==================== ser_packer
Figure 1. Clock wiring as the flow saved it (ser_packer).
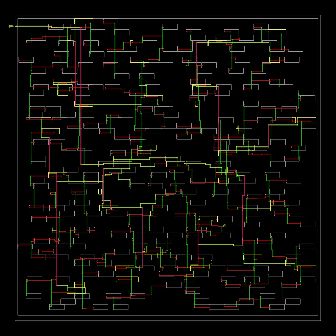

<file path="src/rtl/ser_packer.sv">
// Parallel-to-serial packer: one signed word per channel in, SER_BW-bit
// chunks out LSB first, with a one-word hold buffer for gapless streaming.
module ser_packer #(
  parameter int NO_CH  = 10,
  parameter int BW_IN  = 12,
  parameter int SER_BW = 4
) (
  input  logic                           clk,
  input  logic                           rst,
  input  logic                           vld_in,
  output logic                           rdy_in,
  input  logic [NO_CH-1:0][BW_IN-1:0]    data_in,
  output logic                           vld_out,
  output logic [NO_CH-1:0][SER_BW-1:0]   data_out,
  output logic                           last_out
);

  localparam int WORD_CYC = (BW_IN + SER_BW - 1) / SER_BW;
  localparam int PAD_W    = WORD_CYC * SER_BW;
  localparam int CW       = (WORD_CYC > 1) ? $clog2(WORD_CYC) : 1;
  localparam logic [CW-1:0] CNT_LAST = CW'(WORD_CYC - 1);

  typedef logic [NO_CH-1:0][PAD_W-1:0] word_t;

  word_t         sh_q, sh_d;
  word_t         hb_q, hb_d;
  word_t         pad;
  logic [CW-1:0] cnt_q, cnt_d;
  logic          active_q, active_d;
  logic          hold_q, hold_d;
  logic          accept, word_end, adv;

  assign accept   = vld_in & rdy_in;
  assign word_end = active_q & (cnt_q == CNT_LAST);
  assign adv      = active_q & ~word_end;

  always_comb begin
    for (int i = 0; i < NO_CH; i++)
      pad[i] = PAD_W'($signed(data_in[i]));
  end

  always_ff @(posedge clk) begin
    if (rst) begin
      sh_q     <= '0;
      hb_q     <= '0;
      cnt_q    <= '0;
      active_q <= 1'b0;
      hold_q   <= 1'b0;
    end else begin
      sh_q     <= sh_d;
      hb_q     <= hb_d;
      cnt_q    <= cnt_d;
      active_q <= active_d;
      hold_q   <= hold_d;
    end
  end

  always_comb begin
    sh_d     = sh_q;
    hb_d     = hb_q;
    cnt_d    = cnt_q;
    active_d = active_q;
    hold_d   = hold_q;
    unique case (1'b1)
      word_end: begin
        cnt_d = '0;
        // a held word always wins; rdy_in is low then anyway
        if (hold_q) begin
          sh_d   = hb_q;
          hold_d = 1'b0;
        end else if (accept) begin
          sh_d = pad;
        end else begin
          active_d = 1'b0;
        end
      end
      adv: begin
        for (int i = 0; i < NO_CH; i++)
          sh_d[i] = sh_q[i] >> SER_BW;
        cnt_d = cnt_q + 1'b1;
        if (accept) begin
          hb_d   = pad;
          hold_d = 1'b1;
        end
      end
      default: begin
        if (accept) begin
          sh_d     = pad;
          active_d = 1'b1;
          cnt_d    = '0;
        end
      end
    endcase
  end

  always_comb begin
    rdy_in   = ~hold_q & ~rst;
    vld_out  = active_q;
    last_out = word_end;
    for (int i = 0; i < NO_CH; i++)
      data_out[i] = sh_q[i][SER_BW-1:0];
  end

endmodule

</file>
<file path="config.mk">
export PLATFORM = sky130hd
export DESIGN_NAME = ser_packer
export DESIGN_NICKNAME = d
export VERILOG_FILES = /design/src/rtl/ser_packer.sv
export SDC_FILE = /design/constraint.sdc
export NUM_CORES = 1
export LEC_CHECK = 0
export ABC_AREA = 1
export CAP_MARGIN = 10
export CORE_UTILIZATION = 55
export CTS_CLUSTER_DIAMETER = 50
export DETAILED_ROUTE_END_ITERATION = 6
export GPL_ROUTABILITY_DRIVEN = 0
export GPL_TIMING_DRIVEN = 0
export PLACE_DENSITY_LB_ADDON = 0.05
export SETUP_SLACK_MARGIN = 0.15
export SYNTH_ARGS = -nofsm -noshare
export SYNTH_HDL_FRONTEND = slang
export SYNTH_SLANG_ARGS = --single-unit
</file>
<file path="constraint.sdc">
create_clock -name clk -period 2.1 [get_ports clk]
set_clock_uncertainty 0.15 [all_clocks]
set_input_delay 0.21 -clock clk [delete_from_list [all_inputs] [get_ports clk]]
set_output_delay 0.21 -clock clk [all_outputs]
set_load 0.02 [all_outputs]
</file>
==================== vc_fifo_flat
<file path="config.mk">
export PLATFORM = sky130hd
export DESIGN_NAME = vc_fifo_flat
export DESIGN_NICKNAME = d
export VERILOG_FILES = /design/src/rtl/vc_fifo_if.sv /design/src/rtl/vc_fifo.sv /design/src/flat_wrapper.sv
export SDC_FILE = /design/constraint.sdc
export NUM_CORES = 1
export LEC_CHECK = 0
export CELL_PAD_IN_SITES_DETAIL_PLACEMENT = 0
export CELL_PAD_IN_SITES_GLOBAL_PLACEMENT = 1
export CORE_ASPECT_RATIO = 0.5
export CORE_MARGIN = 2
export CORE_UTILIZATION = 45
export CTS_BUF_LIST = sky130_fd_sc_hd__clkbuf_4
export DETAILED_ROUTE_END_ITERATION = 7
export PLACE_DENSITY_LB_ADDON = 0.05
export SYNTH_ARGS = -nofsm -noshare
export SYNTH_HDL_FRONTEND = slang
export SYNTH_SLANG_ARGS = --single-unit
</file>
<file path="constraint.sdc">
create_clock -name clk -period 7 [get_ports clk]
set_clock_uncertainty 0.1 [all_clocks]
set_input_delay 1.05 -clock clk [delete_from_list [all_inputs] [get_ports clk]]
set_output_delay 1.05 -clock clk [all_outputs]
set_load 0.05 [all_outputs]
</file>
<file path="src/rtl/vc_fifo_if.sv">
// Write/read handshake bundle for the multi-VC input buffer.
// The router-side producer/consumer uses master; the buffer uses slave.
interface vc_fifo_if #(
  parameter int DATA_WIDTH = 12,
  parameter int VC_W       = 2
);
  logic                  wr_en;
  logic [VC_W-1:0]       wr_vc;
  logic [DATA_WIDTH-1:0] wr_data;
  logic                  rd_en;
  logic [VC_W-1:0]       rd_vc;
  logic [DATA_WIDTH-1:0] rd_data;
  logic                  rd_valid;

  modport master (
    output wr_en, wr_vc, wr_data, rd_en, rd_vc,
    input  rd_data, rd_valid
  );

  modport slave (
    input  wr_en, wr_vc, wr_data, rd_en, rd_vc,
    output rd_data, rd_valid
  );
endinterface

</file>
<file path="src/rtl/vc_fifo.sv">
// Multi-virtual-channel input buffer: NUM_VC statically partitioned FIFOs
// sharing one storage array, with per-VC status and sticky error flags.
module vc_fifo #(
  parameter int DATA_WIDTH = 12,
  parameter int NUM_VC     = 4,
  parameter int VC_W       = 2,
  parameter int ADDR_WIDTH = 3,
  parameter int DEPTH      = 8,
  parameter int AF_THRESH  = 6
) (
  input  logic                             clk,
  input  logic                             rst,
  vc_fifo_if.slave                         bus,
  output logic [NUM_VC-1:0]                full,
  output logic [NUM_VC-1:0]                empty,
  output logic [NUM_VC-1:0]                almost_full,
  output logic [NUM_VC*(ADDR_WIDTH+1)-1:0] count,
  output logic                             err_overflow,
  output logic                             err_underflow,
  input  logic                             err_clr
);
  localparam int CW = ADDR_WIDTH + 1;
  localparam int MW = VC_W + ADDR_WIDTH;

  logic [DATA_WIDTH-1:0] mem_q [NUM_VC*DEPTH];

  logic [ADDR_WIDTH-1:0] wr_ptr_q [NUM_VC];
  logic [ADDR_WIDTH-1:0] wr_ptr_d [NUM_VC];
  logic [ADDR_WIDTH-1:0] rd_ptr_q [NUM_VC];
  logic [ADDR_WIDTH-1:0] rd_ptr_d [NUM_VC];
  logic [CW-1:0]         cnt_q    [NUM_VC];
  logic [CW-1:0]         cnt_d    [NUM_VC];

  logic [DATA_WIDTH-1:0] rd_data_q, rd_data_d;
  logic                  rd_valid_q, rd_valid_d;
  logic                  err_ovf_q, err_ovf_d;
  logic                  err_udf_q, err_udf_d;

  logic                  rd_accept, wr_accept;
  logic [MW-1:0]         wr_addr, rd_addr;
  logic [NUM_VC-1:0]     wr_hit, rd_hit;

  always_comb begin
    full        = '0;
    empty       = '0;
    almost_full = '0;
    count       = '0;
    for (int unsigned v = 0; v < NUM_VC; v++) begin
      full[v]             = (cnt_q[v] == CW'(DEPTH));
      empty[v]            = (cnt_q[v] == '0);
      almost_full[v]      = (cnt_q[v] >= CW'(AF_THRESH));
      count[v*CW +: CW]   = cnt_q[v];
    end
  end

  // A full VC still accepts a write when the same VC is read this cycle;
  // reads never see a same-cycle write (no bypass into an empty VC).
  always_comb begin
    rd_accept = bus.rd_en && !empty[bus.rd_vc];
    wr_accept = bus.wr_en &&
                (!full[bus.wr_vc] || (rd_accept && (bus.rd_vc == bus.wr_vc)));
    wr_addr   = {bus.wr_vc, wr_ptr_q[bus.wr_vc]};
    rd_addr   = {bus.rd_vc, rd_ptr_q[bus.rd_vc]};
  end

  always_comb begin
    wr_hit = '0;
    rd_hit = '0;
    for (int unsigned v = 0; v < NUM_VC; v++) begin
      wr_hit[v]   = wr_accept && (bus.wr_vc == VC_W'(v));
      rd_hit[v]   = rd_accept && (bus.rd_vc == VC_W'(v));
      wr_ptr_d[v] = wr_ptr_q[v];
      rd_ptr_d[v] = rd_ptr_q[v];
      cnt_d[v]    = cnt_q[v];
      if (wr_hit[v]) wr_ptr_d[v] = wr_ptr_q[v] + ADDR_WIDTH'(1);
      if (rd_hit[v]) rd_ptr_d[v] = rd_ptr_q[v] + ADDR_WIDTH'(1);
      if (wr_hit[v] && !rd_hit[v]) cnt_d[v] = cnt_q[v] + CW'(1);
      if (rd_hit[v] && !wr_hit[v]) cnt_d[v] = cnt_q[v] - CW'(1);
    end
  end

  always_comb begin
    rd_valid_d = rd_accept;
    rd_data_d  = rd_accept ? mem_q[rd_addr] : rd_data_q;
    err_ovf_d  = err_clr ? 1'b0 : (err_ovf_q | (bus.wr_en && !wr_accept));
    err_udf_d  = err_clr ? 1'b0 : (err_udf_q | (bus.rd_en && !rd_accept));
  end

  always_ff @(posedge clk or negedge rst) begin
    if (!rst) begin
      for (int unsigned v = 0; v < NUM_VC; v++) begin
        wr_ptr_q[v] <= '0;
        rd_ptr_q[v] <= '0;
        cnt_q[v]    <= '0;
      end
      rd_data_q  <= '0;
      rd_valid_q <= 1'b0;
      err_ovf_q  <= 1'b0;
      err_udf_q  <= 1'b0;
    end else begin
      for (int unsigned v = 0; v < NUM_VC; v++) begin
        wr_ptr_q[v] <= wr_ptr_d[v];
        rd_ptr_q[v] <= rd_ptr_d[v];
        cnt_q[v]    <= cnt_d[v];
      end
      rd_data_q  <= rd_data_d;
      rd_valid_q <= rd_valid_d;
      err_ovf_q  <= err_ovf_d;
      err_udf_q  <= err_udf_d;
    end
  end

  // Storage is deliberately left out of reset.
  always_ff @(posedge clk) begin
    if (wr_accept) mem_q[wr_addr] <= bus.wr_data;
  end

  assign bus.rd_data   = rd_data_q;
  assign bus.rd_valid  = rd_valid_q;
  assign err_overflow  = err_ovf_q;
  assign err_underflow = err_udf_q;
endmodule

</file>
<file path="src/flat_wrapper.sv">
// flat-port wrapper written by rule: the top's interface ports become plain ports
module vc_fifo_flat 
#(
  parameter int DATA_WIDTH = 12,
  parameter int NUM_VC     = 4,
  parameter int VC_W       = 2,
  parameter int ADDR_WIDTH = 3,
  parameter int DEPTH      = 8,
  parameter int AF_THRESH  = 6
)
  (clk, rst, full, empty, almost_full, count, err_overflow, err_underflow, err_clr, bus_wr_en, bus_wr_vc, bus_wr_data, bus_rd_en, bus_rd_vc, bus_rd_data, bus_rd_valid);
  vc_fifo_if #(.DATA_WIDTH(DATA_WIDTH), .VC_W(VC_W)) bus_i ();
  input  logic clk;
  input  logic rst;
  output logic [NUM_VC-1:0] full;
  output logic [NUM_VC-1:0] empty;
  output logic [NUM_VC-1:0] almost_full;
  output logic [NUM_VC*(ADDR_WIDTH+1)-1:0] count;
  output logic err_overflow;
  output logic err_underflow;
  input  logic err_clr;
  input wire logic [$bits(bus_i.wr_en)-1:0] bus_wr_en;
  input wire logic [$bits(bus_i.wr_vc)-1:0] bus_wr_vc;
  input wire logic [$bits(bus_i.wr_data)-1:0] bus_wr_data;
  input wire logic [$bits(bus_i.rd_en)-1:0] bus_rd_en;
  input wire logic [$bits(bus_i.rd_vc)-1:0] bus_rd_vc;
  output wire logic [$bits(bus_i.rd_data)-1:0] bus_rd_data;
  output wire logic [$bits(bus_i.rd_valid)-1:0] bus_rd_valid;
  assign bus_i.wr_en = bus_wr_en;
  assign bus_i.wr_vc = bus_wr_vc;
  assign bus_i.wr_data = bus_wr_data;
  assign bus_i.rd_en = bus_rd_en;
  assign bus_i.rd_vc = bus_rd_vc;
  assign bus_rd_data = bus_i.rd_data;
  assign bus_rd_valid = bus_i.rd_valid;
  vc_fifo #(.DATA_WIDTH(DATA_WIDTH), .NUM_VC(NUM_VC), .VC_W(VC_W), .ADDR_WIDTH(ADDR_WIDTH), .DEPTH(DEPTH), .AF_THRESH(AF_THRESH)) u_core (.clk(clk), .rst(rst), .bus(bus_i), .full(full), .empty(empty), .almost_full(almost_full), .count(count), .err_overflow(err_overflow), .err_underflow(err_underflow), .err_clr(err_clr));
endmodule
</file>
==================== keypad_entry
$ cat src/rtl/keypad_pkg.sv
// ============================================================================
// Module      : keypad_pkg
// Description : Key codes, operator encoding and FSM state encodings shared
//               by the keypad debounce and operand-entry logic.
// Revision    : 1.0 - initial release
// ============================================================================
`default_nettype none

package keypad_pkg;

    localparam logic [3:0] KEY_ADD = 4'hA;
    localparam logic [3:0] KEY_SUB = 4'hB;
    localparam logic [3:0] KEY_MUL = 4'hC;
    localparam logic [3:0] KEY_DIV = 4'hD;
    localparam logic [3:0] KEY_CLR = 4'hE;
    localparam logic [3:0] KEY_EQ  = 4'hF;

    localparam logic [2:0] OP_ADD = 3'd0;
    localparam logic [2:0] OP_SUB = 3'd1;
    localparam logic [2:0] OP_MUL = 3'd2;
    localparam logic [2:0] OP_DIV = 3'd3;
    localparam logic [2:0] OP_EQ  = 3'd4;

    typedef logic [1:0] deb_state_t;
    localparam deb_state_t c_DEB_IDLE         = 2'd0;
    localparam deb_state_t c_DEB_PRESS_WAIT   = 2'd1;
    localparam deb_state_t c_DEB_HELD         = 2'd2;
    localparam deb_state_t c_DEB_RELEASE_WAIT = 2'd3;

    typedef logic [0:0] entry_state_t;
    localparam entry_state_t c_ENT_ENTRY = 1'b0;
    localparam entry_state_t c_ENT_SEND  = 1'b1;

    // Only meaningful for operator/equals codes (A..D, F).
    function automatic logic [2:0] key_to_op(input logic [3:0] code);
        logic [2:0] op;
        op = OP_EQ;
        case (code)
            KEY_ADD: op = OP_ADD;
            KEY_SUB: op = OP_SUB;
            KEY_MUL: op = OP_MUL;
            KEY_DIV: op = OP_DIV;
            default: op = OP_EQ;
        endcase
        return op;
    endfunction

endpackage

`default_nettype wire

$ cat src/rtl/key_debounce.sv
// ============================================================================
// Module      : key_debounce
// Description : Turns the raw, bouncing key stream into single-cycle press
//               events once a code has been stable for DEBOUNCE_CYCLES.
// Revision    : 1.0 - initial release
// ============================================================================
`default_nettype none

module key_debounce
    import keypad_pkg::*;
#(
    parameter int DEBOUNCE_CYCLES = 20
) (
    input  logic       clk,
    input  logic       rst,
    input  logic [3:0] key_value,
    input  logic       key_valid,
    output logic       press,
    output logic [3:0] press_code
);

    localparam int CW = $clog2(DEBOUNCE_CYCLES + 1);
    localparam logic [CW-1:0] c_LAST = CW'(DEBOUNCE_CYCLES - 1);
    localparam logic [CW-1:0] c_FULL = CW'(DEBOUNCE_CYCLES);

    deb_state_t      r_state;
    logic [CW-1:0]   r_cnt;
    logic [3:0]      r_code;
    logic            r_press;

    // The counter reaching DEBOUNCE_CYCLES and the resulting action share one
    // edge, so the decision is taken when the count is one short.
    always_ff @(posedge clk) begin
        if (rst) begin
            r_state <= c_DEB_IDLE;
            r_cnt   <= '0;
            r_code  <= 4'h0;
            r_press <= 1'b0;
        end else begin
            r_press <= 1'b0;
            case (r_state)
                c_DEB_IDLE: begin
                    if (key_valid) begin
                        r_state <= c_DEB_PRESS_WAIT;
                        r_code  <= key_value;
                        r_cnt   <= CW'(1);
                    end
                end
                c_DEB_PRESS_WAIT: begin
                    if (!key_valid) begin
                        r_state <= c_DEB_IDLE;
                        r_cnt   <= '0;
                    end else if (key_value != r_code) begin
                        r_code <= key_value;
                        r_cnt  <= CW'(1);
                    end else if (r_cnt >= c_LAST) begin
                        r_cnt   <= c_FULL;
                        r_press <= 1'b1;
                        r_state <= c_DEB_HELD;
                    end else begin
                        r_cnt <= r_cnt + CW'(1);
                    end
                end
                c_DEB_HELD: begin
                    if (!key_valid) begin
                        r_state <= c_DEB_RELEASE_WAIT;
                        r_cnt   <= CW'(1);
                    end
                end
                c_DEB_RELEASE_WAIT: begin
                    if (key_valid) begin
                        r_state <= c_DEB_HELD;
                    end else if (r_cnt >= c_LAST) begin
                        r_cnt   <= '0;
                        r_state <= c_DEB_IDLE;
                    end else begin
                        r_cnt <= r_cnt + CW'(1);
                    end
                end
                default: begin
                    r_state <= c_DEB_IDLE;
                    r_cnt   <= '0;
                end
            endcase
        end
    end

    assign press      = r_press;
    assign press_code = r_code;

endmodule

`default_nettype wire

$ cat src/rtl/keypad_entry.sv
// ============================================================================
// Module      : keypad_entry
// Description : Debounced keypad operand entry; assembles BCD digits and hands
//               operand+operator tokens downstream over valid/ready.
// Revision    : 1.0 - initial release
// ============================================================================
`default_nettype none

module keypad_entry
    import keypad_pkg::*;
#(
    parameter int DEBOUNCE_CYCLES = 20,
    parameter int NDIGITS         = 4
) (
    input  logic                 clk,
    input  logic                 rst,
    input  logic [3:0]           key_value,
    input  logic                 key_valid,
    output logic [4*NDIGITS-1:0] entry_bcd,
    output logic [3:0]           entry_count,
    output logic                 overflow,
    output logic                 out_valid,
    input  logic                 out_ready,
    output logic [4*NDIGITS-1:0] out_operand,
    output logic [2:0]           out_op
);

    localparam logic [3:0] c_MAX_COUNT = 4'(NDIGITS);

    logic                 w_press;
    logic [3:0]           w_code;
    logic [4*NDIGITS-1:0] w_shifted;

    entry_state_t         r_state;
    logic [4*NDIGITS-1:0] r_bcd;
    logic [3:0]           r_count;
    logic                 r_overflow;
    logic                 r_out_valid;
    logic [4*NDIGITS-1:0] r_out_operand;
    logic [2:0]           r_out_op;

    key_debounce #(
        .DEBOUNCE_CYCLES (DEBOUNCE_CYCLES)
    ) u_debounce (
        .clk        (clk),
        .rst        (rst),
        .key_value  (key_value),
        .key_valid  (key_valid),
        .press      (w_press),
        .press_code (w_code)
    );

    always_comb begin
        w_shifted      = r_bcd << 4;
        w_shifted[3:0] = w_code;
    end

    // Presses that arrive while a token is outstanding are dropped on purpose.
    always_ff @(posedge clk) begin
        if (rst) begin
            r_state       <= c_ENT_ENTRY;
            r_bcd         <= '0;
            r_count       <= 4'd0;
            r_overflow    <= 1'b0;
            r_out_valid   <= 1'b0;
            r_out_operand <= '0;
            r_out_op      <= 3'd0;
        end else begin
            case (r_state)
                c_ENT_ENTRY: begin
                    if (w_press) begin
                        if (w_code <= 4'd9) begin
                            if (r_count == c_MAX_COUNT) begin
                                r_overflow <= 1'b1;
                            end else if (r_count != 4'd0 || w_code != 4'd0) begin
                                r_bcd   <= w_shifted;
                                r_count <= r_count + 4'd1;
                            end
                        end else begin
                            r_bcd      <= '0;
                            r_count    <= 4'd0;
                            r_overflow <= 1'b0;
                            if (w_code != KEY_CLR) begin
                                r_out_operand <= r_bcd;
                                r_out_op      <= key_to_op(w_code);
                                r_out_valid   <= 1'b1;
                                r_state       <= c_ENT_SEND;
                            end
                        end
                    end
                end
                c_ENT_SEND: begin
                    if (r_out_valid && out_ready) begin
                        r_out_valid <= 1'b0;
                        r_state     <= c_ENT_ENTRY;
                    end
                end
                default: r_state <= c_ENT_ENTRY;
            endcase
        end
    end

    assign entry_bcd   = r_bcd;
    assign entry_count = r_count;
    assign overflow    = r_overflow;
    assign out_valid   = r_out_valid;
    assign out_operand = r_out_operand;
    assign out_op      = r_out_op;

endmodule

`default_nettype wire

$ cat config.mk
export PLATFORM = sky130hd
export DESIGN_NAME = keypad_entry
export DESIGN_NICKNAME = d
export VERILOG_FILES = /design/src/rtl/keypad_pkg.sv /design/src/rtl/key_debounce.sv /design/src/rtl/keypad_entry.sv
export SDC_FILE = /design/constraint.sdc
export NUM_CORES = 1
export LEC_CHECK = 0
export CAP_MARGIN = 5
export CORE_MARGIN = 2
export CORE_UTILIZATION = 54
export CTS_BUF_LIST = sky130_fd_sc_hd__clkbuf_8 sky130_fd_sc_hd__clkbuf_16
export CTS_CLUSTER_SIZE = 14
export DETAILED_ROUTE_END_ITERATION = 12
export HOLD_SLACK_MARGIN = 0.05
export PLACE_DENSITY = 0.84
export SKIP_CTS_REPAIR_TIMING = 1
export SLEW_MARGIN = 30
export SYNTH_ARGS = -nofsm -noshare
export SYNTH_HDL_FRONTEND = slang
export SYNTH_SLANG_ARGS = --single-unit
$ cat constraint.sdc
create_clock -name clk -period 3.7 [get_ports clk]
set_clock_uncertainty 0.2 [all_clocks]
set_input_delay 1.11 -clock clk [delete_from_list [all_inputs] [get_ports clk]]
set_output_delay 1.11 -clock clk [all_outputs]
set_load 0.03 [all_outputs]
==================== start_rdy_timer
==> config.mk <==
export PLATFORM = sky130hd
export DESIGN_NAME = start_rdy_timer
export DESIGN_NICKNAME = d
export VERILOG_FILES = /design/src/rtl/start_rdy_timer.sv
export SDC_FILE = /design/constraint.sdc
export NUM_CORES = 1
export LEC_CHECK = 0
export ABC_AREA = 1
export CAP_MARGIN = 40
export CORE_ASPECT_RATIO = 1.1
export CORE_MARGIN = 8
export CORE_UTILIZATION = 30
export DETAILED_ROUTE_END_ITERATION = 10
export GPL_ROUTABILITY_DRIVEN = 0
export PLACE_DENSITY = 0.48
export SETUP_SLACK_MARGIN = 0.5
export SLEW_MARGIN = 20
export SYNTH_ARGS = -nofsm -noshare
export SYNTH_HDL_FRONTEND = slang
export SYNTH_SLANG_ARGS = --single-unit
==> constraint.sdc <==
create_clock -name clk -period 1.9 [get_ports clk]
set_clock_uncertainty 0.05 [all_clocks]
set_input_delay 0.38 -clock clk [delete_from_list [all_inputs] [get_ports clk]]
set_output_delay 0.38 -clock clk [all_outputs]
set_load 0.005 [all_outputs]
==> src/rtl/start_rdy_timer.sv <==
// Programmable START/RDY delay timer: drops RDY for max(DELAY,1) prescaled ticks.
// Ports: clk, reset, START, DELAY, ABORT in; RDY, DONE, REMAIN out (registered).
module start_rdy_timer #(
  parameter int PRESCALE  = 1000,
  parameter int CNT_W     = 16,
  parameter bit RETRIGGER = 1'b0
) (
  input  logic             clk,
  input  logic             reset,
  input  logic             START,
  input  logic [CNT_W-1:0] DELAY,
  input  logic             ABORT,
  output logic             RDY,
  output logic             DONE,
  output logic [CNT_W-1:0] REMAIN
);

  localparam int PW = (PRESCALE > 1) ? $clog2(PRESCALE) : 1;
  localparam logic [PW-1:0] PRE_MAX = PW'(PRESCALE - 1);

  typedef enum logic {
    IDLE,
    RUN
  } state_e;

  state_e           state_q, state_d;
  logic [PW-1:0]    pre_q, pre_d;
  logic [CNT_W-1:0] remain_q, remain_d;
  logic             rdy_q, rdy_d;
  logic             done_q, done_d;

  logic [CNT_W-1:0] dly_eff;
  logic             tick;

  // A zero DELAY still produces one full tick of delay.
  assign dly_eff = (DELAY == '0) ? CNT_W'(1) : DELAY;
  assign tick    = (pre_q == PRE_MAX);

  always_ff @(posedge clk) begin
    if (reset) begin
      state_q  <= IDLE;
      pre_q    <= '0;
      remain_q <= '0;
      rdy_q    <= 1'b1;
      done_q   <= 1'b0;
    end else begin
      state_q  <= state_d;
      pre_q    <= pre_d;
      remain_q <= remain_d;
      rdy_q    <= rdy_d;
      done_q   <= done_d;
    end
  end

  always_comb begin
    state_d  = state_q;
    pre_d    = pre_q;
    remain_d = remain_q;
    rdy_d    = rdy_q;
    done_d   = 1'b0;
    unique case (state_q)
      IDLE: begin
        if (START && !ABORT) begin
          state_d  = RUN;
          remain_d = dly_eff;
          pre_d    = '0;
          rdy_d    = 1'b0;
        end
      end
      RUN: begin
        if (ABORT) begin
          state_d  = IDLE;
          remain_d = '0;
          pre_d    = '0;
          rdy_d    = 1'b1;
        end else if (START && RETRIGGER) begin
          // Reload wins over a coincident expiry: no DONE, RDY stays low.
          remain_d = dly_eff;
          pre_d    = '0;
        end else if (tick) begin
          pre_d = '0;
          if (remain_q > CNT_W'(1)) begin
            remain_d = remain_q - CNT_W'(1);
          end else begin
            state_d  = IDLE;
            remain_d = '0;
            rdy_d    = 1'b1;
            done_d   = 1'b1;
          end
        end else begin
          pre_d = pre_q + PW'(1);
        end
      end
      default: begin
        state_d = IDLE;
      end
    endcase
  end

  assign RDY    = rdy_q;
  assign DONE   = done_q;
  assign REMAIN = remain_q;

endmodule

Figure 2. Sequential cells grouped by signal name (ser_packer).
(3 px per um) Other sequential cells in the stronger grey, the rest of the logic in the fainter grey.
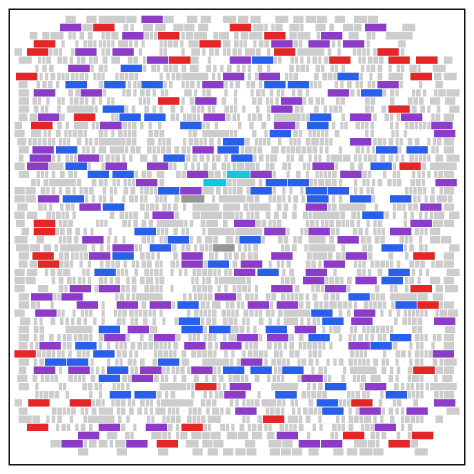
Key: sh_q = blue [placed flops 80, where widely spread]; cnt_q = cyan [placed flops 2]; data_out = red [placed flops 40, where widely spread]; hb_q = purple [placed flops 120, where widely spread]
Another 2 sequential cells are not coloured.

## Picture notes: Figure 1
Num CTS Buffers: 28
# clock sinks: 244

==> qor.yml, ser_packer <==
status:
  status: "complete, no violations"
min_path:
  min_to: "hb_q[15]$_SDFFE_PP0P_"
  whs_path_depth: 3
detailed_routing:
  drt_wl_total_mm: 37.5
  drc: 0
setup_path:
  reg2reg_from: "vld_out$_SDFFE_PP0P_"
  path_max_fanout: 10
clock_tree:
  clock-root-buffer: "clkbuf_16"
  hold_buffers: 0
placed_design:
  post-place-ws_ns: -0.152
finish:
  largest_register_ffs: 120
  layout_top_cell: "nor2_1"
  inv_count: 326
  final_cell_mix: "430 x nor2_1, 323 x inv_1, 253 x nand2_1, 242 x nand3_1, 241 x dfxtp_1"
sta:
  fin_tns_setup_ns: 0
power_and_ir_drop:
  irDropWorstVdd_mv: 0.549
  power_leader: "registers"
  p_int_mw: 8.64
logic_synthesis:
  flop_cell: "dfxtp_1"
==> ser_packer: routing by layer <==
metal | up-vias | GRT usage (%) | share of wire, % | wire [um]
li1 | 6387 | - | - | -
met1 | 5867 | 42.0 | 42 | 15600
met2 | 584 | 52.5 | 45 | 16900
met3 | 131 | 5.21 | 8.7 | 3260
met4 | 2 | 16.1 | 4.5 | 1680
met5 | - | 0 | 0.037 | 14
==> ser_packer: critical path, stage by stage (launching register included) <==
cell and delay (ns):
dfxtp_2 0.34, inv_2 0.05, ha_4 0.17, nand2_2 0.10, inv_2 0.05, buf_6 0.14, buf_4 0.16
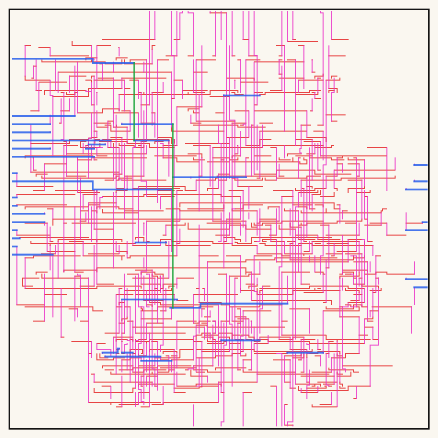
Figure 3: keypad_entry, metal layers overlaid.
(6 px per um)
Key: met2 = magenta [wire length 2,330 um]; met4 = green [wire length 43.5 um]; met3 = blue [wire length 250 um]; met1 = red [wire length 2,330 um]

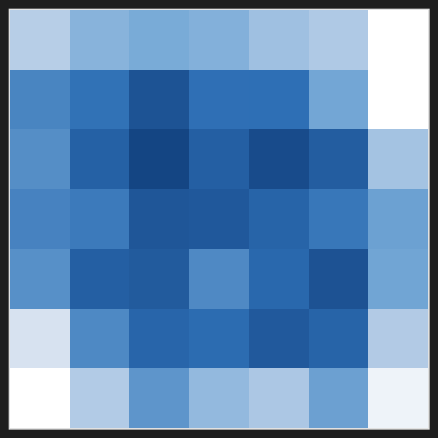
Figure 4: keypad_entry, placement density heat map.
(6 px per um) 7 x 7 tiles, from white (low) to dark blue (high), 0 to 100% covered.
The mean over all tiles is 58%. The fullest tile reaches 92%. The emptiest ninth of the die: upper right.

==> qor.yml, keypad_entry <==
status:
  status: "complete, no violations"
power_and_ir_drop:
  power_frac_seq_pct: 56.9
  p_comb_share_pct: 4.8
  power_leader: "registers"
finish:
  buf_share_pct: 17.5
  final_cell_mix: "54 x dfxtp_1, 48 x clkdlybuf4s50_1, 45 x nor2_1, 18 x nand2_1"
  seq_area_um2: 1080
  seq_share_pct: 37.3
logic_synthesis:
  edf_count: 0
  yosysTopAreaCellShare_pct: 46.4
  yosys.area.top_type: "dfxtp_1"
  netlist_area_um2: 2330
placed_design:
  portBuffers: 48
  hpwlAfterDp_mm: 3.38
flow_run:
  maxCapViolations: 0
setup_path:
  cpPeakStageDelay_ns: 0.73
  regToRegSetupSlack_ns: 1.58
  crit_required_ns: 2.39
clock_tree:
  cts.htree.levels: 2
  insertion_delay_ns: 0.31
global_route:
  use_met2_pct: 32.6
sta:
  fin_tns_setup_ns: 0
## keypad_entry: cell usage after synthesis, types with 5 or more instances
cell / instances
nand2_1: 18
nand2b_1: 5
o21ai_0: 8
a22oi_1: 14
dfxtp_1: 54
mux2i_1: 16
a21oi_1: 16
nor2_1: 45
nor2b_1: 5
buf_6: 5
nand3_1: 7
clkbuf_1: 8
## keypad_entry: per-stage QoR
step / total power, mW / util, % / cells
floorplan: 0.644 / - / 258
global placement: 0.657 / 68.2 / 340
detailed placement: 0.658 / 68.2 / 340
CTS: 1.05 / 70.9 / 348
global route: 1.08 / 70.9 / 348
finish: 1.05 / 70.9 / 348
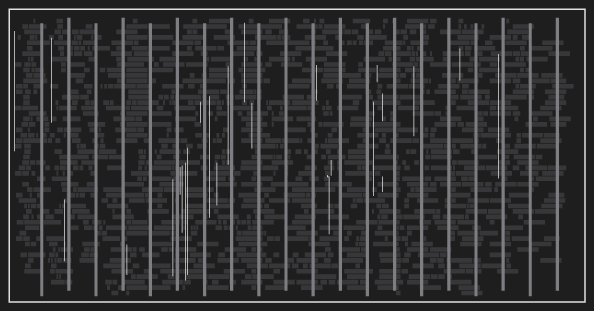
Figure 5: vc_fifo_flat, signal wires on met4.
(2 px per um) Supply wires on this layer in grey.
The wires run mostly vertical. The layer carries 811 um of wire. 16 nets have wire on it. The longest straight run is 63.2 um.

==> qor.yml, vc_fifo_flat <==
status:
  status: "complete, no violations"
sta:
  hold_viol_final: 0
  fin_crit_sh_pct: 68.0
  fin_tns_setup_ns: 0
global_route:
  use_met1_pct: 34.8
  grt_max_degree: 56
  gr-total-overflow: 0
  use_met3_pct: 6.44
setup_path:
  reg2reg_depth: 6
  crit_top_cell: "nor2_1"
  cpPeakStageDelay_ns: 1.15
  crit_slowest_cell: "nor2_1"
  path_max_fanout: 16
  critPathLaunch: "bus_rd_vc[1]"
  regToRegSetupSlack_ns: 3.28
  path_cells: "clkdlybuf4s50_1 > nor2_1 > a22oi_1 > nand4_1 > a21boi_1 > buf_4 > nand3_1 > nor2_1"
  crit_arrival_ns: 5.08
logic_synthesis:
  postSynthSeqShare_pct: 71.5
  area_leaders: "edfxtp_1 64%, dfrtp_1 7.6%, mux2i_1 7.5%"
  top_logic_kind: "multiplexers"
  most_common_cell: "edfxtp_1"
  synth-adder-area-share_pct: 1.83
  yosys-stat-area_um2: 18000
  mux_share_pct: 14.0
min_path:
  hold_path_class: "input pin to asynchronous set/reset pin"
detailed_routing:
  wl_per_cell_um: 26.8
  top_layer: "met4"
  vias: 10100
  met3_length_mm: 3.57
clock_tree:
  clock-root-buffer: "clkbuf_4"
  cts-buffers-inserted: 101
  hold_buffers: 0
  cts_setup_buffers: 0
floorplanning:
  fp.dieW_um: 287
  dieArea_um2: 41800
power_and_ir_drop:
  power_frac_seq_pct: 40.2
  comb_power_mw: 2.88
  clock_net_power_mw: 2.08
  powerDensity_nw_per_um2: 403
  swShare_pct: 36.7
finish:
  layout_top_cell: "edfxtp_1"
  final_cell_mix: "384 x edfxtp_1, 152 x clkbuf_4, 134 x mux2i_1, 55 x dfrtp_1, 52 x clkdlybuf4s50_1"
  post-route-util_pct: 52.5
placed_design:
  place_congestion: 0.805
  dp.cells: 1608
  hpwlAfterDp_mm: 30.1
flow_run:
  maxCapViolations: 0
==> vc_fifo_flat: sequential cells by signal (all words and copies together), names as in the netlist <==
signal                count
u_core.bus.rd_data       12
u_core.bus.rd_valid       1
u_core.count             16
u_core.err_overflow       1
u_core.err_underflow      1
u_core.mem_q            384
u_core.rd_ptr_q          12
u_core.wr_ptr_q          12
==> vc_fifo_flat: final cells by class <==
class                   instances  area (um2)
fillers                      3270       18600
flip-flops and latches        439       12900
multi-input cells             529        4810
clock buffers                 152        1140
repair buffers                 92         806
well taps                     530         663
clock inverters                27         165
inverters                      18        67.6
diodes                          1        2.50
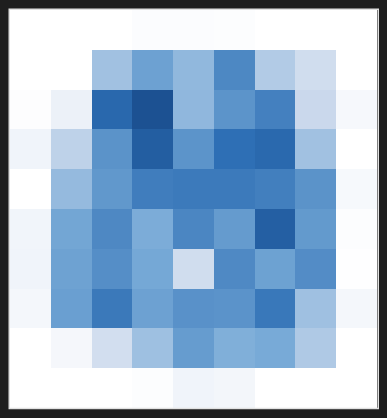
Figure 6: start_rdy_timer, placement density heat map.
(4 px per um) 9 x 10 tiles, from white (low) to dark blue (high), 0 to 100% covered.
29% of the tiles are nearly empty. The densest ninth of the die: centre. 5.6% of the tiles are over 75% full. The emptiest ninth of the die: upper left. The fullest tile reaches 87%. The mean over all tiles is 33%.

==> qor.yml, start_rdy_timer <==
setup_path:
  start_kind: "flip-flop"
  crit_required_ns: 2.04
  crit_slowest_cell: "dfxtp_4"
  path_depth: 11
  crit_arrival_ns: 1.62
  r2r-end: "RDY$_SDFFE_PP1P_"
logic_synthesis:
  yosys.area_share.simple_pct: 45.8
  synth_cell_types: 27
  flop_cell: "dfxtp_1"
  yosys-top-cells-count: "84 x nand2_1, 76 x nor2_1, 40 x inv_1, 29 x dfxtp_1, 29 x nand3_1"
  netlist_area_um2: 1900
  synth-adder-area-share_pct: 1.98
  mux_share_pct: 0
  syn_avg_cell_area_um2: 5.88
  edf_count: 0
  most_common_cell: "nand2_1"
finish:
  nets: 416
  clkbuf_count: 5
  num-multi-input-gates: 245
  fill_cells: 645
  clkCellAreaFrac_pct: 4.29
min_path:
  whs_path_depth: 2
  hold_path_class: "flip-flop to flip-flop"
clock_tree:
  hold_buffers: 0
  cts-buffers-inserted: 5
  tritoncts: "built"
  insertion_delay_ns: 0.29
  cts_sinks: 29
global_route:
  use_met2_pct: 23.9
  top_usage_layer: "met2"
  grt_pass1_wl_mm: 10.3
detailed_routing:
  top_layer: "met4"
  drt_wl_total_mm: 6.30
  vias: 2198
  wl_met2_mm: 3.00
power_and_ir_drop:
  clkPwrFrac_pct: 34.0
  switching_power_mw: 0.792
  irDropWorstVdd_mv: 0.360
floorplanning:
  fp_util_pct: 30.9
  dieArea_um2: 9140
  well_tap_count: 80
sta:
  worst_slack_ns: 0.420
  rsz0062_at_grt: "yes"
  fmax_ghz: 0.676
placed_design:
  dp.cells: 445
  hpwlAfterDp_mm: 4.57
status:
  status: "complete, no violations"
flow_run:
  maxCapViolations: 0
-- start_rdy_timer: worst min-delay path, delay by kind of cell, from the launching register on --
family	cells	cell delay (ns)
DFF	1	0.33
and+or+nand+nor	1	0.04
AOI/OAI and AO/OA	1	0.05
-- start_rdy_timer: power groups by stage --
stage | combinational, mW | clock (mW) | sequential, mW
final | 0.826 | 0.795 | 0.721
after global routing | 0.917 | 0.839 | 0.730
after CTS | 0.709 | 0.812 | 0.717
after detailed placement | 0.617 | 0 | 0.736
after global placement | 0.614 | 0 | 0.738
after floorplan | 0.373 | 0 | 0.720

==================== calc_seq_controller
--- config.mk ---
export PLATFORM = sky130hd
export DESIGN_NAME = calc_seq_controller
export DESIGN_NICKNAME = d
export VERILOG_FILES = /design/src/rtl/calc_seq_controller.sv
export SDC_FILE = /design/constraint.sdc
export NUM_CORES = 1
export LEC_CHECK = 0
export CAP_MARGIN = 40
export CELL_PAD_IN_SITES_DETAIL_PLACEMENT = 1
export CELL_PAD_IN_SITES_GLOBAL_PLACEMENT = 2
export CORE_MARGIN = 10
export CORE_UTILIZATION = 31
export CTS_BUF_LIST = sky130_fd_sc_hd__clkbuf_4 sky130_fd_sc_hd__clkbuf_8
export DETAILED_ROUTE_END_ITERATION = 16
export GPL_TIMING_DRIVEN = 0
export PLACE_DENSITY = 0.78
export SLEW_MARGIN = 20
export SYNTH_ARGS = -nofsm -noshare
export SYNTH_HDL_FRONTEND = slang
export SYNTH_SLANG_ARGS = --single-unit
--- constraint.sdc ---
create_clock -name clk -period 3.55 [get_ports clk]
set_input_delay 0.5325 -clock clk [delete_from_list [all_inputs] [get_ports clk]]
set_output_delay 0.5325 -clock clk [all_outputs]
set_load 0.05 [all_outputs]
--- src/rtl/calc_seq_controller.sv ---
// Calculator sequencing controller.
// Builds two signed operands from keypad digits, issues one ALU operation per
// equal press over a start/done handshake, and shows the result or an error.
//
// state   | meaning
// --------+-----------------------------------------------------------
// GET_OP1 | entering operand 1 (digits / sign toggle / operator)
// GET_OP2 | entering operand 2 (operator may be replaced until a digit)
// START   | one-cycle alu_start pulse, operands presented
// WAIT    | waiting for alu_done, timeout counter running
// SHOW    | result displayed, complete=1, chaining possible
// ERROR   | overflow or timeout, only clear/RST leaves
module calc_seq_controller #(
    parameter int WIDTH      = 16,
    parameter int MAX_DIGITS = 4,
    parameter int TIMEOUT    = 255
) (
    input  logic             clk,
    input  logic             RST,
    input  logic [3:0]       keypad_input,
    input  logic             digit_valid,
    input  logic             negate_input,
    input  logic [2:0]       operator_input,
    input  logic             op_valid,
    input  logic             equal_input,
    input  logic             clear_input,
    output logic             alu_start,
    output logic [WIDTH-1:0] alu_a,
    output logic [WIDTH-1:0] alu_b,
    output logic [2:0]       alu_op,
    input  logic             alu_done,
    input  logic [WIDTH-1:0] alu_result,
    input  logic             alu_ovf,
    output logic [WIDTH-1:0] display_output,
    output logic             complete,
    output logic             error
);

    localparam logic [2:0] GET_OP1 = 3'd0;
    localparam logic [2:0] GET_OP2 = 3'd1;
    localparam logic [2:0] START   = 3'd2;
    localparam logic [2:0] WAIT    = 3'd3;
    localparam logic [2:0] SHOW    = 3'd4;
    localparam logic [2:0] ERROR   = 3'd5;

    localparam int CNT_W = $clog2(MAX_DIGITS + 1);
    localparam int TMR_W = (TIMEOUT > 1) ? $clog2(TIMEOUT) : 1;
    localparam logic [WIDTH+3:0] MAG_MAX = {5'b00000, {(WIDTH-1){1'b1}}};

    logic [2:0]       state;
    logic [WIDTH-1:0] mag;
    logic             sign;
    logic [CNT_W-1:0] digit_cnt;
    logic [WIDTH-1:0] op1_val;
    logic [TMR_W-1:0] wait_cnt;

    logic [WIDTH+3:0] mag_ext;
    logic [WIDTH+3:0] mag_next_wide;
    logic [WIDTH-1:0] mag_next;
    logic [WIDTH-1:0] cur_val;
    logic             op_onehot;
    logic             digit_ok;
    logic             sel_eq;
    logic             sel_op;
    logic             sel_neg;
    logic             sel_dig;

    // Digit append via shift-add, range checks and strobe priority decode.
    always_comb begin
        mag_ext       = {4'b0000, mag};
        mag_next_wide = (mag_ext << 3) + (mag_ext << 1) + {{WIDTH{1'b0}}, keypad_input};
        mag_next      = mag_next_wide[WIDTH-1:0];
        cur_val       = sign ? -mag : mag;
        op_onehot     = (operator_input == 3'b001) || (operator_input == 3'b010) ||
                        (operator_input == 3'b100);
        digit_ok      = (keypad_input <= 4'd9) && (digit_cnt < CNT_W'(MAX_DIGITS)) &&
                        (mag_next_wide <= MAG_MAX);
        // clear is handled ahead of everything in the sequential block
        sel_eq        = equal_input;
        sel_op        = op_valid & ~equal_input;
        sel_neg       = negate_input & ~op_valid & ~equal_input;
        sel_dig       = digit_valid & ~negate_input & ~op_valid & ~equal_input;
    end

    assign alu_start = (state == START);
    assign error     = (state == ERROR);

    // Main sequencer: operand entry, handshake, result display and error.
    always_ff @(posedge clk) begin
        if (RST || clear_input) begin
            state          <= GET_OP1;
            mag            <= '0;
            sign           <= 1'b0;
            digit_cnt      <= '0;
            op1_val        <= '0;
            wait_cnt       <= '0;
            alu_a          <= '0;
            alu_b          <= '0;
            alu_op         <= '0;
            display_output <= '0;
            complete       <= 1'b0;
        end else begin
            case (state)
                GET_OP1, GET_OP2: begin
                    if (sel_eq) begin
                        if (state == GET_OP2 && digit_cnt != '0) begin
                            alu_a <= op1_val;
                            alu_b <= cur_val;
                            state <= START;
                        end
                    end else if (sel_op) begin
                        if (op_onehot) begin
                            if (state == GET_OP1) begin
                                op1_val        <= cur_val;
                                alu_op         <= operator_input;
                                mag            <= '0;
                                sign           <= 1'b0;
                                digit_cnt      <= '0;
                                display_output <= '0;
                                state          <= GET_OP2;
                            end else if (digit_cnt == '0) begin
                                alu_op <= operator_input;
                            end
                        end
                    end else if (sel_neg) begin
                        sign           <= ~sign;
                        display_output <= sign ? mag : -mag;
                    end else if (sel_dig && digit_ok) begin
                        mag            <= mag_next;
                        digit_cnt      <= digit_cnt + CNT_W'(1);
                        display_output <= sign ? -mag_next : mag_next;
                    end
                end
                START: begin
                    wait_cnt <= '0;
                    state    <= WAIT;
                end
                WAIT: begin
                    if (alu_done) begin
                        if (alu_ovf) begin
                            display_output <= '0;
                            state          <= ERROR;
                        end else begin
                            display_output <= alu_result;
                            complete       <= 1'b1;
                            state          <= SHOW;
                        end
                    end else if (wait_cnt == TMR_W'(TIMEOUT - 1)) begin
                        display_output <= '0;
                        state          <= ERROR;
                    end else begin
                        wait_cnt <= wait_cnt + TMR_W'(1);
                    end
                end
                SHOW: begin
                    if (sel_op) begin
                        if (op_onehot) begin
                            op1_val        <= display_output;
                            alu_op         <= operator_input;
                            mag            <= '0;
                            sign           <= 1'b0;
                            digit_cnt      <= '0;
                            display_output <= '0;
                            complete       <= 1'b0;
                            state          <= GET_OP2;
                        end
                    end else if (sel_neg) begin
                        display_output <= -display_output;
                    end else if (sel_dig && keypad_input <= 4'd9) begin
                        mag            <= {{(WIDTH-4){1'b0}}, keypad_input};
                        sign           <= 1'b0;
                        digit_cnt      <= CNT_W'(1);
                        display_output <= {{(WIDTH-4){1'b0}}, keypad_input};
                        complete       <= 1'b0;
                        state          <= GET_OP1;
                    end
                end
                ERROR: begin
                end
                default: state <= GET_OP1;
            endcase
        end
    end

endmodule

==================== pipeline_control
$ cat config.mk
export PLATFORM = sky130hd
export DESIGN_NAME = pipeline_control
export DESIGN_NICKNAME = d
export VERILOG_FILES = /design/src/rtl/datapath_types_pkg.sv /design/src/rtl/sat_counter.sv /design/src/rtl/pipeline_control.sv
export SDC_FILE = /design/constraint.sdc
export NUM_CORES = 1
export LEC_CHECK = 0
export ABC_AREA = 1
export ABC_CLOCK_PERIOD_IN_PS = 2250
export CORE_UTILIZATION = 30
export DETAILED_ROUTE_END_ITERATION = 12
export PLACE_DENSITY = 0.87
export SYNTH_ARGS = -nofsm -noshare
export SYNTH_HDL_FRONTEND = slang
export SYNTH_SLANG_ARGS = --single-unit
$ cat constraint.sdc
create_clock -name CLK -period 2.25 [get_ports CLK]
set_clock_uncertainty 0.05 [all_clocks]
set_input_delay 0.225 -clock CLK [delete_from_list [all_inputs] [get_ports CLK]]
set_output_delay 0.225 -clock CLK [all_outputs]
set_load 0.005 [all_outputs]
$ cat src/rtl/datapath_types_pkg.sv
// ============================================================================
// datapath_types_pkg
//   Shared types for the pipeline sequencing logic.
//   Revision: 1.0
// ============================================================================
`default_nettype none

package datapath_types_pkg;

  typedef enum logic [1:0] {
    RUN    = 2'd0,
    DDONE  = 2'd1,
    HALTED = 2'd2
  } pipe_state_t;

  localparam int unsigned C_DEF_CNT_W = 32;

endpackage : datapath_types_pkg

`default_nettype wire

$ cat src/rtl/sat_counter.sv
// ============================================================================
// sat_counter
//   Up-counter that sticks at all-ones instead of wrapping.
//   Revision: 1.0
// ============================================================================
`default_nettype none

module sat_counter #(
  parameter int unsigned CNT_W = 32
) (
  input  logic             CLK,
  input  logic             nRST,
  input  logic             inc,
  output logic [CNT_W-1:0] count
);

  logic [CNT_W-1:0] r_count;
  logic             w_full;

  assign w_full = &r_count;
  assign count  = r_count;

  // Count requested events, holding once the counter is full.
  always_ff @(posedge CLK or negedge nRST) begin
    if (!nRST) begin
      r_count <= '0;
    end else if (inc && !w_full) begin
      r_count <= r_count + 1'b1;
    end
  end

endmodule : sat_counter

`default_nettype wire

$ cat src/rtl/pipeline_control.sv
// ============================================================================
// pipeline_control
//   Turns cache handshakes and hazard decisions into per-latch enable and
//   flush strobes for a 5-stage pipeline, and masks a finished data access
//   while the front end is still waiting for its instruction.
//   Optional performance counters are built when PIPE_PERF_CNT_EN is defined.
//   Revision: 1.0
// ============================================================================
`default_nettype none

module pipeline_control
  import datapath_types_pkg::*;
#(
  parameter int unsigned CNT_W = C_DEF_CNT_W
) (
  input  logic             CLK,
  input  logic             nRST,
  input  logic             ihit,
  input  logic             dhit,
  input  logic             dmem_req,
  input  logic             flush,
  input  logic             insert_nop,
  input  logic             halt,
  output logic             pc_en,
  output logic             if_id_en,
  output logic             id_ex_en,
  output logic             ex_mem_en,
  output logic             mem_wb_en,
  output logic             if_id_flush,
  output logic             id_ex_flush,
  output logic             dmem_mask,
  output logic             halted,
  output logic [CNT_W-1:0] stall_cnt,
  output logic [CNT_W-1:0] flush_cnt,
  output logic [CNT_W-1:0] nop_cnt
);

  pipe_state_t r_state;

  logic w_adv;     // memory handshakes allow the pipeline to move
  logic w_go;      // pipeline actually moves (halt overrides)
  logic w_front;   // IF side (PC, IF/ID) may load
  logic w_active;  // not halted

  // Advance condition depends on whether the data access already completed.
  always_comb begin
    w_adv = 1'b0;
    case (r_state)
      RUN:     w_adv = ihit && (!dmem_req || dhit);
      DDONE:   w_adv = ihit;
      default: w_adv = 1'b0;
    endcase
  end

  assign w_active = (r_state != HALTED);
  assign w_go     = w_adv && !halt;
  // A load-use bubble holds the front end, unless a flush squashes the victim.
  assign w_front  = w_go && (flush || !insert_nop);

  assign pc_en       = w_front;
  assign if_id_en    = w_front;
  assign id_ex_en    = w_go;
  assign ex_mem_en   = w_go;
  assign mem_wb_en   = w_go;
  assign if_id_flush = w_go && flush;
  assign id_ex_flush = w_go && (flush || insert_nop);
  assign dmem_mask   = (r_state == DDONE) || (r_state == HALTED);
  assign halted      = (r_state == HALTED);

  // Sequencing state: remember a completed data access, and latch halt forever.
  always_ff @(posedge CLK or negedge nRST) begin
    if (!nRST) begin
      r_state <= RUN;
    end else begin
      case (r_state)
        RUN: begin
          if (halt)                          r_state <= HALTED;
          else if (dmem_req && dhit && !ihit) r_state <= DDONE;
        end
        DDONE: begin
          if (halt)      r_state <= HALTED;
          else if (ihit) r_state <= RUN;
        end
        HALTED:  r_state <= HALTED;
        default: r_state <= RUN;
      endcase
    end
  end

`ifdef PIPE_PERF_CNT_EN
  logic w_inc_stall;
  logic w_inc_flush;
  logic w_inc_nop;

  assign w_inc_stall = w_active && !w_adv;
  assign w_inc_flush = w_active && w_go && flush;
  assign w_inc_nop   = w_active && w_go && insert_nop && !flush;

  sat_counter #(.CNT_W(CNT_W)) u_stall_cnt (
    .CLK   (CLK),
    .nRST  (nRST),
    .inc   (w_inc_stall),
    .count (stall_cnt)
  );

  sat_counter #(.CNT_W(CNT_W)) u_flush_cnt (
    .CLK   (CLK),
    .nRST  (nRST),
    .inc   (w_inc_flush),
    .count (flush_cnt)
  );

  sat_counter #(.CNT_W(CNT_W)) u_nop_cnt (
    .CLK   (CLK),
    .nRST  (nRST),
    .inc   (w_inc_nop),
    .count (nop_cnt)
  );
`else
  assign stall_cnt = '0;
  assign flush_cnt = '0;
  assign nop_cnt   = '0;
`endif

endmodule : pipeline_control

`default_nettype wire
==================== kyber_enc_loader
File: config.mk
export PLATFORM = sky130hd
export DESIGN_NAME = kyber_enc_loader
export DESIGN_NICKNAME = d
export VERILOG_FILES = /design/src/rtl/kyber_enc_loader.sv
export SDC_FILE = /design/constraint.sdc
export NUM_CORES = 1
export LEC_CHECK = 0
export ABC_AREA = 1
export CAP_MARGIN = 20
export CORE_ASPECT_RATIO = 0.7
export CORE_MARGIN = 2
export CORE_UTILIZATION = 40
export DETAILED_ROUTE_END_ITERATION = 6
export GPL_TIMING_DRIVEN = 0
export MAX_ROUTING_LAYER = met4
export PLACE_DENSITY = 0.76
export SETUP_SLACK_MARGIN = 0.3
export SYNTH_ARGS = -nofsm -noshare
export SYNTH_HDL_FRONTEND = slang
export SYNTH_SLANG_ARGS = --single-unit
File: constraint.sdc
create_clock -name i_clk -period 2.8 [get_ports i_clk]
set_input_delay 0.56 -clock i_clk [delete_from_list [all_inputs] [get_ports i_clk]]
set_output_delay 0.56 -clock i_clk [all_outputs]
set_load 0.03 [all_outputs]
File: src/rtl/kyber_enc_loader.sv
// kyber_enc_loader: feeds host byte buffers to a kyber_pke_enc core and drains its ciphertext
// Ports:
//   i_clk, i_reset                    clock, synchronous active-high reset
//   i_start / o_busy, o_done, o_err   host control and status
//   o_src_sel, o_src_addr, o_src_re   source buffer read port (0 rand, 1 ek, 2 msg, 3 seed)
//   i_src_data                        read data, valid one cycle after o_src_re
//   o_core_*                          set / readin / full_in / data_type / din / in_index / readout to the core
//   i_core_*                          input_type / readin_ok / done / dout_1 / dout_2 / out_index from the core
//   o_c_we, o_c_addr, o_c_wdata       ciphertext word write port, data = {dout_2, dout_1}
module kyber_enc_loader #(
   parameter int K         = 3,
   parameter int OUT_PAIRS = 272
) (
   input  logic        i_clk,
   input  logic        i_reset,
   input  logic        i_start,
   output logic        o_busy,
   output logic        o_done,
   output logic        o_err,
   output logic [1:0]  o_src_sel,
   output logic [10:0] o_src_addr,
   output logic        o_src_re,
   input  logic [7:0]  i_src_data,
   output logic        o_core_set,
   output logic        o_core_readin,
   output logic        o_core_full_in,
   output logic [3:0]  o_core_data_type,
   output logic [7:0]  o_core_din,
   output logic [15:0] o_core_in_index,
   input  logic [3:0]  i_core_input_type,
   input  logic        i_core_readin_ok,
   input  logic        i_core_done,
   output logic        o_core_readout,
   input  logic [15:0] i_core_dout_1,
   input  logic [15:0] i_core_dout_2,
   input  logic [15:0] i_core_out_index,
   output logic        o_c_we,
   output logic [8:0]  o_c_addr,
   output logic [31:0] o_c_wdata
);
   localparam logic [2:0] S_IDLE = 3'd0, S_SET = 3'd1, S_WAIT_REQ = 3'd2, S_LOAD = 3'd3,
                          S_WAIT_DONE = 3'd4, S_DRAIN = 3'd5, S_FIN = 3'd6, S_ERR = 3'd7;
   localparam logic [10:0] EK_LEN = 11'(384 * K);
   localparam logic [15:0] PAIRS  = 16'(OUT_PAIRS);

   logic [2:0]  r_state;
   logic [3:0]  r_served, r_type;
   logic [10:0] r_n, r_idx;
   logic        r_rd, r_hold_v;
   logic [7:0]  r_hold_data;
   logic [15:0] r_p;

   logic        w_load, w_readin, w_xfer, w_last, w_idx_ok;
   logic [10:0] w_len;
   logic [3:0]  w_bit;

   // r_rd marks the cycle src_data is on the bus; r_hold_v keeps a byte the core refused.
   // A new read is only issued with nothing in flight, giving one byte per two cycles.
   assign w_load   = r_state == S_LOAD;
   assign w_len    = (r_type == 4'd2) ? EK_LEN : 11'd32;
   assign w_readin = w_load && (r_rd || r_hold_v);
   assign w_xfer   = w_readin && i_core_readin_ok;
   assign w_last   = r_idx == w_len - 11'd1;
   assign w_bit    = 4'd1 << (r_type[1:0] - 2'd1);
   assign w_idx_ok = i_core_out_index < PAIRS;

   assign o_src_re         = w_load && !r_rd && !r_hold_v && (r_n < w_len);
   assign o_src_sel        = w_load ? r_type[1:0] - 2'd1 : 2'd0;
   assign o_src_addr       = w_load ? r_n : 11'd0;
   assign o_core_readin    = w_readin;
   assign o_core_full_in   = w_xfer && w_last;
   assign o_core_din       = w_readin ? (r_rd ? i_src_data : r_hold_data) : 8'd0;
   assign o_core_in_index  = w_readin ? {5'd0, r_idx} : 16'd0;
   assign o_core_data_type = r_type;
   assign o_core_set       = r_state == S_SET;
   assign o_core_readout   = r_state == S_DRAIN;
   assign o_busy           = r_state != S_IDLE && r_state != S_ERR;
   assign o_done           = r_state == S_FIN;
   assign o_err            = r_state == S_ERR;
   assign o_c_we           = o_core_readout && w_idx_ok;
   assign o_c_addr         = o_c_we ? i_core_out_index[8:0] : 9'd0;
   assign o_c_wdata        = o_c_we ? {i_core_dout_2, i_core_dout_1} : 32'd0;

   always_ff @(posedge i_clk) begin
      if (i_reset) begin
         r_state     <= S_IDLE;
         r_served    <= '0;
         r_type      <= '0;
         r_n         <= '0;
         r_idx       <= '0;
         r_rd        <= 1'b0;
         r_hold_v    <= 1'b0;
         r_hold_data <= '0;
         r_p         <= '0;
      end else begin
         case (r_state)
            S_IDLE: if (i_start) begin
               r_served <= '0;
               r_n      <= '0;
               r_idx    <= '0;
               r_p      <= '0;
               r_state  <= S_SET;
            end
            S_SET: r_state <= S_WAIT_REQ;
            S_WAIT_REQ: begin
               if (r_served == 4'hF) r_state <= S_WAIT_DONE;
               else if (i_core_done) r_state <= S_ERR;
               else if (i_core_input_type != 4'd0) begin
                  if (i_core_input_type > 4'd4 || r_served[i_core_input_type[1:0] - 2'd1]) r_state <= S_ERR;
                  else begin
                     r_type   <= i_core_input_type;
                     r_n      <= '0;
                     r_rd     <= 1'b0;
                     r_hold_v <= 1'b0;
                     r_state  <= S_LOAD;
                  end
               end
            end
            S_LOAD: begin
               r_rd <= o_src_re;
               if (o_src_re) begin
                  r_n   <= r_n + 11'd1;
                  r_idx <= r_n;
               end
               if (r_rd && !w_xfer) begin
                  r_hold_v    <= 1'b1;
                  r_hold_data <= i_src_data;
               end else if (w_xfer) r_hold_v <= 1'b0;
               if (w_xfer && w_last) begin
                  r_served <= r_served | w_bit;
                  r_state  <= S_WAIT_REQ;
               end
            end
            S_WAIT_DONE: if (i_core_done) begin
               r_p     <= '0;
               r_state <= S_DRAIN;
            end
            S_DRAIN: begin
               if (!w_idx_ok) r_state <= S_ERR;
               else begin
                  r_p <= r_p + 16'd1;
                  if (r_p == PAIRS - 16'd1) r_state <= S_FIN;
               end
            end
            S_FIN: r_state <= S_IDLE;
            default: ;
         endcase
      end
   end
endmodule
==================== overture_sequencer_flat
## src/rtl/overture_sequencer_pkg.sv

```systemverilog
// Shared types and constants for the overture fetch/decode/branch sequencer.
package overture_pkg;

  typedef enum logic [1:0] {
    ST_IDLE  = 2'd0,
    ST_FETCH = 2'd1,
    ST_EXEC  = 2'd2
  } state_t;

  typedef enum logic [1:0] {
    MODE_IMM  = 2'b00,
    MODE_ALU  = 2'b01,
    MODE_COPY = 2'b10,
    MODE_COND = 2'b11
  } mode_t;

  localparam int MODE_MSB = 7;
  localparam int MODE_LSB = 6;

  localparam logic [2:0] COND_NEVER  = 3'b000;
  localparam logic [2:0] COND_EQ     = 3'b001;
  localparam logic [2:0] COND_LT     = 3'b010;
  localparam logic [2:0] COND_LE     = 3'b011;
  localparam logic [2:0] COND_ALWAYS = 3'b100;
  localparam logic [2:0] COND_NE     = 3'b101;
  localparam logic [2:0] COND_GE     = 3'b110;
  localparam logic [2:0] COND_GT     = 3'b111;

  function automatic mode_t inst_mode(input logic [7:0] inst);
    return mode_t'(inst[MODE_MSB:MODE_LSB]);
  endfunction

endpackage

```

## src/rtl/overture_sequencer_if.sv

```systemverilog
// Instruction-memory req/ack fetch channel between the sequencer and its memory.
interface overture_sequencer_if #(
  parameter int PC_WIDTH = 8
);
  logic                imem_req;
  logic [PC_WIDTH-1:0] imem_addr;
  logic                imem_ack;
  logic [7:0]          imem_data;

  modport master (output imem_req, imem_addr, input imem_ack, imem_data);
  modport slave  (input imem_req, imem_addr, output imem_ack, imem_data);
endinterface

```

## src/rtl/overture_sequencer_cond_eval.sv

```systemverilog
// Branch condition evaluator: signed compare of a register against zero.
module cond_eval
  import overture_pkg::*;
(
  input  logic [2:0]        cond,
  input  logic signed [7:0] value,
  output logic              taken
);

  logic zero;
  logic neg;

  assign zero = (value == 8'sd0);
  assign neg  = (value < 8'sd0);

  always_comb begin
    taken = 1'b0;
    case (cond)
      COND_NEVER:  taken = 1'b0;
      COND_EQ:     taken = zero;
      COND_LT:     taken = neg;
      COND_LE:     taken = neg | zero;
      COND_ALWAYS: taken = 1'b1;
      COND_NE:     taken = ~zero;
      COND_GE:     taken = ~neg;
      COND_GT:     taken = ~neg & ~zero;
      default:     taken = 1'b0;
    endcase
  end

endmodule

```

## src/rtl/overture_sequencer.sv

```systemverilog
// Fetch/decode/branch control stage: fetches one instruction per req/ack
// transaction, then issues a single-cycle execute strobe and updates the pc.
module overture_sequencer
  import overture_pkg::*;
#(
  parameter int PC_WIDTH = 8
) (
  input  logic                 clk,
  input  logic                 rst,
  input  logic                 run,
  overture_sequencer_if.master imem,
  input  logic [7:0]           reg0,
  input  logic [7:0]           reg3,
  output logic [7:0]           inst,
  output logic                 copy_en,
  output logic                 imm_en,
  output logic [7:0]           imm_val,
  output logic                 alu_en,
  output logic [2:0]           alu_op,
  output logic [PC_WIDTH-1:0]  pc,
  output logic                 halted
);

  state_t state_q;
  state_t state_d;
  mode_t  mode;
  logic   req;
  logic   cond_taken;
  logic   jump;

  assign mode    = inst_mode(inst);
  assign imm_val = {2'b00, inst[5:0]};
  assign alu_op  = inst[2:0];
  assign halted  = (state_q == ST_IDLE);

  assign imem.imem_req  = req;
  assign imem.imem_addr = pc;

  cond_eval u_cond_eval (
    .cond  (inst[2:0]),
    .value ($signed(reg3)),
    .taken (cond_taken)
  );

  assign jump = (mode == MODE_COND) && cond_taken;

  always_ff @(posedge clk) begin
    if (rst) begin
      state_q <= ST_IDLE;
    end else begin
      state_q <= state_d;
    end
  end

  // Reset beats a coincident ack, so a fetch cut short by rst never lands in inst.
  always_ff @(posedge clk) begin
    if (rst) begin
      inst <= 8'h00;
    end else if (state_q == ST_FETCH && imem.imem_ack) begin
      inst <= imem.imem_data;
    end
  end

  // reg0/reg3 are sampled on the EXEC edge, before the register file writes them.
  always_ff @(posedge clk) begin
    if (rst) begin
      pc <= '0;
    end else if (state_q == ST_EXEC) begin
      pc <= jump ? reg0[PC_WIDTH-1:0] : pc + PC_WIDTH'(1);
    end
  end

  always_comb begin
    state_d = state_q;
    req     = 1'b0;
    imm_en  = 1'b0;
    alu_en  = 1'b0;
    copy_en = 1'b0;
    case (state_q)
      ST_IDLE: begin
        if (run) state_d = ST_FETCH;
      end
      ST_FETCH: begin
        req = 1'b1;
        if (imem.imem_ack) state_d = ST_EXEC;
      end
      ST_EXEC: begin
        case (mode)
          MODE_IMM:  imm_en  = 1'b1;
          MODE_ALU:  alu_en  = 1'b1;
          MODE_COPY: copy_en = 1'b1;
          default:   ;
        endcase
        state_d = run ? ST_FETCH : ST_IDLE;
      end
      default: state_d = ST_IDLE;
    endcase
  end

endmodule

```

## src/flat_wrapper.sv

```systemverilog
// flat-port wrapper written by rule: the top's interface ports become plain ports
module overture_sequencer_flat import overture_pkg::*;
#(
  parameter int PC_WIDTH = 8
)
  (clk, rst, run, reg0, reg3, inst, copy_en, imm_en, imm_val, alu_en, alu_op, pc, halted, imem_imem_req, imem_imem_addr, imem_imem_ack, imem_imem_data);
  overture_sequencer_if #(.PC_WIDTH(PC_WIDTH)) imem_i ();
  input  logic clk;
  input  logic rst;
  input  logic run;
  input  logic [7:0] reg0;
  input  logic [7:0] reg3;
  output logic [7:0] inst;
  output logic copy_en;
  output logic imm_en;
  output logic [7:0] imm_val;
  output logic alu_en;
  output logic [2:0] alu_op;
  output logic [PC_WIDTH-1:0] pc;
  output logic halted;
  output wire logic [$bits(imem_i.imem_req)-1:0] imem_imem_req;
  output wire logic [$bits(imem_i.imem_addr)-1:0] imem_imem_addr;
  input wire logic [$bits(imem_i.imem_ack)-1:0] imem_imem_ack;
  input wire logic [$bits(imem_i.imem_data)-1:0] imem_imem_data;
  assign imem_imem_req = imem_i.imem_req;
  assign imem_imem_addr = imem_i.imem_addr;
  assign imem_i.imem_ack = imem_imem_ack;
  assign imem_i.imem_data = imem_imem_data;
  overture_sequencer #(.PC_WIDTH(PC_WIDTH)) u_core (.clk(clk), .rst(rst), .run(run), .imem(imem_i), .reg0(reg0), .reg3(reg3), .inst(inst), .copy_en(copy_en), .imm_en(imm_en), .imm_val(imm_val), .alu_en(alu_en), .alu_op(alu_op), .pc(pc), .halted(halted));
endmodule
```

## config.mk

```make
export PLATFORM = sky130hd
export DESIGN_NAME = overture_sequencer_flat
export DESIGN_NICKNAME = d
export VERILOG_FILES = /design/src/rtl/overture_sequencer_pkg.sv /design/src/rtl/overture_sequencer_if.sv /design/src/rtl/overture_sequencer_cond_eval.sv /design/src/rtl/overture_sequencer.sv /design/src/flat_wrapper.sv
export SDC_FILE = /design/constraint.sdc
export NUM_CORES = 1
export LEC_CHECK = 0
export CORE_UTILIZATION = 32
export CTS_CLUSTER_SIZE = 12
export DETAILED_ROUTE_END_ITERATION = 16
export GPL_TIMING_DRIVEN = 0
export PLACE_DENSITY = 0.83
export RECOVER_POWER = 100
export SLEW_MARGIN = 25
export SYNTH_ARGS = -nofsm -noshare
export SYNTH_HDL_FRONTEND = slang
export SYNTH_SLANG_ARGS = --single-unit
```

## constraint.sdc

```tcl
create_clock -name clk -period 2.53 [get_ports clk]
set_input_delay 0.759 -clock clk [delete_from_list [all_inputs] [get_ports clk]]
set_output_delay 0.759 -clock clk [all_outputs]
set_load 0.02 [all_outputs]
```


==> layout pictures side by side <==
Placement density heat map.
image #1
(3 px per um) 13 x 9 tiles, from white (low) to dark blue (high), 0 to 100% covered.
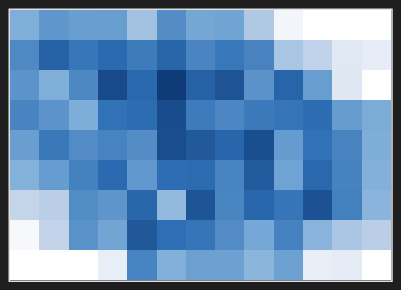
image #2
(6 px per um) 12 x 12 tiles, from white (low) to dark blue (high), 0 to 100% covered.
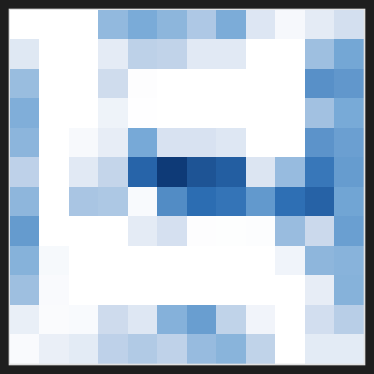
image #3
(6 px per um) 6 x 6 tiles, from white (low) to dark blue (high), 0 to 100% covered.
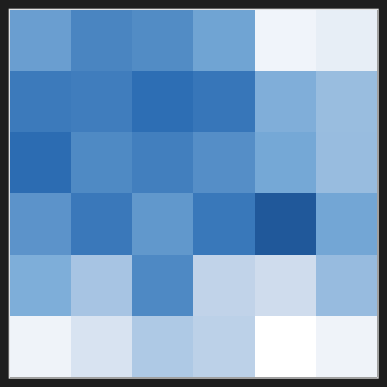
image #4
(2 px per um) 17 x 17 tiles, from white (low) to dark blue (high), 0 to 100% covered.
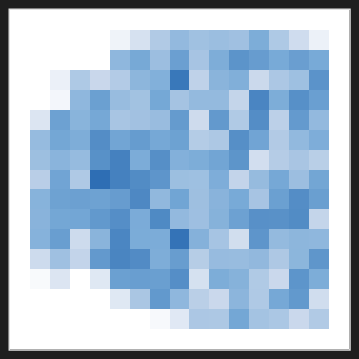
calc_seq_controller is image #4.
pipeline_control is image #2.
overture_sequencer_flat is image #3.
kyber_enc_loader is image #1.
The one with the lowest utilization is image #2.
The one with the largest die is image #4.

Key to image #3:
The emptiest ninth of the die: lower right. 2.8% of the tiles are nearly empty. 8.3% of the tiles are over 75% full.

Figure 7. Clock wiring as the flow saved it (pipeline_control).
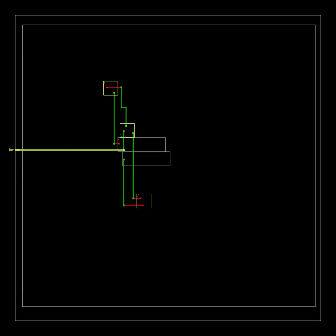
Num CTS Buffers: 3
flip-flop and latch count: 2
# clock sinks: 2

==> qor.yml, pipeline_control <==
global_route:
  grt_pass1_vias: 299
  top_usage_layer: "met2"
floorplanning:
  fp.dieW_um: 59.0
logic_synthesis:
  top_logic_kind: "buffers and inverters"
  yosysWarnings: 0
  area_leaders: "buf_4 76%, dfrtp_1 5.1%, nand2_1 4.6%"
  ys_ff: 2
finish:
  layout_top_cell: "conb_1"
  nets: 167
  seq_share_pct: 6.07
flow_run:
  tool_warnings: 28
clock_tree:
  cts_setup_buffers: 0
  cts.htree.levels: 1
  clk_path_buf_depth: 2
  clkSlewWorstSetupHoldPaths_ns: 0.03
detailed_routing:
  top_layer: "met3"
  vias_per_cell: 2.64
  ant_nets: 0
sta:
  fin_tns_setup_ns: 0
  fmax_ghz: 0.498
power_and_ir_drop:
  powerDensity_nw_per_um2: 547
  leakagePower_nw: 0.539
  power_frac_seq_pct: 15.7
status:
  status: "complete, no violations"
setup_path:
  cp_top_family: "buffers and inverters"
  critPathLaunch: "r_state[1]$_DFFE_PN0P_"
==> pipeline_control: synth_stat cells (all sizes together) <==
cell type,number
conb,1
inv,9
nand2,14
ha,3
buf,99
nand3,3
dfrtp,2
nor2,8
==> pipeline_control: metrics by stage <==
stage	utilization [%]	cells	total power [mW]	cell area, um2
2_1_floorplan	-	234	0.369	1330
3_3_place_gp	26.1	195	0.372	802
3_5_place_dp	26.1	195	0.373	802
4_1_cts	26.8	198	0.463	825
5_1_grt	26.8	198	0.518	825
6_report	26.8	198	0.451	825
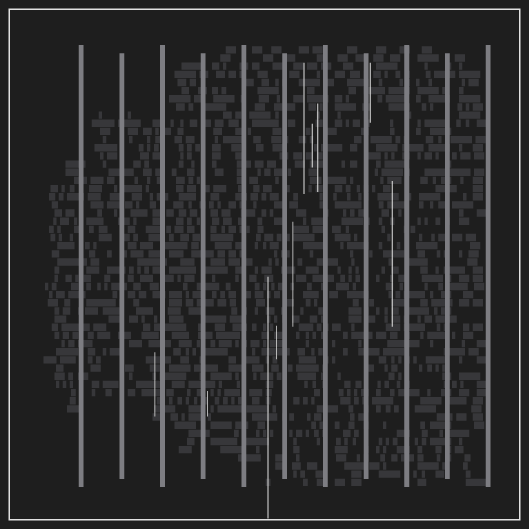
Figure 8: calc_seq_controller, signal wires on met4.
(3 px per um) Supply wires on this layer in grey.
The longest straight run is 80.2 um. The wires run mostly vertical. The layer holds 1.1% of the routed length. The layer carries 310 um of wire. 8 nets have wire on it.

==> qor.yml, calc_seq_controller <==
sta:
  relSlewSlack_pct: 36.6
  fmax_ghz: 0.268
  hold_viol_final: 0
  finalSetupViolCount: 33
  worst_hold_slack_ns: 0.461
  worst_slack_ns: -0.179
finish:
  fin_cells: 1306
  post-route-util_pct: 41.7
  layout_top_cell: "nor2_1"
  fin_area_um2: 9160
  nets: 1093
  fill_cells: 2653
  drive_gt1_share_pct: 16.5
logic_synthesis:
  syn_avg_cell_area_um2: 7.75
  synth_cell_types: 83
  area_leaders: "dfxtp_1 29%, nor2_1 7.1%, ha_1 6.8%"
  synth-adder-area-share_pct: 7.42
  postSynthSeqShare_pct: 28.5
  edf_count: 0
detailed_routing:
  met3_length_mm: 1.28
  drt-met1-wl_mm: 12.7
placed_design:
  post-place-ws_ns: -1.14
global_route:
  use_met2_pct: 31.7
  use_met1_pct: 24.4
  antenna_found_initial: 0
setup_path:
  cp_top_family: "adder cells"
  path_buffers: 3
  regToRegSetupSlack_ns: -0.18
  crit_path_end: "mag[11]$_SDFFE_PP0P_"
  crit_top_cell: "buf_4"
status:
  violations: "setup timing"
  status: "finished, violations left"
power_and_ir_drop:
  p_comb_share_pct: 18.3
  switching_power_mw: 0.768
  powerDensity_nw_per_um2: 263
  swShare_pct: 31.8
clock_tree:
  hold_buffers: 0
  cts_sinks: 99
  cts_setup_buffers: 7
calc_seq_controller: layout make-up:
| class | count | area, um2 | area share (%) |
|---|---|---|---|
| buffer | 54 | 289 | 3.16 |
| clock buffer | 9 | 124 | 1.35 |
| clock inverter | 7 | 93.8 | 1.02 |
| inverter | 27 | 106 | 1.16 |
| multi-input combinational | 715 | 5030 | 54.9 |
| sequential | 99 | 2020 | 22.0 |
| tap | 280 | 350 | 3.83 |
| timing repair buffer | 115 | 1150 | 12.5 |
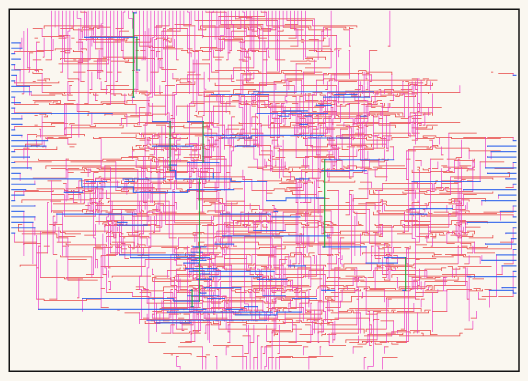
Figure 9: kyber_enc_loader, metal layers overlaid.
(4 px per um)
Key: met3 = blue [wire length 1,070 um]; met2 = magenta [wire length 5,460 um]; met4 = green [wire length 116 um]; met1 = red [wire length 6,560 um]

==> qor.yml, kyber_enc_loader <==
finish:
  fill_cells: 944
  layout_top_cell: "nand2_1"
  largest_cell_class: "multi-input combinational cells"
  n_sequential_cell: 59
  nets: 988
  antennaDiodeCount: 0
  drive_gt1_share_pct: 18.8
  largest_register_ffs: 16
  fin_cells: 1049
  reg_top3: "r_p: 16 flops, r_idx: 11 flops, r_n: 11 flops"
  logic_area_um2: 2560
  area_growth_pct: 52.2
  final_cell_mix: "168 x nand2_1, 162 x nor2_1, 114 x inv_1, 66 x clkdlybuf4s50_1, 55 x dfxtp_1"
  clkCellAreaFrac_pct: 5.06
  inv_count: 121
  buf_share_pct: 27.1
status:
  status: "complete, no violations"
power_and_ir_drop:
  power_frac_seq_pct: 27.0
  switching_power_mw: 1.59
  power_leader: "combinational logic"
  p_total_mw: 3.99
  irDropWorstVdd_mv: 0.478
  p_seq_mw: 1.08
  p_int_mw: 2.39
floorplanning:
  row_count: 31
  well_tap_count: 132
  coreArea_um2: 10300
  dieArea_um2: 11500
setup_path:
  cpPeakStageDelay_ns: 0.41
  r2r-end: "r_idx[0]$_SDFFE_PP0P_"
  regToRegSetupSlack_ns: 0.58
  reg2reg_depth: 14
  crit_type: "input pin to output pin"
  critPathLaunch: "i_core_out_index[10]"
  crit_arrival_ns: 1.96
  cp_top_family: "buffers and inverters"
sta:
  slew_viol_final: 0
  hold_viol_final: 0
  worst_slack_ns: 0.283
  period_minus_slack_ns: 2.52
logic_synthesis:
  postSynthSeqShare_pct: 27.9
  yosysTopAreaCellShare_pct: 27.9
  yosys-top-cells-count: "177 x nor2_1, 171 x nand2_1, 115 x inv_1, 59 x dfxtp_1, 44 x a21oi_1"
  flop_cell: "dfxtp_1"
  ys_ff: 59
  synth-adder-area-share_pct: 2.95
  synthCells: 736
  synthXorXnorAreaFrac_pct: 0.620
clock_tree:
  cts-buffers-inserted: 9
  clk_path_buf_depth: 2
  insertion_delay_ns: 0.33
  clock-root-buffer: "clkbuf_16"
  tritoncts: "built"
global_route:
  track_usage_pct: 22.6
  grt_max_degree: 11
  gr-total-overflow: 0
  antenna_found_initial: 0
  grt_pass1_wl_mm: 20.8
placed_design:
  post-place-ws_ns: -0.411
  place_congestion: 0.929
  dp.cells: 1022
detailed_routing:
  drt_iter0_markers: 420
  vias: 5049
min_path:
  min_to: "r_hold_v$_SDFFE_PP0P_"
  hold_path_class: "flip-flop to flip-flop"
flow_run:
  tool_warnings: 32
  maxCapViolations: 0
-- kyber_enc_loader: kinds of logic after synthesis --
family,Yosys count
and+or+nand+nor,440
DFF,59
buffers and inverters,149
other,1
xor gates and xnor gates,3
AOI/OAI and AO/OA,74
adders and majority gates,10
-- kyber_enc_loader: metal layers --
metal	vias up	GRT usage (%)	share of wire [%]
li1	2620	-	-
met5	-	-	0
met4	0	4.58	0.88
met3	17	5.00	8.1
met2	221	31.6	41
met1	2191	33.3	50
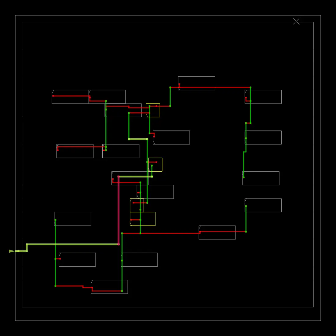
Figure 10: overture_sequencer_flat, clock wiring as the flow saved it.
clock latency on the worst-skew pair: 0.30 ns
Power Clock: 0.183 mW
# clock sinks: 18
Num CTS Buffers: 3

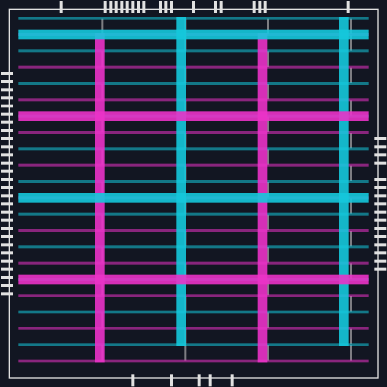
Figure 11: overture_sequencer_flat, supply network.
(6 px per um) Pins as bars on the die edge. Tap cells in grey.
Key: VSS = magenta; VDD = cyan
The core has 21 rows. 4 straps on met5. 68 signal pins sit on the boundary.

==> qor.yml, overture_sequencer_flat <==
logic_synthesis:
  synth-async-reset-ratio_pct: 0
  top_logic_kind: "simple AND/OR/NAND/NOR gates"
  synthCells: 143
status:
  status: "finished, violations left"
  violations: "DRC"
setup_path:
  crit_required_ns: 1.77
  r2r-end: "u_core.imem.imem_addr[5]$_SDFFE_PP0P_"
  regToRegSetupSlack_ns: 0.74
min_path:
  hold_path_class: "flip-flop to flip-flop"
finish:
  buffers: 90
  final_cell_mix: "35 x dlygate4sd3_1, 25 x clkdlybuf4s50_1, 19 x buf_4, 18 x nand2_1, 18 x dfxtp_1"
placed_design:
  portBuffers: 64
  hpwlAfterDp_mm: 2.27
  dp.cells: 254
detailed_routing:
  drt-met1-wl_mm: 1.24
  drc: 2
floorplanning:
  well_tap_count: 46
flow_run:
  maxCapViolations: 0
sta:
  worst_hold_slack_ns: 0.488
==> overture_sequencer_flat: cells by family (layout without fill, tap and decap cells) <==
kind of cell,after synthesis,in the layout
simple gates,64,64
mux,1,1
compound gates,28,28
fa+ha+maj,1,1
buf+inv,28,95
flops,18,18
xor+xnor,2,2
other cells,1,2
==> overture_sequencer_flat: through the flow <==
step / power (mW) / TNS, ns / util (%)
after floorplan: 0.441 / 0 / -
after global placement: 0.555 / -0.327 / 54.7
after detailed placement: 0.561 / -0.430 / 54.7
after CTS: 0.741 / 0 / 55.7
after global routing: 0.761 / 0 / 55.1
final: 0.723 / 0 / 55.1


==> notes/layouts.md <==
Pictures saved along the way, in no particular order.

Supply network.
(a)
(6 px per um) Pins as bars on the die edge. Tap cells in grey.
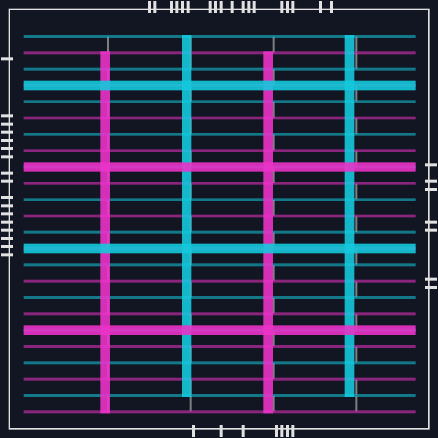
(b)
(6 px per um) Pins as bars on the die edge. Tap cells in grey.
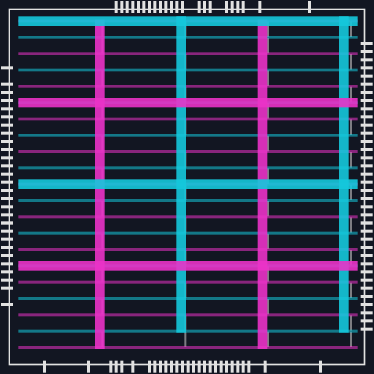
(c)
(4 px per um) Pins as bars on the die edge. Tap cells in grey.
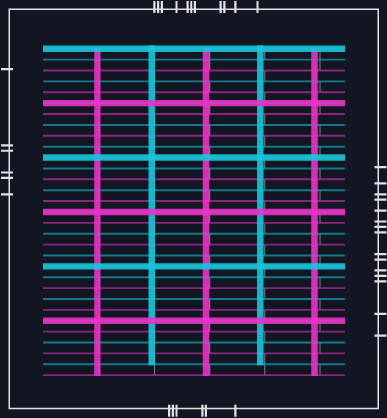
(c) is start_rdy_timer.
(b) is pipeline_control.
(a) is keypad_entry.
- smallest die: (b)
- fewest pins: (c)

Key to (c):
Key: VSS = magenta; VDD = cyan
38 signal pins sit on the boundary. 31 met1 rails follow the rows.


## Gallery

Metal layers overlaid.
Plate I
(2 px per um)
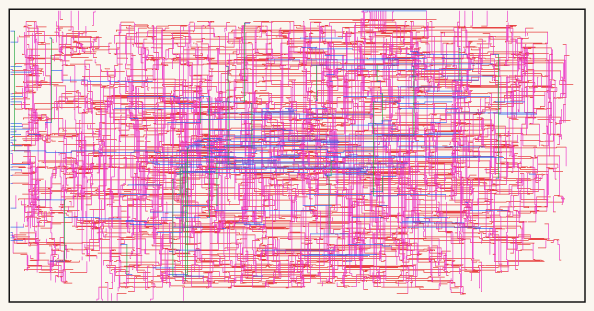
Plate II
(8 px per um)
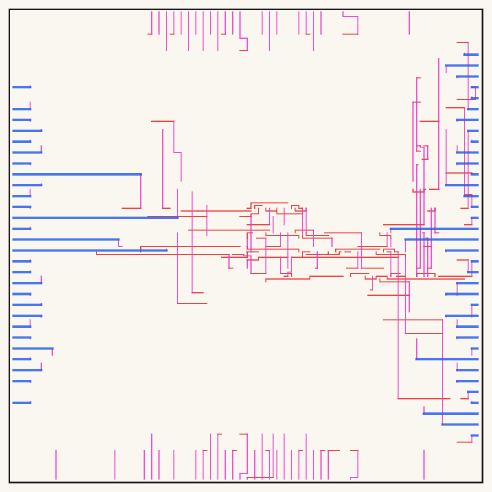
Plate III
(8 px per um)
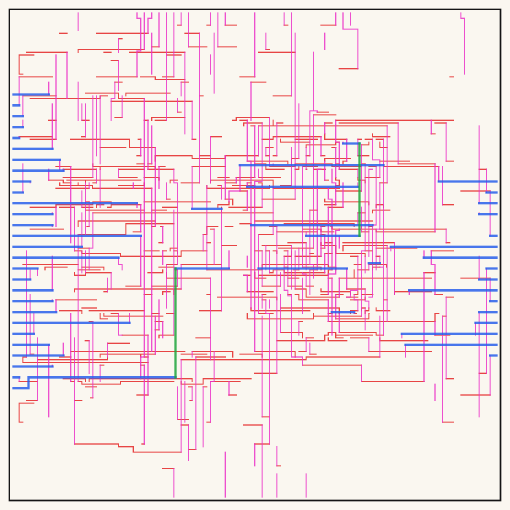
Plate IV
(3 px per um)
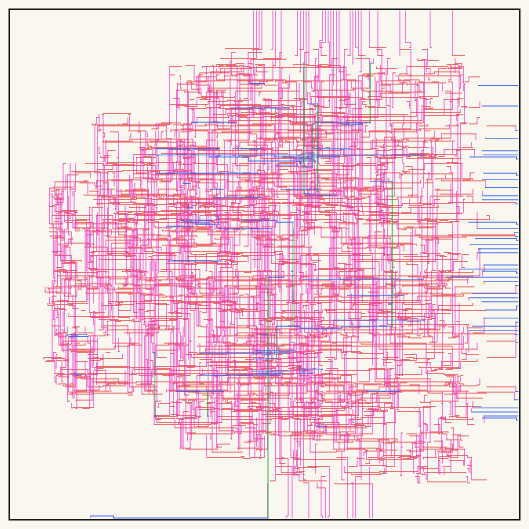
Plate V
(3 px per um)
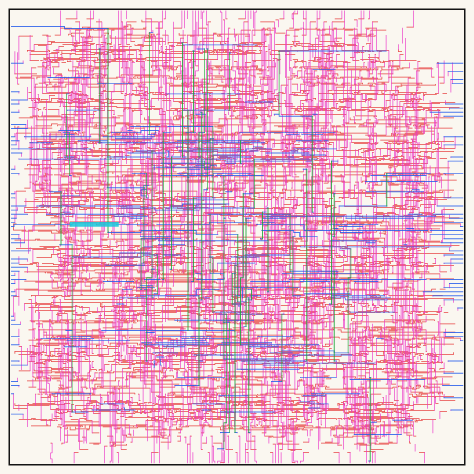
Plate VI
(4 px per um)
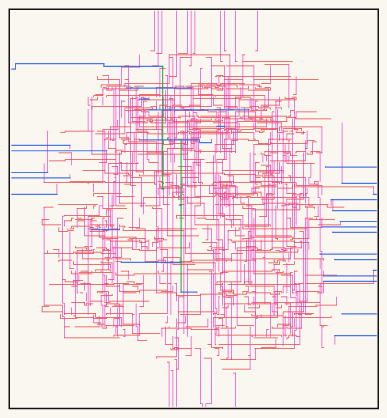
- most wire: Plate I
| from | picture |
|---|---|
| overture_sequencer_flat | Plate III |
| vc_fifo_flat | Plate I |
| calc_seq_controller | Plate IV |
| ser_packer | Plate V |
| start_rdy_timer | Plate VI |
| pipeline_control | Plate II |

Power is estimated from default activity; no workload was simulated.
